# knight_scan

`src/rtl/knight_scan.sv`:
```
// knight_scan: parametrised bouncing/wrapping LED scanner with step-rate prescaler
module knight_scan #(
    parameter int WIDTH = 8,
    parameter int BEAM  = 1,
    parameter int DIV_W = 16,
    localparam int PW   = $clog2(WIDTH)
) (
    input  logic             ck,
    input  logic             res,
    input  logic             en,
    input  logic [DIV_W-1:0] div,
    input  logic [1:0]       mode,
    output logic [WIDTH-1:0] out,
    output logic [PW-1:0]    pos,
    output logic             dir,
    output logic             tick,
    output logic             turn
);
    localparam logic [PW-1:0]    MAXP = PW'(WIDTH - BEAM);
    localparam logic [WIDTH-1:0] MASK = {{(WIDTH - BEAM){1'b0}}, {BEAM{1'b1}}};
    logic [DIV_W-1:0] cnt;
    logic [PW-1:0]    pos_n;
    logic             step;
    logic             dir_n;
    logic             turn_n;
    // >= rather than == so lowering div below the running count fires at once
    assign step = en && (cnt >= div);
    // position and direction one step ahead under the current mode
    always_comb begin
        pos_n  = pos;
        dir_n  = dir;
        turn_n = 1'b0;
        case (mode)
            2'b00: begin
                turn_n = dir ? (pos == MAXP) : (pos == '0);
                dir_n  = turn_n ? !dir : dir;
                pos_n  = dir_n ? pos + 1'b1 : pos - 1'b1;
            end
            2'b01: begin
                dir_n  = 1'b1;
                turn_n = pos == MAXP;
                pos_n  = turn_n ? '0 : pos + 1'b1;
            end
            2'b10: begin
                dir_n  = 1'b0;
                turn_n = pos == '0;
                pos_n  = turn_n ? MAXP : pos - 1'b1;
            end
            default: ;
        endcase
    end
    // prescaler, scan state and strobes; out is rebuilt from the new pos so they never disagree
    always_ff @(posedge ck or negedge res) begin
        if (!res) begin
            cnt  <= '0;
            pos  <= '0;
            dir  <= 1'b1;
            out  <= MASK;
            tick <= 1'b0;
            turn <= 1'b0;
        end else begin
            cnt  <= step ? '0 : (en ? cnt + 1'b1 : cnt);
            tick <= step;
            turn <= step && turn_n;
            if (step) begin
                pos <= pos_n;
                dir <= dir_n;
                out <= MASK << pos_n;
            end
        end
    end
endmodule
```
`config.mk`:
```
export PLATFORM = sky130hd
export DESIGN_NAME = knight_scan
export DESIGN_NICKNAME = d
export VERILOG_FILES = /design/src/rtl/knight_scan.sv
export SDC_FILE = /design/constraint.sdc
export NUM_CORES = 1
export LEC_CHECK = 0
export CAP_MARGIN = 40
export CORE_UTILIZATION = 57
export CTS_CLUSTER_SIZE = 28
export DETAILED_ROUTE_END_ITERATION = 10
export PLACE_DENSITY = 0.95
export SETUP_SLACK_MARGIN = 0.4
export SYNTH_ARGS = -nofsm -noshare
export SYNTH_HDL_FRONTEND = slang
export SYNTH_SLANG_ARGS = --single-unit
```
`constraint.sdc`:
```
create_clock -name ck -period 6.4 [get_ports ck]
set_input_delay 0.96 -clock ck [delete_from_list [all_inputs] [get_ports ck]]
set_output_delay 0.96 -clock ck [all_outputs]
set_load 0.1 [all_outputs]
```
==> run summary <==
Results of an implementation run.

The run finished with clean final reports. The number of hold-slack violations in the final timing report is 0. The compound-gate portion of the synthesized area is between 10% and 20%.

Listed in order, past its start point the critical path passes clkdlybuf4s50_1 -> inv_1 -> ha_1 -> nand4_1 -> nor3_2 -> a2bb2oi_1 -> a21o_4 -> inv_2 -> nand3b_1 -> o21ai_0. After Yosys synthesis, full adders, half adders and majority gates account for 15.3% of the synthesized area. The count of pins on the block boundary is 35. The unique cell type count in the Yosys netlist is just over 50.

The final timing report derives a shortest allowable period of just over 3 ns. The final layout contains a sequential cell count of 30. The first global-routing pass estimated 7.32 mm of wire. The deepest clock path buffer count is 2. After synthesis, the cell types taking the most area are dfrtp_1 34%, ha_1 15%, inv_1 4.4%.

The max-slew violation total from the final report is 0. According to the timing report, the data required time at the worst endpoint equals about 6.7 ns. The routability congestion estimate from global placement is 0.858.
-- worst max path at each step --
| stage | to | slack (ns) | start | cells after the start |
|---|---|---|---|---|
| floorplan | cnt[3] | 3.65 | div[0] | 7 |
| global placement | out[6] | 3.04 | div[0] | 9 |
| detailed placement | out[2] | 2.96 | div[0] | 9 |
| CTS | out[2] | 3.32 | div[14] | 10 |
| global route | out[6] | 3.15 | div[14] | 10 |
| finish | out[2] | 3.32 | div[14] | 10 |
-- flip-flops by register name, summed over array words and instances (netlist names) --
| register | cells |
|---|---|
| tick | 1 |
| cnt | 16 |
| pos | 3 |
| turn | 1 |
| dir | 1 |
| out | 8 |
-- stage by stage --
stage          std cells  hold WS (ns)  utilization, %
2_1_floorplan        220         0.491               -
4_1_cts              321         0.493            80.4
3_5_place_dp         313         0.474            77.9
3_3_place_gp         299         0.476            71.7
5_1_grt              321         0.520            80.4
6_report             321         0.491            80.4
-- worst max-delay path: cells and delay by family --
family,cells,cell delay (ns)
AND-OR/OR-AND,3,0.75
buffers and inverters,3,0.73
AND/OR/NAND/NOR,3,0.59
adder cells (fa/ha/maj),1,0.30
==> knight_scan/drive_strength.png <==
(4 px per um)
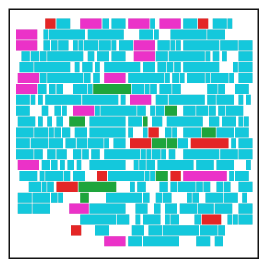
| size | colour | cells |
|---|---|---|
| drive 2 | green | 10 |
| drive 1 or less | cyan | 239 |
| drive 3 to 4 | red | 10 |
| drive 6 and up | magenta | 16 |

==> knight_scan/met3.png <==
(6 px per um)
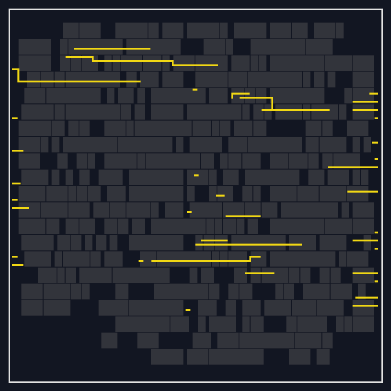
main direction: horizontal
nets with wire on the layer: 33
wire length on this layer: 184 um


# multichannel_rd_rr_arbiter

File: src/rtl/ddr_arb_pkg.sv
// Shared definitions for the DDR read/write arbiters: one-hot FSM encoding
// and a one-hot to index helper.
package ddr_arb_pkg;

   localparam int ST_W   = 3;
   localparam int MAX_CH = 16;

   typedef logic [ST_W-1:0] arb_state_t;

   localparam arb_state_t ST_IDLE      = 3'b001;
   localparam arb_state_t ST_ISSUE     = 3'b010;
   localparam arb_state_t ST_WAIT_DONE = 3'b100;

   // OR of the indices of all set bits; exact for a one-hot or zero input
   function automatic logic [3:0] onehot2idx(input logic [MAX_CH-1:0] oh);
      logic [3:0] idx;
      idx = '0;
      for (int i = 0; i < MAX_CH; i++) begin
         if (oh[i]) idx = idx | 4'(i);
      end
      return idx;
   endfunction

endpackage

File: src/rtl/rr_pick.sv
// Combinational round-robin pick: first set request at or after ptr,
// wrapping around, via a masked copy plus a double-width priority encoder.
module rr_pick #(
   parameter int CH_NUM = 4,
   localparam int PW    = $clog2(CH_NUM)
) (
   input  logic [CH_NUM-1:0] req_i,
   input  logic [PW-1:0]     ptr_i,
   output logic              any_o,
   output logic [PW-1:0]     idx_o,
   output logic [CH_NUM-1:0] onehot_o
);

   localparam int DW  = 2 * CH_NUM;
   localparam int DPW = $clog2(DW);

   logic [CH_NUM-1:0] mask;
   logic [DW-1:0]     dbl;
   logic [DPW-1:0]    pos;

   always_comb begin
      mask = '0;
      for (int i = 0; i < CH_NUM; i++) begin
         mask[i] = (int'(ptr_i) <= i);
      end
   end

   // Lower half holds only requests at/after ptr, so it wins when non-empty
   assign dbl = {req_i, req_i & mask};

   always_comb begin
      pos = '0;
      for (int i = DW - 1; i >= 0; i--) begin
         if (dbl[i]) pos = DPW'(i);
      end
   end

   always_comb begin
      if (pos >= DPW'(CH_NUM)) idx_o = PW'(pos - DPW'(CH_NUM));
      else                     idx_o = PW'(pos);
   end

   assign any_o    = |req_i;
   assign onehot_o = any_o ? (CH_NUM'(1) << idx_o) : '0;

endmodule

File: src/rtl/multichannel_rd_rr_arbiter.sv
// N-channel DDR read arbiter: round-robin grant, one registered valid/ready
// read command per grant, grant held until the master reports burst done.
module multichannel_rd_rr_arbiter
   import ddr_arb_pkg::*;
#(
   parameter int CH_NUM = 4,
   parameter int ADDR_W = 30,
   parameter int LEN_W  = 8
) (
   input  logic                     clk,
   input  logic                     rst,
   input  logic [CH_NUM-1:0]        rd_req,
   input  logic [CH_NUM*ADDR_W-1:0] rd_addr,
   input  logic [CH_NUM*LEN_W-1:0]  rd_len,
   output logic [CH_NUM-1:0]        rd_grant,
   output logic                     axi_rd_start,
   input  logic                     axi_rd_ready,
   output logic [ADDR_W-1:0]        axi_rd_addr,
   output logic [LEN_W-1:0]         axi_rd_len,
   input  logic                     rd_done,
   output logic                     busy,
   output logic                     proto_err
);

   localparam int PW = $clog2(CH_NUM);

   arb_state_t          state_q, state_d;
   logic [PW-1:0]       ptr_q, ptr_d;
   logic [CH_NUM-1:0]   grant_q, grant_d;
   logic                start_q, start_d;
   logic [ADDR_W-1:0]   addr_q, addr_d;
   logic [LEN_W-1:0]    len_q, len_d;
   logic                busy_q, busy_d;
   logic                err_q, err_d;

   logic                pick_any;
   logic [PW-1:0]       pick_idx;
   logic [CH_NUM-1:0]   pick_oh;
   logic [ADDR_W-1:0]   addr_sel;
   logic [LEN_W-1:0]    len_sel;
   logic [PW-1:0]       cur_idx, ptr_nxt;
   logic                accept;

   rr_pick #(.CH_NUM(CH_NUM)) u_pick (
      .req_i    (rd_req),
      .ptr_i    (ptr_q),
      .any_o    (pick_any),
      .idx_o    (pick_idx),
      .onehot_o (pick_oh)
   );

   always_comb begin
      addr_sel = '0;
      len_sel  = '0;
      for (int i = 0; i < CH_NUM; i++) begin
         if (PW'(i) == pick_idx) begin
            addr_sel = rd_addr[i*ADDR_W +: ADDR_W];
            len_sel  = rd_len[i*LEN_W +: LEN_W];
         end
      end
   end

   // Pointer advances past the channel that just finished its burst
   assign cur_idx = PW'(onehot2idx(MAX_CH'(grant_q)));
   assign ptr_nxt = (cur_idx == PW'(CH_NUM - 1)) ? '0 : cur_idx + 1'b1;
   assign accept  = start_q && axi_rd_ready;

   always_ff @(posedge clk or posedge rst) begin
      if (rst) begin
         state_q <= ST_IDLE;
         ptr_q   <= '0;
         grant_q <= '0;
         start_q <= 1'b0;
         addr_q  <= '0;
         len_q   <= '0;
         busy_q  <= 1'b0;
         err_q   <= 1'b0;
      end else begin
         state_q <= state_d;
         ptr_q   <= ptr_d;
         grant_q <= grant_d;
         start_q <= start_d;
         addr_q  <= addr_d;
         len_q   <= len_d;
         busy_q  <= busy_d;
         err_q   <= err_d;
      end
   end

   always_comb begin
      state_d = state_q;
      case (state_q)
         ST_IDLE:      if (pick_any) state_d = ST_ISSUE;
         ST_ISSUE:     if (accept)   state_d = ST_WAIT_DONE;
         ST_WAIT_DONE: if (rd_done)  state_d = ST_IDLE;
         default:                    state_d = ST_IDLE;
      endcase
   end

   always_comb begin
      ptr_d   = ptr_q;
      grant_d = grant_q;
      start_d = start_q;
      addr_d  = addr_q;
      len_d   = len_q;
      case (state_q)
         ST_IDLE: begin
            if (pick_any) begin
               grant_d = pick_oh;
               addr_d  = addr_sel;
               len_d   = len_sel;
               start_d = 1'b1;
            end
         end
         ST_ISSUE: begin
            if (accept) start_d = 1'b0;
         end
         ST_WAIT_DONE: begin
            if (rd_done) begin
               grant_d = '0;
               ptr_d   = ptr_nxt;
            end
         end
         default: begin
            grant_d = '0;
            start_d = 1'b0;
         end
      endcase
      busy_d = (state_d != ST_IDLE);
      err_d  = err_q | (rd_done && (state_q != ST_WAIT_DONE));
   end

   assign rd_grant     = grant_q;
   assign axi_rd_start = start_q;
   assign axi_rd_addr  = addr_q;
   assign axi_rd_len   = len_q;
   assign busy         = busy_q;
   assign proto_err    = err_q;

endmodule

File: config.mk
export PLATFORM = sky130hd
export DESIGN_NAME = multichannel_rd_rr_arbiter
export DESIGN_NICKNAME = d
export VERILOG_FILES = /design/src/rtl/ddr_arb_pkg.sv /design/src/rtl/rr_pick.sv /design/src/rtl/multichannel_rd_rr_arbiter.sv
export SDC_FILE = /design/constraint.sdc
export NUM_CORES = 1
export LEC_CHECK = 0
export CAP_MARGIN = 30
export CORE_MARGIN = 3
export CORE_UTILIZATION = 39
export DETAILED_ROUTE_END_ITERATION = 10
export GPL_TIMING_DRIVEN = 0
export PLACE_DENSITY = 0.85
export SLEW_MARGIN = 20
export SYNTH_ARGS = -nofsm -noshare
export SYNTH_HDL_FRONTEND = slang
export SYNTH_SLANG_ARGS = --single-unit
export TNS_END_PERCENT = 50
File: constraint.sdc
create_clock -name clk -period 4 [get_ports clk]
set_clock_uncertainty 0.05 [all_clocks]
set_input_delay 0.4 -clock clk [delete_from_list [all_inputs] [get_ports clk]]
set_output_delay 0.4 -clock clk [all_outputs]
set_load 0.01 [all_outputs]
==> multichannel_rd_rr_arbiter/cell_classes.png <==
(4 px per um)
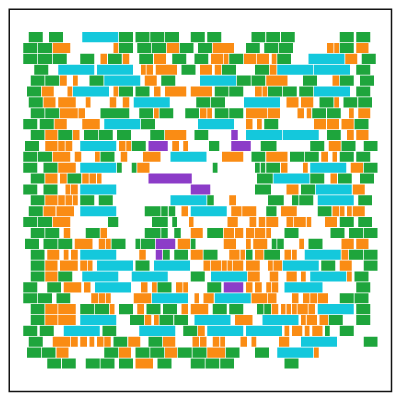
| class | colour | cells | share of their area |
|---|---|---|---|
| clock drivers and dummy loads | purple | 8 | 2.1% |
| all other logic | orange | 239 | 31% |
| other buffers and delay cells | green | 235 | 43% |
| flops | cyan | 50 | 24% |

==> multichannel_rd_rr_arbiter/met3.png <==
(4 px per um)
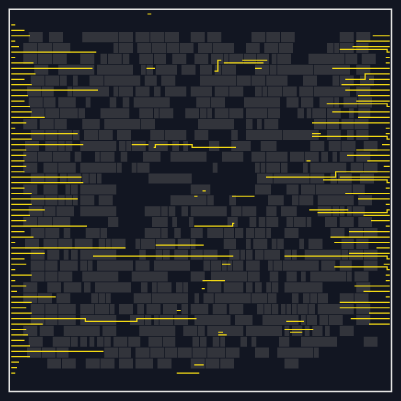
longest straight run: 34.7 um
main direction: horizontal

==> multichannel_rd_rr_arbiter/final_clocks.png <==
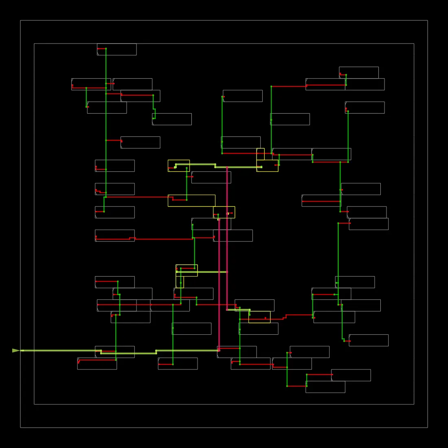
number of buffers created by CTS: 5
clock network power consumption: 0.000358 W
count of clock-net buffers in the final layout: 5

==> run summary <==
Results of an implementation run.

The final standard cell utilization of the core is between 70 and 80%. According to the hold report, the worst path is of the input pin to asynchronous set/reset pin type. Non-clock buffering takes up between 40% and 50% of total cell area after layout. Per the post-route antenna check, the number of violating nets is 0. The timing report shows that the slowest cell on the worst path is clkdlybuf4s50_1.

The met2 usage in global routing is a little under half. The combinational share of power is 60.0%. In the final layout, the multi-input gates occupy 1610 um2. Routing resource usage on met3 recorded by global route was under 10%. The arrival time at the worst endpoint is ~2.4 ns. The run finished with clean final reports. In the final report, the number of pins over their slew limit comes to 0. Entering global routing, the biggest net connects 27 pins.

The clock passes through at most 2 buffers. Row generation in the floorplan step produced 31 rows. The floorplan report gives the top-level pin count as roughly 200. In the post-route report, total wirelength is listed as about 12 mm.

The fill cell total of the finished layout is approximately 560. The synthesized netlist occupies a cell area of 3100 um2. Across the whole layout, storage elements account for approximately 1300 um2. The dominant cell type by area after synthesis is dfrtp_1. The per-cell routed wire length is 18.2 um. Cell internal power was estimated by the tool at 0.00187 W.
## metrics by stage
step / cell area [um2] / hold slack [ns] / power, W / instances
2_1_floorplan: 3100 / 0.428 / 0.00188 / 322
3_3_place_gp: 5240 / 0.413 / 0.00269 / 622
3_5_place_dp: 5260 / 0.418 / 0.00274 / 623
4_1_cts: 5370 / 0.442 / 0.00310 / 631
5_1_grt: 5370 / 0.473 / 0.00330 / 631
6_report: 5370 / 0.436 / 0.00308 / 631
## power by group through the flow
stage | Combinational, W | Sequential (W) | Clock (W)
global placement | 0.00182 | 0.000872 | 0
detailed placement | 0.00186 | 0.000879 | 0
global route | 0.00201 | 0.000896 | 0.000387
floorplan | 0.000919 | 0.000960 | 0
CTS | 0.00187 | 0.000870 | 0.000364
finish | 0.00185 | 0.000872 | 0.000358
## cell families after synthesis
group                  after synthesis  share of synthesized area, %
AND-OR/OR-AND                      162                          41.0
AND/OR/NAND/NOR                     71                          10.8
flip-flops                          50                          40.4
buffers and inverters               38                          7.58
XOR/XNOR                             1                         0.282

# example_serial_rx

==> src/rtl/example_serial_rx.sv <==
// rtl/example_serial_rx.sv - framed serial receiver with single-entry valid/ready output buffer
// Optional even-parity bit enabled by defining EXAMPLE_SERIAL_RX_PARITY_EN.
module example_serial_rx #(
  parameter int WIDTH      = 8,
  parameter int BIT_CYCLES = 4
) (
  input  logic             clk,
  input  logic             rst,
  input  logic             data_in,
  output logic [WIDTH-1:0] rx_data,
  output logic             rx_valid,
  input  logic             rx_ready,
  output logic             framing_err,
  output logic             overrun,
  output logic             parity_err
);

  localparam int CW = $clog2(BIT_CYCLES);
  localparam int BW = (WIDTH > 1) ? $clog2(WIDTH) : 1;
  localparam logic [CW-1:0] CYC_MID  = CW'(BIT_CYCLES / 2 - 1);
  localparam logic [CW-1:0] CYC_LAST = CW'(BIT_CYCLES - 1);
  localparam logic [BW-1:0] BIT_LAST = BW'(WIDTH - 1);

  typedef enum logic [2:0] {
    IDLE   = 3'd0,
    START  = 3'd1,
    DATA   = 3'd2,
    PARITY = 3'd3,
    STOP   = 3'd4,
    BREAK  = 3'd5
  } state_t;

  state_t           state_q, state_d;
  logic             sync1_q, sync1_d;
  logic             sync2_q, sync2_d;
  logic [CW-1:0]    cyc_q, cyc_d;
  logic [BW-1:0]    bitn_q, bitn_d;
  logic [WIDTH-1:0] word_q, word_d;
  logic [WIDTH-1:0] rx_data_q, rx_data_d;
  logic             rx_valid_q, rx_valid_d;
  logic             framing_err_q, framing_err_d;
  logic             overrun_q, overrun_d;
  logic             line;
  logic             cyc_end;
  logic             good_stop;
`ifdef EXAMPLE_SERIAL_RX_PARITY_EN
  logic             par_q, par_d;
  logic             parity_err_q, parity_err_d;
`endif

  assign line    = sync2_q;
  assign cyc_end = (cyc_q == CYC_LAST);

  always_comb begin
    state_d       = state_q;
    sync1_d       = data_in;
    sync2_d       = sync1_q;
    cyc_d         = cyc_end ? '0 : cyc_q + 1'b1;
    bitn_d        = bitn_q;
    word_d        = word_q;
    rx_data_d     = rx_data_q;
    rx_valid_d    = rx_valid_q;
    framing_err_d = 1'b0;
    overrun_d     = 1'b0;
    good_stop     = 1'b0;
`ifdef EXAMPLE_SERIAL_RX_PARITY_EN
    par_d         = par_q;
    parity_err_d  = 1'b0;
`endif

    case (state_q)
      IDLE: begin
        cyc_d = '0;
        if (!line) state_d = START;
      end
      START: begin
        // Re-check half a bit in; from here every later sample lands mid-bit.
        if (cyc_q == CYC_MID) begin
          cyc_d = '0;
          if (!line) begin
            state_d = DATA;
            bitn_d  = '0;
          end else begin
            state_d = IDLE;
          end
        end
      end
      DATA: begin
        if (cyc_end) begin
          word_d[bitn_q] = line;
          if (bitn_q == BIT_LAST) begin
            bitn_d = '0;
`ifdef EXAMPLE_SERIAL_RX_PARITY_EN
            state_d = PARITY;
`else
            state_d = STOP;
`endif
          end else begin
            bitn_d = bitn_q + 1'b1;
          end
        end
      end
`ifdef EXAMPLE_SERIAL_RX_PARITY_EN
      PARITY: begin
        if (cyc_end) begin
          par_d   = line;
          state_d = STOP;
        end
      end
`endif
      STOP: begin
        if (cyc_end) begin
          if (line) begin
            good_stop = 1'b1;
            state_d   = IDLE;
          end else begin
            framing_err_d = 1'b1;
            state_d       = BREAK;
          end
        end
      end
      BREAK: begin
        cyc_d = '0;
        if (line) state_d = IDLE;
      end
      default: state_d = IDLE;
    endcase

    if (rx_valid_q && rx_ready) rx_valid_d = 1'b0;

    // A consumer draining the buffer this cycle frees room for the new word.
    if (good_stop) begin
      if (!rx_valid_q || rx_ready) begin
        rx_data_d  = word_q;
        rx_valid_d = 1'b1;
      end else begin
        overrun_d = 1'b1;
      end
`ifdef EXAMPLE_SERIAL_RX_PARITY_EN
      parity_err_d = ^{word_q, par_q};
`endif
    end
  end

  always_ff @(posedge clk or posedge rst) begin
    if (rst) begin
      state_q       <= IDLE;
      sync1_q       <= 1'b1;
      sync2_q       <= 1'b1;
      cyc_q         <= '0;
      bitn_q        <= '0;
      word_q        <= '0;
      rx_data_q     <= '0;
      rx_valid_q    <= 1'b0;
      framing_err_q <= 1'b0;
      overrun_q     <= 1'b0;
`ifdef EXAMPLE_SERIAL_RX_PARITY_EN
      par_q         <= 1'b0;
      parity_err_q  <= 1'b0;
`endif
    end else begin
      state_q       <= state_d;
      sync1_q       <= sync1_d;
      sync2_q       <= sync2_d;
      cyc_q         <= cyc_d;
      bitn_q        <= bitn_d;
      word_q        <= word_d;
      rx_data_q     <= rx_data_d;
      rx_valid_q    <= rx_valid_d;
      framing_err_q <= framing_err_d;
      overrun_q     <= overrun_d;
`ifdef EXAMPLE_SERIAL_RX_PARITY_EN
      par_q         <= par_d;
      parity_err_q  <= parity_err_d;
`endif
    end
  end

  assign rx_data     = rx_data_q;
  assign rx_valid    = rx_valid_q;
  assign framing_err = framing_err_q;
  assign overrun     = overrun_q;
`ifdef EXAMPLE_SERIAL_RX_PARITY_EN
  assign parity_err  = parity_err_q;
`else
  assign parity_err  = 1'b0;
`endif

endmodule
==> config.mk <==
export PLATFORM = sky130hd
export DESIGN_NAME = example_serial_rx
export DESIGN_NICKNAME = d
export VERILOG_FILES = /design/src/rtl/example_serial_rx.sv
export SDC_FILE = /design/constraint.sdc
export NUM_CORES = 1
export LEC_CHECK = 0
export CAP_MARGIN = 0
export CORE_ASPECT_RATIO = 0.6
export CORE_MARGIN = 1.5
export CORE_UTILIZATION = 25
export CTS_CLUSTER_DIAMETER = 120
export DETAILED_ROUTE_END_ITERATION = 10
export REMOVE_ABC_BUFFERS = 1
export SETUP_SLACK_MARGIN = 0.1
export SLEW_MARGIN = 20
export SYNTH_ARGS = -nofsm -noshare
export SYNTH_HDL_FRONTEND = slang
export SYNTH_SLANG_ARGS = --single-unit
==> constraint.sdc <==
create_clock -name clk -period 1.7 [get_ports clk]
set_input_delay 0.34 -clock clk [delete_from_list [all_inputs] [get_ports clk]]
set_output_delay 0.34 -clock clk [all_outputs]
set_load 0.05 [all_outputs]
==> example_serial_rx/cell_classes.png <==
(6 px per um)
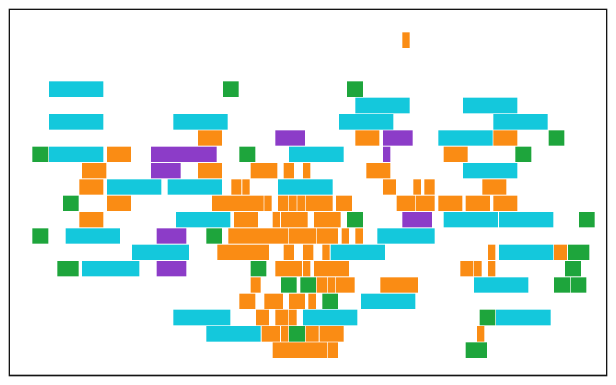
| class | colour | cells | share of their area |
|---|---|---|---|
| clock drivers and dummy loads | purple | 8 | 7.0% |
| flops | cyan | 29 | 44% |
| other buffers and delay cells | green | 23 | 11% |
| all other logic | orange | 73 | 38% |

==> example_serial_rx/met3.png <==
(4 px per um)
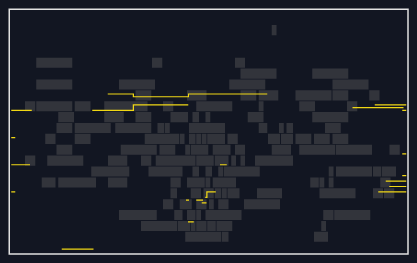
longest straight run: 19.6 um
wire length on this layer: 130 um
share of all routed wire: 4.8%
nets with wire on the layer: 17

==> run summary <==
Results of an implementation run.

The clock tree from TritonCTS is yes. The total clock network power is 0.000722 W. The number of antenna violations at the first check in global routing is 0. The mapped netlist covers around 1400 um2. For this run, the total global-route usage over all layers was measured as 9.85%. The simple-gate share of the synthesized area is ~17%. The maximum clock skew at final layout is ~0.0092 ns. Setup repair after global routing could not meet its margin everywhere. The fraction of registers with async set/reset is 100%.

The final-layout setup total negative slack is 0 ns. The finished cells cover roughly 1700 um2. The unique cell type count in the Yosys netlist is 35. The top layer used by detailed routing is met4. The max-slew violation total from the final report is 0. The total length of routed wires is approximately 2.7 mm. The final weighted congestion recorded by global placement is between 0.7 and 0.8. The flow ran to the end, and the final reports show no timing, DRC or antenna violations. The number of cells in Yosys stat is roughly 110. Global routing finished with a remaining overflow of 0. The main combinational cell family by area after synthesis is simple AND/OR/NAND/NOR gates. The placed instance area is about 1600 um2. The number of buffers inserted during clock tree synthesis is 5.
[critical path, stage by stage (launching register included)]
cell and delay, ns:
dfrtp_1 0.40, ha_4 0.20, nand4bb_4 0.19, nor4b_4 0.28, mux2_2 0.36
[cell usage in the layout, fill, tap and decap left out, types with 2 or more instances in the layout]
cell type        synthesis  routed
nor4b_4                  0       2
mux2_2                  15      15
nand2_1                  9       9
clkbuf_8                 0       6
dfstp_2                  2       2
dfrtp_1                 27      25
nand2b_1                 2       2
nand3_1                  2       2
clkdlybuf4s50_1          0       3
inv_1                    6       6
buf_4                    3      20
dfrtp_2                  0       2
a21oi_1                  3       3
ha_1                     5       4
nand4b_1                 2       2
o21ai_0                  3       3
nor2b_1                  3       3
nor2_1                   4       4
[per-stage QoR]
| step | utilization (%) | setup slack, ns |
|---|---|---|
| 2_1_floorplan | - | 0.149 |
| 3_3_place_gp | 30.1 | 0.0947 |
| 3_5_place_dp | 30.1 | 0.0558 |
| 4_1_cts | 32.4 | 0.0925 |
| 5_1_grt | 33.5 | 0.0840 |
| 6_report | 33.5 | 0.147 |

# tx_scheduler

==> tx_scheduler/final_clocks.png <==
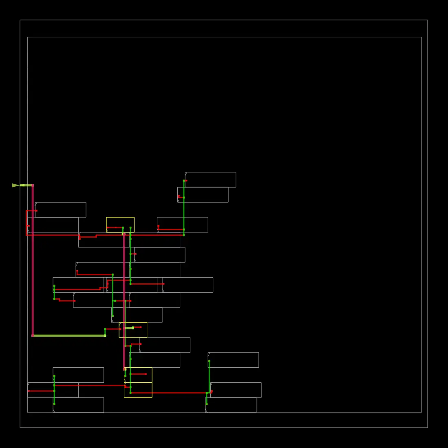
--- src/rtl/tx_scheduler.sv ---
// tx_scheduler: two-requester round-robin message scheduler feeding a UART
// transmitter byte stream.
//
// Ports:
//   clk, rst        clock (rising edge), asynchronous active-high reset
//   req[1:0]        level requests, bit i = requester i
//   msg_id0/1       message select for requester 0/1 (0 OK, 1 FAIL, 2 HELP, 3 STATUS)
//   gnt[1:0]        one-cycle grant pulse for the winning requester
//   duty_cycle      live duty value (snapshotted at grant, saturated to 99)
//   pow2, pow5      live POW2/POW5 values (snapshotted at grant)
//   tx_data         byte presented to the UART transmitter
//   tx_valid        tx_data valid
//   tx_ready        transmitter accepts the presented byte this cycle
//   busy            high from the grant cycle through the post-message gap
module tx_scheduler #(
    parameter int unsigned CRLF = 1
) (
    input  logic       clk,
    input  logic       rst,
    input  logic [1:0] req,
    input  logic [1:0] msg_id0,
    input  logic [1:0] msg_id1,
    output logic [1:0] gnt,
    input  logic [6:0] duty_cycle,
    input  logic [1:0] pow2,
    input  logic [1:0] pow5,
    output logic [7:0] tx_data,
    output logic       tx_valid,
    input  logic       tx_ready,
    output logic       busy
);

    typedef enum logic [1:0] {
        IDLE,
        SEND,
        GAP
    } state_t;

    // Message bodies, right-justified: byte i of an N-byte body sits at
    // bits [8*(N-1-i) +: 8].
    localparam logic [191:0] S_OK   = {176'd0, "OK"};
    localparam logic [191:0] S_FAIL = {160'd0, "FAIL"};
    localparam logic [191:0] S_HELP = "HELP STATUS DC POW2 POW5";
    localparam logic [191:0] S_STAT = {72'd0, "DC=00 P2=0 P5=0"};

    state_t     state_q, state_d;
    logic [4:0] idx_q,   idx_d;
    logic [1:0] gnt_q,   gnt_d;
    logic       prio_q,  prio_d;    // requester favoured when both request
    logic [1:0] id_q,    id_d;
    logic [3:0] tens_q,  tens_d;
    logic [3:0] ones_q,  ones_d;
    logic [1:0] p2_q,    p2_d;
    logic [1:0] p5_q,    p5_d;

    logic [4:0] body_len;
    logic [4:0] last_idx;
    logic [6:0] dc_sat;
    logic       win;
    logic [7:0] body_byte;
    logic [7:0] cur_byte;

    function automatic logic [7:0] pick(input logic [191:0] s,
                                        input logic [4:0]   len,
                                        input logic [4:0]   i);
        logic [7:0]   sh;
        logic [191:0] t;
        sh = {len - i - 5'd1, 3'b000};
        t  = s >> sh;
        return t[7:0];
    endfunction

    always_ff @(posedge clk or posedge rst) begin
        if (rst) begin
            state_q <= IDLE;
            idx_q   <= '0;
            gnt_q   <= '0;
            prio_q  <= 1'b0;
            id_q    <= '0;
            tens_q  <= '0;
            ones_q  <= '0;
            p2_q    <= '0;
            p5_q    <= '0;
        end else begin
            state_q <= state_d;
            idx_q   <= idx_d;
            gnt_q   <= gnt_d;
            prio_q  <= prio_d;
            id_q    <= id_d;
            tens_q  <= tens_d;
            ones_q  <= ones_d;
            p2_q    <= p2_d;
            p5_q    <= p5_d;
        end
    end

    assign dc_sat = (duty_cycle > 7'd99) ? 7'd99 : duty_cycle;

    always_comb begin
        case (id_q)
            2'd0:    body_len = 5'd2;
            2'd1:    body_len = 5'd4;
            2'd2:    body_len = 5'd24;
            default: body_len = 5'd15;
        endcase
    end

    assign last_idx = (CRLF != 0) ? body_len + 5'd1 : body_len;

    always_comb begin
        body_byte = 8'h00;
        case (id_q)
            2'd0: body_byte = pick(S_OK,   body_len, idx_q);
            2'd1: body_byte = pick(S_FAIL, body_len, idx_q);
            2'd2: body_byte = pick(S_HELP, body_len, idx_q);
            default: begin
                // Template holds ASCII '0' (0x30) at each digit slot, so the
                // snapshotted digit drops straight into the low nibble.
                body_byte = pick(S_STAT, body_len, idx_q);
                case (idx_q)
                    5'd3:    body_byte[3:0] = tens_q;
                    5'd4:    body_byte[3:0] = ones_q;
                    5'd9:    body_byte[3:0] = {2'b00, p2_q};
                    5'd14:   body_byte[3:0] = {2'b00, p5_q};
                    default: ;
                endcase
            end
        endcase
    end

    always_comb begin
        if (idx_q < body_len)
            cur_byte = body_byte;
        else if ((CRLF != 0) && (idx_q == body_len))
            cur_byte = 8'h0D;
        else
            cur_byte = 8'h0A;
    end

    // The grant cycle stays in IDLE with gnt_q set; that registered pulse is
    // what moves the FSM into SEND, giving the first byte one cycle after gnt.
    always_comb begin
        state_d = state_q;
        idx_d   = idx_q;
        gnt_d   = '0;
        prio_d  = prio_q;
        id_d    = id_q;
        tens_d  = tens_q;
        ones_d  = ones_q;
        p2_d    = p2_q;
        p5_d    = p5_q;
        win     = (req == 2'b11) ? prio_q : req[1];
        case (state_q)
            IDLE: begin
                if (gnt_q != 2'b00) begin
                    state_d = SEND;
                    idx_d   = '0;
                end else if (req != 2'b00) begin
                    gnt_d  = win ? 2'b10 : 2'b01;
                    prio_d = ~win;
                    id_d   = win ? msg_id1 : msg_id0;
                    tens_d = 4'(dc_sat / 7'd10);
                    ones_d = 4'(dc_sat % 7'd10);
                    p2_d   = pow2;
                    p5_d   = pow5;
                end
            end
            SEND: begin
                if (tx_ready) begin
                    if (idx_q == last_idx) begin
                        state_d = GAP;
                        idx_d   = '0;
                    end else begin
                        idx_d = idx_q + 5'd1;
                    end
                end
            end
            GAP:     state_d = IDLE;
            default: state_d = IDLE;
        endcase
    end

    assign gnt      = gnt_q;
    assign tx_valid = (state_q == SEND);
    assign tx_data  = tx_valid ? cur_byte : 8'h00;
    assign busy     = (state_q != IDLE) || (gnt_q != 2'b00);

endmodule

--- config.mk ---
export PLATFORM = sky130hd
export DESIGN_NAME = tx_scheduler
export DESIGN_NICKNAME = d
export VERILOG_FILES = /design/src/rtl/tx_scheduler.sv
export SDC_FILE = /design/constraint.sdc
export NUM_CORES = 1
export LEC_CHECK = 0
export CAP_MARGIN = 5
export CORE_MARGIN = 1
export CORE_UTILIZATION = 58
export DETAILED_ROUTE_END_ITERATION = 12
export PLACE_DENSITY = 0.82
export SYNTH_ARGS = -nofsm -noshare
export SYNTH_HDL_FRONTEND = slang
export SYNTH_SLANG_ARGS = --single-unit
--- constraint.sdc ---
create_clock -name clk -period 5.1 [get_ports clk]
set_input_delay 1.02 -clock clk [delete_from_list [all_inputs] [get_ports clk]]
set_output_delay 1.02 -clock clk [all_outputs]
set_load 0.1 [all_outputs]
==> run summary <==
Results of an implementation run.

The run finished with clean final reports. Setup repair after global routing could not meet its margin everywhere. Of the total standard cell area in the layout, the sequential portion is between 10% and 20%. The proportion of layout cells with a drive suffix above 1 is 12.3%. The count of nets left with antenna violations after detail routing is 0.

The met3 routed wirelength is 541 um. The final timing report lists a hold violation count of 0. The critical path is of the input pin to flop type. The post-synthesis instance area is ~3000 um2.

Along the worst hold path, the cell count comes to 1. The number of global-route vias before repair is 2,775. The chip area from the yosys synthesis statistics is roughly 3000 um2. Per the OpenROAD timing report, the critical path contains 16 cells. Hold analysis lists the worst path endpoint as tens_q[2].

The number of rows created at floorplan is 25. The count of endpoints failing setup in the final report is 0. The register-to-register path setup slack is approximately 2.2 ns. The maximum cell stage delay along the critical path is about 0.50 ns. The DRC violation total left in the routed layout is recorded as 0. The worst setup path is captured at a flop. The synthesized design contains 0 enable-type register cells.

Routing resource usage on met3 recorded by global route was under 10%. The time the final worst path needs with I/O delays and setup is roughly 4.9 ns.

## Picture notes: tx_scheduler/final_clocks.png
setup skew after layout: 0.00218 ns
FFs & Latches: 24

## sequential cells by signal, summed over array words and instances, names as in the netlist
| name | cells |
|---|---|
| tens_q | 4 |
| prio_q | 1 |
| state_q | 2 |
| idx_q | 5 |
| ones_q | 4 |
| p2_q | 2 |
| id_q | 2 |
| p5_q | 2 |
| gnt | 2 |
## through the flow
stage               area [um2]  setup WS (ns)  std cells
finish                    3570          0.244        480
floorplan                 3040         -0.309        389
global placement          3490          0.156        476
detailed placement        3490        -0.0737        476
CTS                       3550          0.185        480
global route              3570        0.00955        480
## cells in the mapped netlist, types with 3 or more instances
cell and n:
a211oi_1 5, a21o_1 6, a21oi_1 23, a221oi_1 5, a22oi_1 3, a311oi_1 5
a31oi_1 3, and3_1 5, buf_2 3, clkbuf_1 19, dfrtp_1 24, ha_1 26
inv_1 20, mux2_2 5, mux2i_1 6, nand2_1 46, nand2b_1 6, nand3_1 13
nand4_1 3, nor2_1 23, nor2b_1 7, nor3_1 13, nor3b_1 5, o211ai_1 4
o21ai_0 27, o311a_1 3, o311ai_2 3, o31ai_1 5, or2_1 3, or2_2 3
or3_1 5, xnor2_1 9, xor2_1 4

# start_edge_monitor

==> start_edge_monitor/met3.png <==
(3 px per um)
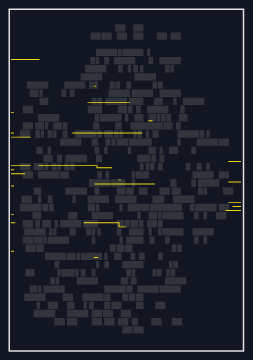
==> config.mk <==
export PLATFORM = sky130hd
export DESIGN_NAME = start_edge_monitor
export DESIGN_NICKNAME = d
export VERILOG_FILES = /design/src/rtl/start_mon_pkg.sv /design/src/rtl/start_edge_monitor_sync_2ff.sv /design/src/rtl/start_edge_monitor.sv
export SDC_FILE = /design/constraint.sdc
export NUM_CORES = 1
export LEC_CHECK = 0
export CAP_MARGIN = 20
export CORE_ASPECT_RATIO = 1.5
export CORE_MARGIN = 3
export CORE_UTILIZATION = 29
export DETAILED_ROUTE_END_ITERATION = 16
export PLACE_DENSITY = 0.49
export SLEW_MARGIN = 40
export SYNTH_ARGS = -nofsm -noshare
export SYNTH_HDL_FRONTEND = slang
export SYNTH_SLANG_ARGS = --single-unit
==> constraint.sdc <==
create_clock -name clk -period 3.2 [get_ports clk]
set_clock_uncertainty 0.2 [all_clocks]
set_input_delay 0.48 -clock clk [delete_from_list [all_inputs] [get_ports clk]]
set_output_delay 0.48 -clock clk [all_outputs]
set_load 0.05 [all_outputs]
==> src/rtl/start_mon_pkg.sv <==
// -----------------------------------------------------------------------------
// start_mon_pkg
// Shared types and defaults for the start edge monitor.
//   mon_state_t : monitor FSM states
//   DEF_CNT_W   : default width of the edge counter
//   DEF_PER_W   : default width of the period counter
//   mon_evt_t   : event record {count, period} at the default widths
// -----------------------------------------------------------------------------
package start_mon_pkg;

   localparam int DEF_CNT_W = 8;
   localparam int DEF_PER_W = 16;

   typedef enum logic {
      S_IDLE = 1'b0,   // no edge seen since reset or clear
      S_RUN  = 1'b1    // period counter running
   } mon_state_t;

   typedef struct packed {
      logic [DEF_CNT_W-1:0] count;
      logic [DEF_PER_W-1:0] period;
   } mon_evt_t;

endpackage

==> src/rtl/start_edge_monitor_sync_2ff.sv <==
// -----------------------------------------------------------------------------
// sync_2ff
// Generic 1-bit two-flop synchronizer, synchronous active-low reset to 0.
// Ports:
//   clk   : destination clock
//   rst_n : synchronous active-low reset
//   d     : asynchronous input
//   q     : synchronized output (two clk cycles of latency)
// -----------------------------------------------------------------------------
module sync_2ff (
   input  logic clk,
   input  logic rst_n,
   input  logic d,
   output logic q
);

   logic meta;

   always_ff @(posedge clk) begin
      if (!rst_n) begin
         meta <= 1'b0;
         q    <= 1'b0;
      end else begin
         meta <= d;
         q    <= meta;
      end
   end

endmodule

==> src/rtl/start_edge_monitor.sv <==
// -----------------------------------------------------------------------------
// start_edge_monitor
// Detects rising edges of a level 'start' signal, counts them, measures the
// cycle distance between consecutive edges, and presents each edge as an event
// record on a valid/ready interface with a single-entry holding register.
// Optional macro START_SYNC_EN: passes 'start' through a two-flop synchronizer
// before edge detection (adds 2 cycles of latency, periods unchanged).
// Ports:
//   clk         : clock, all logic on posedge
//   rst_n       : synchronous active-low reset
//   start       : monitored level signal
//   clr         : synchronous clear of counts, FSM state and overrun
//   evt_ready   : consumer accepts the held event
//   evt_valid   : event record held
//   evt_count   : edge number of the held event
//   evt_period  : cycles since previous edge (0 for the first edge)
//   rise        : one-cycle pulse per detected edge
//   total_count : running edge count (wraps)
//   overrun     : sticky, an event was dropped
// -----------------------------------------------------------------------------
module start_edge_monitor
   import start_mon_pkg::*;
#(
   parameter int CNT_W = DEF_CNT_W,
   parameter int PER_W = DEF_PER_W
) (
   input  logic             clk,
   input  logic             rst_n,
   input  logic             start,
   input  logic             clr,
   input  logic             evt_ready,
   output logic             evt_valid,
   output logic [CNT_W-1:0] evt_count,
   output logic [PER_W-1:0] evt_period,
   output logic             rise,
   output logic [CNT_W-1:0] total_count,
   output logic             overrun
);

   localparam logic [PER_W-1:0] PER_MAX = '1;

   logic             start_d;
   logic             prev;
   logic             edge_det;
   logic             hs;
   logic [CNT_W-1:0] cnt_nx;
   logic [PER_W-1:0] per_cnt;
   logic [PER_W-1:0] per_nx;
   logic [PER_W-1:0] offer_period;
   mon_state_t       state;
   mon_state_t       state_nx;

`ifdef START_SYNC_EN
   sync_2ff u_sync (
      .clk   (clk),
      .rst_n (rst_n),
      .d     (start),
      .q     (start_d)
   );
`else
   assign start_d = start;
`endif

   assign edge_det = start_d & ~prev;
   assign hs       = evt_valid & evt_ready;
   assign cnt_nx   = total_count + CNT_W'(1);

   // FSM state register
   always_ff @(posedge clk) begin
      // NOTE: sequential state uses non-blocking assignment so every flop
      // samples pre-edge values regardless of statement order.
      if (!rst_n) begin
         state   <= S_IDLE;
         per_cnt <= '0;
      end else begin
         state   <= state_nx;
         per_cnt <= per_nx;
      end
   end

   // Next state and period counter. The period of an edge is the value the
   // counter holds when the edge arrives; reloading 1 on the edge itself makes
   // edges N cycles apart report exactly N.
   always_comb begin
      // NOTE: defaults first so no path leaves a signal unassigned (no latch).
      state_nx     = state;
      per_nx       = per_cnt;
      offer_period = '0;
      case (state)
         S_IDLE: begin
            per_nx = '0;
            if (edge_det) begin
               state_nx = S_RUN;
               per_nx   = PER_W'(1);
            end
         end
         S_RUN: begin
            if (edge_det) begin
               offer_period = per_cnt;
               per_nx       = PER_W'(1);
            end else if (per_cnt != PER_MAX) begin
               per_nx = per_cnt + PER_W'(1);
            end
         end
         default: begin
            state_nx = S_IDLE;
            per_nx   = '0;
         end
      endcase
      if (clr) begin
         state_nx = S_IDLE;
         per_nx   = '0;
      end
   end

   // Edge history, counters and the single-entry event register
   always_ff @(posedge clk) begin
      if (!rst_n) begin
         prev        <= 1'b0;
         rise        <= 1'b0;
         total_count <= '0;
         evt_valid   <= 1'b0;
         evt_count   <= '0;
         evt_period  <= '0;
         overrun     <= 1'b0;
      end else begin
         // prev tracks start_d even during clr so a level held high across
         // the clear is not seen as a fresh edge afterwards.
         prev <= start_d;
         if (clr) begin
            rise        <= 1'b0;
            total_count <= '0;
            evt_valid   <= 1'b0;
            evt_count   <= '0;
            evt_period  <= '0;
            overrun     <= 1'b0;
         end else begin
            rise <= edge_det;
            if (edge_det) begin
               total_count <= cnt_nx;
               // Load when empty or when the held record leaves this cycle.
               if (!evt_valid || hs) begin
                  evt_valid  <= 1'b1;
                  evt_count  <= cnt_nx;
                  evt_period <= offer_period;
               end else begin
                  overrun <= 1'b1;
               end
            end else if (hs) begin
               evt_valid <= 1'b0;
            end
         end
      end
   end

endmodule

==> run summary <==
Results of an implementation run.

The flow ran to the end, and the final reports show no timing, DRC or antenna violations. TritonCTS built the clock tree. The number of well taps is ~100. The arrival time at the worst endpoint is between 1.5 and 2 ns.

The total length of routed wires is 5.42 mm. By area the synthesized netlist is led by dfxtp_1 48%, nand3_1 7.0%, a21oi_1 6.3%. The core utilization at floorplan is between 30% and 40%.

After the flow finishes, the layout carries non-filler instances totaling between 400 and 500. The simple-gate share of the synthesized area is a little over a quarter. Counting both buffers and inverters, the worst setup path holds a total of 1.

The proportion of netlist area held by the largest area contributor is between 40% and 50%. The clock network latency to the later pin of the worst-skew pair is ~0.30 ns. Max fanout on the critical path was recorded as 9. Hold analysis shows the worst path with a depth of 2. The depth of the worst register-to-register path is 6.
## Picture notes: start_edge_monitor/met3.png
nets with wire on the layer: 20
main direction: horizontal
share of all routed wire: 2.8%

-- synth_stat cells, drive strengths merged --
cell and count:
clkbuf 15, o211ai 1, dfxtp 53, nand3 31, a31oi 2, buf 1
a21oi 29, nor2 30, a21bo 1, or3 2, inv 2, xor2 7
o2111ai 1, and4 2, nand2 34, ha 2, o2111a 1, a211oi 7
nor2b 3, nor3b 1, and3 1, nor3 6, xnor2 12, nand4 4
nor4 2, o21ai 10, and2 1, nand2b 4, mux2i 1
-- per-layer routing --
layer / GRT usage, % / vias to the layer above
met5: 0 / -
met4: 5.94 / 0
met3: 2.29 / 9
met2: 23.7 / 28
met1: 15.5 / 883
li1: - / 992
-- power by group through the flow --
stage | sequential, W | clock [W] | combinational, W
6_report | 0.000671 | 0.000528 | 0.0000868
4_1_cts | 0.000672 | 0.000547 | 0.0000889
5_1_grt | 0.000673 | 0.000577 | 0.0000956
3_3_place_gp | 0.000687 | 0 | 0.0000878
3_5_place_dp | 0.000687 | 0 | 0.0000887
2_1_floorplan | 0.000705 | 0 | 0.0000365

# codificador_prioridade_rr

==> codificador_prioridade_rr/cell_classes.png <==
(10 px per um)
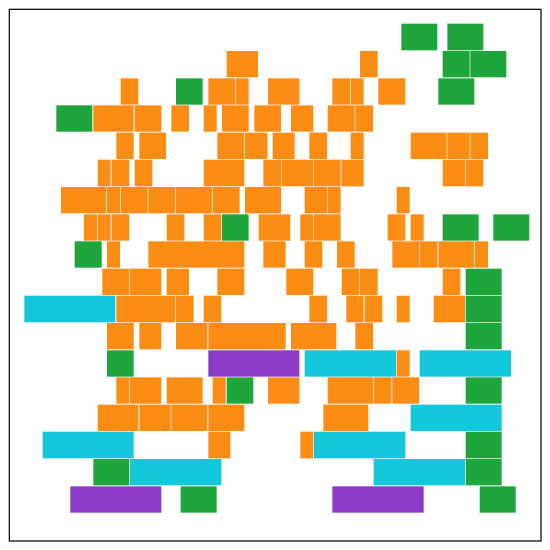
==> codificador_prioridade_rr/wire_density.png <==
(8 px per um) The die is cut into 11 by 11 equal tiles; dark purple is low, yellow is high, scaled to the fullest tile. Values are wire area over tile area, all layers added.
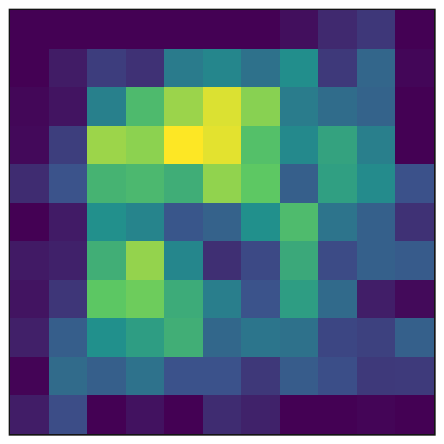
### src/rtl/codificador_prioridade_rr.sv
// Registered N-input priority encoder with valid/ready output stage.
// Fixed mode grants the highest set index; round-robin searches upward from ptr.
module codificador_prioridade_rr #(
  parameter  int N = 8,
  localparam int W = $clog2(N)
) (
  input  logic         clk,
  input  logic         rst_n,
  input  logic [N-1:0] req,
  input  logic         modo,
  input  logic         out_ready,
  output logic         out_valid,
  output logic [W-1:0] code,
  output logic         out_multi
);

  typedef enum logic {VAZIO = 1'b0, CHEIO = 1'b1} state_t;

  state_t         state_q, state_d;
  logic [W-1:0]   code_q, code_d;
  logic           multi_q, multi_d;
  logic [W-1:0]   ptr_q, ptr_d;

  logic           accept, load;
  logic [W-1:0]   ptr_nxt, ptr_eff;
  logic [W-1:0]   fix_code, rr_code;
  logic [N-1:0]   rr_hi, rr_src;
  logic           multi;

  assign out_valid = (state_q == CHEIO);
  assign code      = code_q;
  assign out_multi = multi_q;

  assign accept  = out_valid && out_ready;
  assign load    = (!out_valid || out_ready) && (req != '0);
  assign ptr_nxt = (code_q == W'(N - 1)) ? '0 : code_q + W'(1);
  // Use the pointer implied by the transfer completing this edge so
  // back-to-back grants stay fair without a bubble.
  assign ptr_eff = accept ? ptr_nxt : ptr_q;
  assign multi   = |(req & (req - N'(1)));

  always_comb begin
    fix_code = '0;
    for (int i = 0; i < N; i++)
      if (req[i]) fix_code = W'(i);
  end

  // Lowest set bit at or above ptr_eff, else lowest set bit overall (wrap).
  always_comb begin
    rr_hi   = req & ~((N'(1) << ptr_eff) - N'(1));
    rr_src  = (rr_hi != '0) ? rr_hi : req;
    rr_code = '0;
    for (int i = N - 1; i >= 0; i--)
      if (rr_src[i]) rr_code = W'(i);
  end

  always_comb begin
    state_d = state_q;
    code_d  = code_q;
    multi_d = multi_q;
    ptr_d   = ptr_q;
    if (accept) ptr_d = ptr_nxt;
    case (state_q)
      VAZIO:   if (load) state_d = CHEIO;
      CHEIO:   if (out_ready) state_d = (req != '0) ? CHEIO : VAZIO;
      default: state_d = VAZIO;
    endcase
    if (load) begin
      code_d  = modo ? rr_code : fix_code;
      multi_d = multi;
    end
  end

  always_ff @(posedge clk or negedge rst_n) begin
    if (!rst_n) begin
      state_q <= VAZIO;
      code_q  <= '0;
      multi_q <= 1'b0;
      ptr_q   <= '0;
    end else begin
      state_q <= state_d;
      code_q  <= code_d;
      multi_q <= multi_d;
      ptr_q   <= ptr_d;
    end
  end

endmodule

### config.mk
export PLATFORM = sky130hd
export DESIGN_NAME = codificador_prioridade_rr
export DESIGN_NICKNAME = d
export VERILOG_FILES = /design/src/rtl/codificador_prioridade_rr.sv
export SDC_FILE = /design/constraint.sdc
export NUM_CORES = 1
export LEC_CHECK = 0
export CORE_MARGIN = 1
export CORE_UTILIZATION = 36
export CTS_BUF_LIST = sky130_fd_sc_hd__clkbuf_16
export DETAILED_ROUTE_END_ITERATION = 10
export PLACE_DENSITY_LB_ADDON = 0.05
export SYNTH_ARGS = -nofsm -noshare
export SYNTH_HDL_FRONTEND = slang
export SYNTH_SLANG_ARGS = --single-unit
### constraint.sdc
create_clock -name clk -period 3.6 [get_ports clk]
set_clock_uncertainty 0.1 [all_clocks]
set_input_delay 0.36 -clock clk [delete_from_list [all_inputs] [get_ports clk]]
set_output_delay 0.36 -clock clk [all_outputs]
set_load 0.05 [all_outputs]
==> run summary <==
Results of an implementation run.

The run finished with clean final reports. The main combinational cell family by area after synthesis is AND-OR/OR-AND gates. The floorplan die height is 53.0 um. The max-slew violation total from the final report is 0. The max-capacitance violation count is 0. The signed area change from the synthesized netlist to the final layout is 33.5%.

The multiplexer fraction of the synthesized cell area is 1.20%. The unique cell type count in the Yosys netlist is approximately 50. The critical path launch point is code[0]. The compound-gate portion of the synthesized area is 37.5%. Yosys reported a register bit count of 8.

The count of buffers inserted at the top-level ports is 16. The depth of the worst register-to-register path is 11. The standard cell core area is 2480 um2. The yosys synthesis warning count is 0.

Global routing used 21.6% of the available tracks across all layers. By instance count, the cell type seen most on the critical path is ha_1. The peak supply drop is 0.588 mV. Per the detail_route report, the via count comes to just over 1,000.

The number of antenna violations at the first check in global routing is 0. The number of antenna diodes in the final layout is 0. The power per standard cell area is a little under 700 nW/um2. The proportion of netlist area held by the largest area contributor is 21.4%.

The core utilization at floorplan is between 30% and 40%. The per-cell routed wire length is around 16 um. STA reports the tightest min-delay check as being of type input pin to asynchronous set/reset pin.
## Picture notes: codificador_prioridade_rr/cell_classes.png
| class | colour | cells | share of their area |
|---|---|---|---|
| all other logic | orange | 105 | 60% |
| other buffers and delay cells | green | 22 | 17% |
| cells driving clock nets | purple | 3 | 6.2% |
| flops | cyan | 8 | 16% |

## Picture notes: codificador_prioridade_rr/wire_density.png
nearly empty tiles: 17%
tiles over half the peak: 22%
fullest tile: 0.48
mean over tiles: 0.15

[report_power, final]
group / switching [W] / leakage (nW) / internal (W) / total, W
registers: 0.0000263 / 0.0897 / 0.000118 / 0.000144
logic: 0.000315 / 0.358 / 0.000227 / 0.000542
clock network: 0.0000417 / 0.0370 / 0.000143 / 0.000185
total: 0.000383 / 0.484 / 0.000487 / 0.000871
[routing by layer]
layer | share of wire (%) | wire [um] | GRT usage (%)
met5 | 0 | 0 | 0
met4 | 0.88 | 24 | 5.26
met3 | 5.0 | 137 | 5.17
met2 | 48 | 1310 | 36.5
met1 | 46 | 1260 | 27.2
[layout make-up]
cell class / count / area [um2]
tap: 30 / 37.5
clock buffer: 3 / 75.1
multi-input combinational: 97 / 703
sequential: 8 / 200
fill: 246 / 1230
timing repair buffer: 22 / 205
inverter: 8 / 30.0
[stage by stage]
step	std cells	instance area, um2	util [%]	setup TNS [ns]	worst slack [ns]
CTS	168	1240	49.9	0	0.0123
finish	168	1250	50.5	0	0.184
detailed placement	165	1160	46.9	-0.0372	-0.0372
floorplan	117	937	-	0	0.0678
global placement	165	1160	46.9	0	0.0641
global route	168	1250	50.5	0	0.0215

# muldiv_sequencer

## src/rtl/muldiv_sequencer_pkg.sv

```systemverilog
// Shared definitions for the multiply/divide sequencer: func codes, FSM
// state encoding and small decode helpers.
package muldiv_sequencer_pkg;

  localparam int unsigned MD_WIDTH = 32;

  localparam logic [5:0] FUNC_MULT  = 6'h18;
  localparam logic [5:0] FUNC_MULTU = 6'h19;
  localparam logic [5:0] FUNC_DIV   = 6'h1A;
  localparam logic [5:0] FUNC_DIVU  = 6'h1B;

  typedef enum logic [2:0] {
    ST_IDLE = 3'd0,
    ST_PREP = 3'd1,
    ST_RUN  = 3'd2,
    ST_FIX  = 3'd3,
    ST_DONE = 3'd4
  } md_state_e;

  // True for any of the four multi-cycle ops.
  function automatic logic is_muldiv(input logic [5:0] func);
    return (func == FUNC_MULT) || (func == FUNC_MULTU) ||
           (func == FUNC_DIV)  || (func == FUNC_DIVU);
  endfunction

  function automatic logic is_div_func(input logic [5:0] func);
    return (func == FUNC_DIV) || (func == FUNC_DIVU);
  endfunction

  function automatic logic is_signed_func(input logic [5:0] func);
    return (func == FUNC_MULT) || (func == FUNC_DIV);
  endfunction

endpackage

```

## src/rtl/muldiv_sequencer_md_step_core.sv

```systemverilog
// Iterative radix-2 datapath: 2*WIDTH accumulator plus the multiplicand /
// divisor register; one shift-add or restoring shift-subtract per step.
// Ports:
//   clock, reset  clock and synchronous active-high reset
//   load          load acc = {0, load_a}, operand = load_b
//   step          perform one iteration
//   is_div        selects divide step (1) or multiply step (0)
//   load_a        multiplier / dividend magnitude
//   load_b        multiplicand / divisor magnitude
//   acc           accumulator: {HI-part, LO-part}
module muldiv_sequencer_md_step_core
  import muldiv_sequencer_pkg::*;
#(
  parameter int unsigned WIDTH = MD_WIDTH
) (
  input  logic               clock,
  input  logic               reset,
  input  logic               load,
  input  logic               step,
  input  logic               is_div,
  input  logic [WIDTH-1:0]   load_a,
  input  logic [WIDTH-1:0]   load_b,
  output logic [2*WIDTH-1:0] acc
);

  logic [WIDTH-1:0]   operand_q;
  logic [2*WIDTH-1:0] acc_q;
  logic [2*WIDTH-1:0] acc_step;
  logic [WIDTH:0]     mul_sum;
  logic [WIDTH:0]     div_rem;
  logic [WIDTH:0]     div_diff;

  // Next accumulator value for a single iteration.
  always_comb begin
    mul_sum  = {1'b0, acc_q[2*WIDTH-1:WIDTH]} +
               (acc_q[0] ? {1'b0, operand_q} : (WIDTH+1)'(0));
    // Partial remainder after the left shift keeps its carried-out bit.
    div_rem  = acc_q[2*WIDTH-1:WIDTH-1];
    div_diff = div_rem - {1'b0, operand_q};
    if (is_div) begin
      if (!div_diff[WIDTH]) begin
        acc_step = {div_diff[WIDTH-1:0], acc_q[WIDTH-2:0], 1'b1};
      end else begin
        acc_step = {div_rem[WIDTH-1:0], acc_q[WIDTH-2:0], 1'b0};
      end
    end else begin
      acc_step = {mul_sum, acc_q[WIDTH-1:1]};
    end
  end

  // Accumulator and operand registers.
  always_ff @(posedge clock) begin
    if (reset) begin
      acc_q     <= '0;
      operand_q <= '0;
    end else if (load) begin
      acc_q     <= {WIDTH'(0), load_a};
      operand_q <= load_b;
    end else if (step) begin
      acc_q     <= acc_step;
    end
  end

  assign acc = acc_q;

endmodule

```

## src/rtl/muldiv_sequencer.sv

```systemverilog
// Multi-cycle MULT/MULTU/DIV/DIVU controller with HI/LO ownership. Holds the
// pipeline while HI/LO access or a new op would observe stale results.
// Optional feature macro: MD_EARLY_DONE_EN -- a multiply with a zero operand
// or any divide by zero skips RUN (done two cycles after the start edge).
// Ports:
//   clock, reset         clock and synchronous active-high reset
//   i_start, i_func_6    issuing SPECIAL op and its func field
//   i_rs_32, i_rt_32     operands (i_rs_32 also carries MTHI/MTLO data)
//   i_rd_hi, i_rd_lo     MFHI / MFLO issuing
//   i_wr_hi, i_wr_lo     MTHI / MTLO issuing
//   o_hi_32, o_lo_32     HI / LO registers
//   o_busy               state is not IDLE
//   o_done               one-cycle pulse, new HI/LO visible
//   o_stall              combinational pipeline hold request
module muldiv_sequencer
  import muldiv_sequencer_pkg::*;
#(
  parameter int unsigned WIDTH = MD_WIDTH
) (
  input  logic             clock,
  input  logic             reset,
  input  logic             i_start,
  input  logic [5:0]       i_func_6,
  input  logic [WIDTH-1:0] i_rs_32,
  input  logic [WIDTH-1:0] i_rt_32,
  input  logic             i_rd_hi,
  input  logic             i_rd_lo,
  input  logic             i_wr_hi,
  input  logic             i_wr_lo,
  output logic [WIDTH-1:0] o_hi_32,
  output logic [WIDTH-1:0] o_lo_32,
  output logic             o_busy,
  output logic             o_done,
  output logic             o_stall
);

  localparam int unsigned CNT_W = $clog2(WIDTH);
  localparam int unsigned ACC_W = 2 * WIDTH;

  md_state_e        state;
  logic [CNT_W-1:0] cnt;
  logic [WIDTH-1:0] rs_q;
  logic [WIDTH-1:0] rt_q;
  logic [WIDTH-1:0] hi_q;
  logic [WIDTH-1:0] lo_q;
  logic             op_div_q;
  logic             op_signed_q;
  logic             busy_q;
  logic             done_q;

  logic             start_ok;
  logic             rs_neg;
  logic             rt_neg;
  logic             res_neg;
  logic             rs_zero;
  logic             rt_zero;
  logic [WIDTH-1:0] abs_rs;
  logic [WIDTH-1:0] abs_rt;
  logic [WIDTH-1:0] quot_fix;
  logic [WIDTH-1:0] rem_fix;
  logic [ACC_W-1:0] acc;
  logic [ACC_W-1:0] prod_fix;
  logic             core_load;
  logic             core_step;

  // Sign handling is derived from the operands latched at acceptance.
  always_comb begin
    start_ok  = i_start && is_muldiv(i_func_6) &&
                ((state == ST_IDLE) || (state == ST_DONE));
    rs_neg    = op_signed_q & rs_q[WIDTH-1];
    rt_neg    = op_signed_q & rt_q[WIDTH-1];
    res_neg   = rs_neg ^ rt_neg;
    rs_zero   = (rs_q == '0);
    rt_zero   = (rt_q == '0);
    abs_rs    = rs_neg ? -rs_q : rs_q;
    abs_rt    = rt_neg ? -rt_q : rt_q;
    prod_fix  = res_neg ? -acc : acc;
    quot_fix  = res_neg ? -acc[WIDTH-1:0] : acc[WIDTH-1:0];
    // Remainder follows the dividend's sign.
    rem_fix   = rs_neg ? -acc[ACC_W-1:WIDTH] : acc[ACC_W-1:WIDTH];
    core_load = (state == ST_PREP);
    core_step = (state == ST_RUN);
  end

  muldiv_sequencer_md_step_core #(
    .WIDTH (WIDTH)
  ) u_md_step_core (
    .clock  (clock),
    .reset  (reset),
    .load   (core_load),
    .step   (core_step),
    .is_div (op_div_q),
    .load_a (abs_rs),
    .load_b (abs_rt),
    .acc    (acc)
  );

  // Sequencer FSM, counter and HI/LO ownership.
  always_ff @(posedge clock) begin
    if (reset) begin
      state       <= ST_IDLE;
      cnt         <= '0;
      rs_q        <= '0;
      rt_q        <= '0;
      hi_q        <= '0;
      lo_q        <= '0;
      op_div_q    <= 1'b0;
      op_signed_q <= 1'b0;
      busy_q      <= 1'b0;
      done_q      <= 1'b0;
    end else begin
      done_q <= 1'b0;
      unique case (state)
        ST_IDLE, ST_DONE: begin
          if (start_ok) begin
            // A start wins over a simultaneous MTHI/MTLO.
            rs_q        <= i_rs_32;
            rt_q        <= i_rt_32;
            op_div_q    <= is_div_func(i_func_6);
            op_signed_q <= is_signed_func(i_func_6);
            busy_q      <= 1'b1;
            state       <= ST_PREP;
          end else begin
            if (i_wr_hi) hi_q <= i_rs_32;
            if (i_wr_lo) lo_q <= i_rs_32;
            busy_q <= 1'b0;
            state  <= ST_IDLE;
          end
        end
        ST_PREP: begin
          cnt <= CNT_W'(WIDTH - 1);
`ifdef MD_EARLY_DONE_EN
          if (op_div_q ? rt_zero : (rs_zero || rt_zero)) begin
            state <= ST_FIX;
          end else begin
            state <= ST_RUN;
          end
`else
          state <= ST_RUN;
`endif
        end
        ST_RUN: begin
          if (cnt == '0) begin
            state <= ST_FIX;
          end else begin
            cnt <= cnt - CNT_W'(1);
          end
        end
        ST_FIX: begin
          if (op_div_q) begin
            if (rt_zero) begin
              hi_q <= rs_q;
              lo_q <= '1;
            end else begin
              hi_q <= rem_fix;
              lo_q <= quot_fix;
            end
          end else if (rs_zero || rt_zero) begin
            // Accumulator is not a product if RUN was skipped.
            hi_q <= '0;
            lo_q <= '0;
          end else begin
            hi_q <= prod_fix[ACC_W-1:WIDTH];
            lo_q <= prod_fix[WIDTH-1:0];
          end
          done_q <= 1'b1;
          state  <= ST_DONE;
        end
        default: begin
          state <= ST_IDLE;
        end
      endcase
    end
  end

  assign o_stall = (i_start | i_rd_hi | i_rd_lo | i_wr_hi | i_wr_lo) &
                   ((state == ST_PREP) || (state == ST_RUN) || (state == ST_FIX));
  assign o_hi_32 = hi_q;
  assign o_lo_32 = lo_q;
  assign o_busy  = busy_q;
  assign o_done  = done_q;

endmodule

```

## config.mk

```make
export PLATFORM = sky130hd
export DESIGN_NAME = muldiv_sequencer
export DESIGN_NICKNAME = d
export VERILOG_FILES = /design/src/rtl/muldiv_sequencer_pkg.sv /design/src/rtl/muldiv_sequencer_md_step_core.sv /design/src/rtl/muldiv_sequencer.sv
export SDC_FILE = /design/constraint.sdc
export NUM_CORES = 1
export LEC_CHECK = 0
export ABC_AREA = 1
export CORE_MARGIN = 4
export CORE_UTILIZATION = 50
export DETAILED_ROUTE_END_ITERATION = 10
export GPL_TIMING_DRIVEN = 1
export PLACE_DENSITY = 0.79
export SLEW_MARGIN = 25
export SYNTH_ARGS = -nofsm -noshare
export SYNTH_HDL_FRONTEND = slang
export SYNTH_SLANG_ARGS = --single-unit
```

## constraint.sdc

```tcl
create_clock -name clock -period 5.85 [get_ports clock]
set_input_delay 1.755 -clock clock [delete_from_list [all_inputs] [get_ports clock]]
set_output_delay 1.755 -clock clock [all_outputs]
set_load 0.005 [all_outputs]
```

==> muldiv_sequencer/final_clocks.png <==
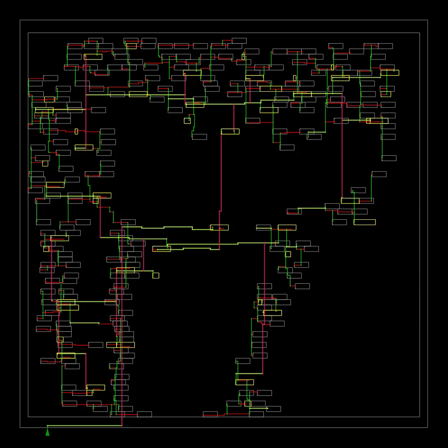
setup skew after layout: 0.0196 ns
number of buffers created by CTS: 27

==> run summary <==
Results of an implementation run.

The flow ran to the end, and the final reports show no timing, DRC or antenna violations. The cell with the most instances on the worst path is clkdlybuf4s50_1. The net load switching power is 0.00210 W. Of all the cell area in the finished design, non-clock buffers hold slightly above 7%.

Per the post-synthesis stats, the area per cell is between 5 and 6 um2. The half-perimeter wire length after detailed placement is roughly 56 mm. For reference, the top cells by area after synthesis are dfxtp_1 24%, nand2_1 19%, inv_1 9.3%.

The headroom to the max-slew limit is ~28%. TritonCTS built the clock tree. The proportion of netlist area held by the largest area contributor is 23.7%.

The floorplan has 72 rows. The first TritonRoute pass finished after 7 iterations. Together, buffers and inverters on the worst path number 3.

Per the detail_route report, routed wire per instance is 17.9 um. Gates resized during post-CTS repair numbered 0. For the worst setup path, the data required time is roughly 4.1 ns. In the final timing run, aggregate negative setup slack is 0 ns.

The synthesis run shows the most used standard cells to be 992 x nand2_1, 496 x inv_1, 338 x nor2_1.
power groups by stage:
stage | Clock (W) | Sequential, W | Combinational (W)
5_1_grt | 0.00185 | 0.00177 | 0.00206
6_report | 0.00176 | 0.00177 | 0.00188
3_5_place_dp | 0 | 0.00180 | 0.00181
3_3_place_gp | 0 | 0.00180 | 0.00180
4_1_cts | 0.00178 | 0.00177 | 0.00182
2_1_floorplan | 0 | 0.00177 | 0.00129
state kept, by name, indices dropped and copies added (netlist names), 3 cells and up:
register and flops:
state 3, rt_q 32, o_hi_32 32, u_md_step_core.acc 64
u_md_step_core.operand_q 32, rs_q 32, cnt 5, o_lo_32 32
kinds of logic after synthesis:
family	share of synthesized area, %
xor gates and xnor gates	3.33
adders and majority gates	4.59
DFF	23.7
buffers and inverters	12.7
and+or+nand+nor	35.6
AOI/OAI and AO/OA	20.0
routing by layer:
metal | up-vias | global-route usage [%] | routed length (um)
li1 | 11400 | - | -
met1 | 10400 | 47.0 | 31900
met2 | 1172 | 46.9 | 30100
met3 | 166 | 5.44 | 8270
met4 | 0 | 11.4 | 3010
met5 | - | 0 | 0

# mem_arbiter

==> mem_arbiter/drive_strength.png <==
(3 px per um)
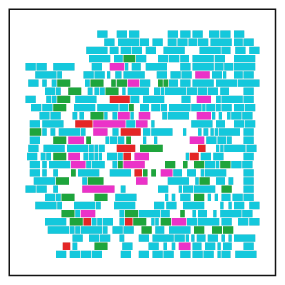
==> mem_arbiter/final_clocks.png <==
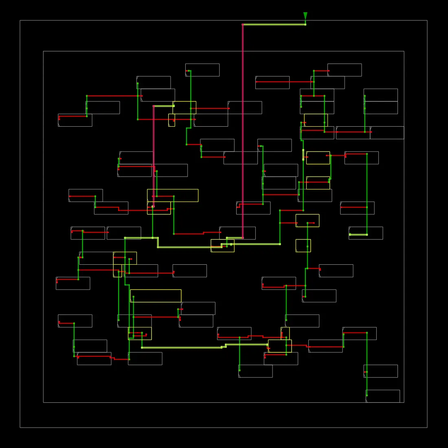
<file path="config.mk">
export PLATFORM = sky130hd
export DESIGN_NAME = mem_arbiter
export DESIGN_NICKNAME = d
export VERILOG_FILES = /design/src/rtl/mem_arbiter.sv
export SDC_FILE = /design/constraint.sdc
export NUM_CORES = 1
export LEC_CHECK = 0
export ABC_CLOCK_PERIOD_IN_PS = 2630
export CORE_MARGIN = 5
export CORE_UTILIZATION = 40
export DETAILED_ROUTE_END_ITERATION = 16
export GPL_TIMING_DRIVEN = 0
export PLACE_DENSITY = 0.8
export SLEW_MARGIN = 20
export SYNTH_ARGS = -nofsm -noshare
export SYNTH_HDL_FRONTEND = slang
export SYNTH_SLANG_ARGS = --single-unit
export TNS_END_PERCENT = 1
</file>
<file path="constraint.sdc">
create_clock -name clk -period 2.63 [get_ports clk]
set_clock_uncertainty 0.2 [all_clocks]
set_input_delay 0.6575 -clock clk [delete_from_list [all_inputs] [get_ports clk]]
set_output_delay 0.6575 -clock clk [all_outputs]
set_load 0.05 [all_outputs]
</file>
<file path="src/rtl/mem_arbiter.sv">
// mem_arbiter: two-requester arbiter/sequencer for a single-port 16-bit RAM.
// The data port (D) has priority over instruction fetch (F). A starvation
// counter forces a fetch grant after STARVE_LIMIT consecutive data grants
// that were made while a fetch was pending.
// The RAM acts on the falling clock edge and has a registered read output.
//
// state    | meaning
// ---------+---------------------------------------------------------------
// S_IDLE   | no access in flight; grant window open
// S_ACCESS | latched request on the RAM bus for one cycle; no grants
// S_RESP   | owner's rvalid pulse with rsp_rdata; grant window open again
module mem_arbiter #(
  parameter int AW           = 16,
  parameter int DW           = 16,
  parameter int STARVE_LIMIT = 4
) (
  input  logic          clk,
  input  logic          rst,
  input  logic          f_req,
  input  logic [AW-1:0] f_addr,
  output logic          f_gnt,
  output logic          f_rvalid,
  input  logic          d_req,
  input  logic          d_we,
  input  logic [AW-1:0] d_addr,
  input  logic [DW-1:0] d_wdata,
  output logic          d_gnt,
  output logic          d_rvalid,
  output logic [DW-1:0] rsp_rdata,
  output logic          ram_we,
  output logic [AW-1:0] ram_addr,
  output logic [DW-1:0] ram_wdata,
  input  logic [DW-1:0] ram_rdata,
  output logic          busy
);

  localparam int CW = $clog2(STARVE_LIMIT + 1);

  typedef enum logic [1:0] {
    S_IDLE   = 2'd0,
    S_ACCESS = 2'd1,
    S_RESP   = 2'd2
  } state_t;

  state_t          r_state;
  state_t          w_state_nxt;
  logic [CW-1:0]   r_starve_cnt;
  logic [AW-1:0]   r_addr;
  logic [DW-1:0]   r_wdata;
  logic            r_we;
  logic            r_owner_d;   // 1 = data port owns the access in flight
  logic            w_win;
  logic            w_force_f;
  logic            w_grant;

  // Arbitration, grant outputs and next-state decode
  always_comb begin
    w_state_nxt = r_state;
    w_win       = 1'b0;
    w_force_f   = 1'b0;
    d_gnt       = 1'b0;
    f_gnt       = 1'b0;
    w_grant     = 1'b0;

    w_win     = ((r_state == S_IDLE) || (r_state == S_RESP)) && !rst;
    w_force_f = (r_starve_cnt == CW'(STARVE_LIMIT)) && f_req;

    if (w_win) begin
      if (d_req && !w_force_f) begin
        d_gnt = 1'b1;
      end else if (f_req) begin
        f_gnt = 1'b1;
      end
    end
    w_grant = d_gnt | f_gnt;

    case (r_state)
      S_IDLE:   w_state_nxt = w_grant ? S_ACCESS : S_IDLE;
      S_ACCESS: w_state_nxt = S_RESP;
      S_RESP:   w_state_nxt = w_grant ? S_ACCESS : S_IDLE;
      default:  w_state_nxt = S_IDLE;
    endcase
  end

  // State register
  always_ff @(posedge clk) begin
    if (rst) begin
      r_state <= S_IDLE;
    end else begin
      r_state <= w_state_nxt;
    end
  end

  // Starvation counter: counts data grants made while a fetch waits
  always_ff @(posedge clk) begin
    if (rst) begin
      r_starve_cnt <= '0;
    end else if (!f_req || f_gnt) begin
      r_starve_cnt <= '0;
    end else if (d_gnt && (r_starve_cnt != CW'(STARVE_LIMIT))) begin
      r_starve_cnt <= r_starve_cnt + CW'(1);
    end
  end

  // Capture the granted request; the RAM bus is driven from these registers
  // so a write already in its ACCESS cycle completes even if reset arrives.
  always_ff @(posedge clk) begin
    if (rst) begin
      r_addr    <= '0;
      r_wdata   <= '0;
      r_we      <= 1'b0;
      r_owner_d <= 1'b0;
    end else if (d_gnt) begin
      r_addr    <= d_addr;
      r_wdata   <= d_wdata;
      r_we      <= d_we;
      r_owner_d <= 1'b1;
    end else if (f_gnt) begin
      r_addr    <= f_addr;
      r_wdata   <= '0;
      r_we      <= 1'b0;
      r_owner_d <= 1'b0;
    end
  end

  // Response capture at the end of ACCESS; rvalid pulses for one cycle
  always_ff @(posedge clk) begin
    if (rst) begin
      rsp_rdata <= '0;
      f_rvalid  <= 1'b0;
      d_rvalid  <= 1'b0;
    end else if (r_state == S_ACCESS) begin
      rsp_rdata <= r_we ? '0 : ram_rdata;
      f_rvalid  <= !r_owner_d;
      d_rvalid  <= r_owner_d;
    end else begin
      f_rvalid  <= 1'b0;
      d_rvalid  <= 1'b0;
    end
  end

  assign ram_we    = (r_state == S_ACCESS) && r_we;
  assign ram_addr  = r_addr;
  assign ram_wdata = r_wdata;
  assign busy      = (r_state == S_ACCESS);

endmodule

</file>
==> run summary <==
Results of an implementation run.

For this run, the post-layout net count is about 460. The combinational share of power is 24.0%. The cell area after layout is approximately 4100 um2.

The number of buffers inserted during clock tree synthesis is 9. Based on the critical path, the design can be clocked at up to between 0.3 and 0.4 GHz. The number of hold-slack violations in the final timing report is 0. The number of rows created at floorplan is 28. The total of hold buffers inserted after clock tree synthesis is 0. The busiest metal layer after global routing is met2. The met2 usage in global routing is about 34%. Across all layers, the routed design uses between 2,000 and 2,500 vias. After detailed routing, no signal wire sits above met4. The length of the first detailed-routing pass in iterations is 4. The run finished with clean final reports. The headroom to the max-slew limit is around 64%.
## Picture notes: mem_arbiter/drive_strength.png
| size | colour | cells |
|---|---|---|
| drive 1 or less | cyan | 312 |
| drive 3 to 4 | red | 11 |
| drive 6 and up | magenta | 22 |
| drive 2 | green | 45 |

## Picture notes: mem_arbiter/final_clocks.png
count of clock-net buffers in the final layout: 11
FFs & Latches: 57
# clock sinks: 57
clock network power consumption: 0.000905 W

## power groups by stage
| stage | clock, W | combinational, W | sequential, W |
|---|---|---|---|
| 6_report | 0.000905 | 0.000589 | 0.000956 |
| 5_1_grt | 0.000973 | 0.000620 | 0.000963 |
| 4_1_cts | 0.000920 | 0.000591 | 0.000956 |
| 3_5_place_dp | 0 | 0.000584 | 0.000974 |
| 3_3_place_gp | 0 | 0.000576 | 0.000971 |
| 2_1_floorplan | 0 | 0.000156 | 0.00115 |
## worst paths after layout
check	from	end	slack, ns
max	f_req	f_gnt	0.02
min	r_owner_d	f_rvalid	0.27
max reg2reg	r_starve_cnt[0]	ram_addr[13]	0.71
min reg2reg	r_owner_d	f_rvalid	0.27
## flip-flops by register name (all words and copies together) (netlist names)
signal        flops
r_owner_d         1
ram_wdata        16
ram_addr         16
f_rvalid          1
r_state           2
d_rvalid          1
r_we              1
rsp_rdata        16
r_starve_cnt      3
## metrics by stage
step	util [%]	cells	hold slack (ns)
after floorplan	-	250	0.217
after global placement	63.3	446	0.246
after detailed placement	63.3	446	0.251
after CTS	67.7	463	0.260
after global routing	68.3	465	0.286
final	68.3	465	0.267


==> notes/layouts.md <==
Pictures saved along the way, in no particular order.

Wiring heat map.
picture 1
(6 px per um) The die is cut into 12 by 12 equal tiles; dark purple is low, yellow is high, scaled to the fullest tile. Values are wire area over tile area, all layers added.
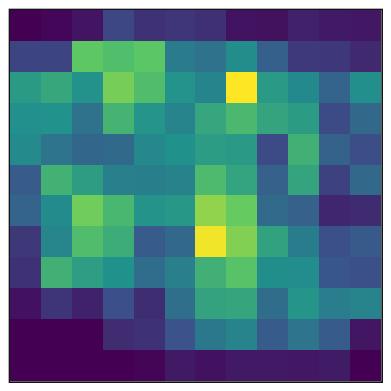
picture 2
(4 px per um) The die is cut into 18 by 18 equal tiles; dark purple is low, yellow is high, scaled to the fullest tile. Values are wire area over tile area, all layers added.
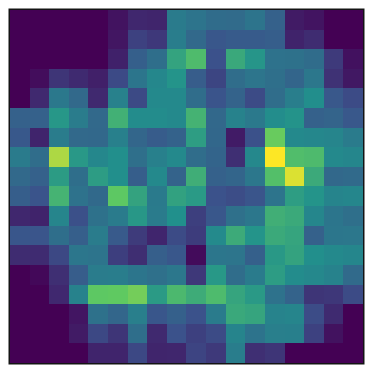
picture 3
(3 px per um) The die is cut into 16 by 23 equal tiles; dark purple is low, yellow is high, scaled to the fullest tile. Values are wire area over tile area, all layers added.
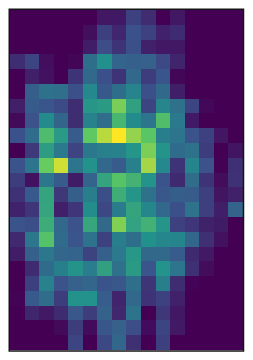
picture 4
(2 px per um) The die is cut into 21 by 21 equal tiles; dark purple is low, yellow is high, scaled to the fullest tile. Values are wire area over tile area, all layers added.
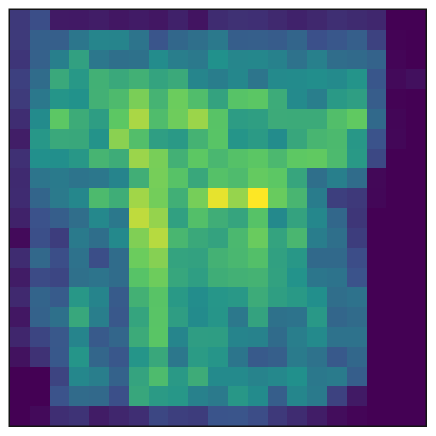
picture 5
(4 px per um) The die is cut into 19 by 19 equal tiles; dark purple is low, yellow is high, scaled to the fullest tile. Values are wire area over tile area, all layers added.
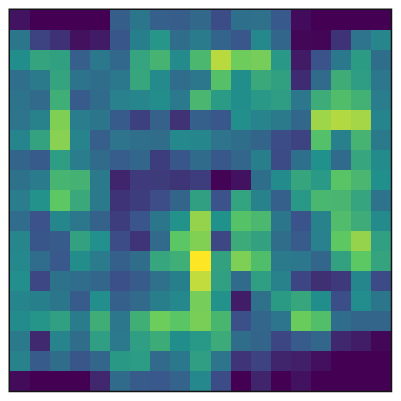
picture 6
(4 px per um) The die is cut into 20 by 12 equal tiles; dark purple is low, yellow is high, scaled to the fullest tile. Values are wire area over tile area, all layers added.
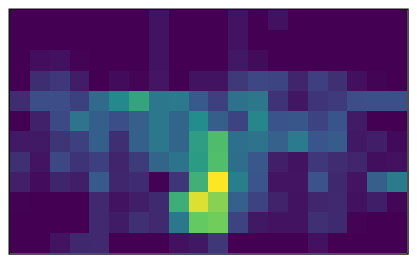
| picture | from |
|---|---|
| picture 2 | mem_arbiter |
| picture 5 | multichannel_rd_rr_arbiter |
| picture 6 | example_serial_rx |
| picture 4 | muldiv_sequencer |
| picture 3 | start_edge_monitor |
| picture 1 | knight_scan |
- largest die: picture 4
- smallest die: picture 1

Key to picture 6:
nearly empty tiles: 35%
densest ninth of the die: middle
tiles over half the peak: 5.0%


==> gallery <==
Signal wires on met3.
panel A
(8 px per um)
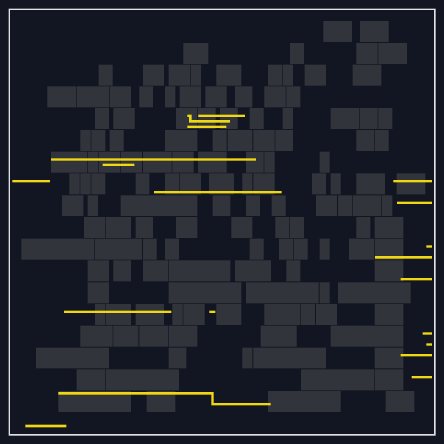
panel B
(4 px per um)
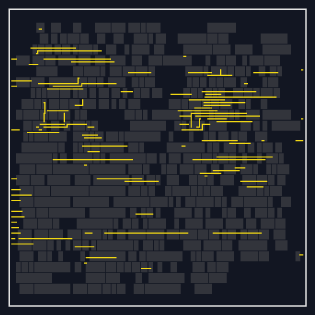
panel C
(4 px per um)
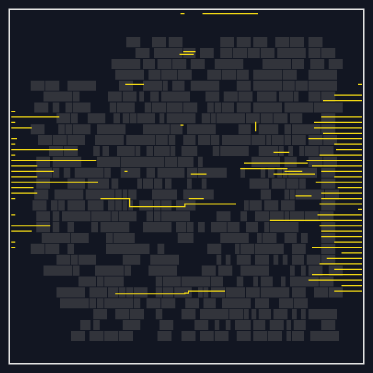
panel D
(2 px per um)
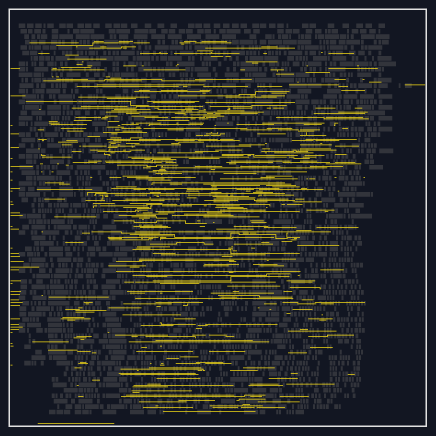
codificador_prioridade_rr: panel A
mem_arbiter: panel C
muldiv_sequencer: panel D
tx_scheduler: panel B
The one with the largest die is panel D.

Key to panel A:
longest straight run: 25.3 um
nets with wire on the layer: 18
wire length on this layer: 137 um
main direction: horizontal
share of all routed wire: 5.0%

Power is estimated from default activity; no workload was simulated.
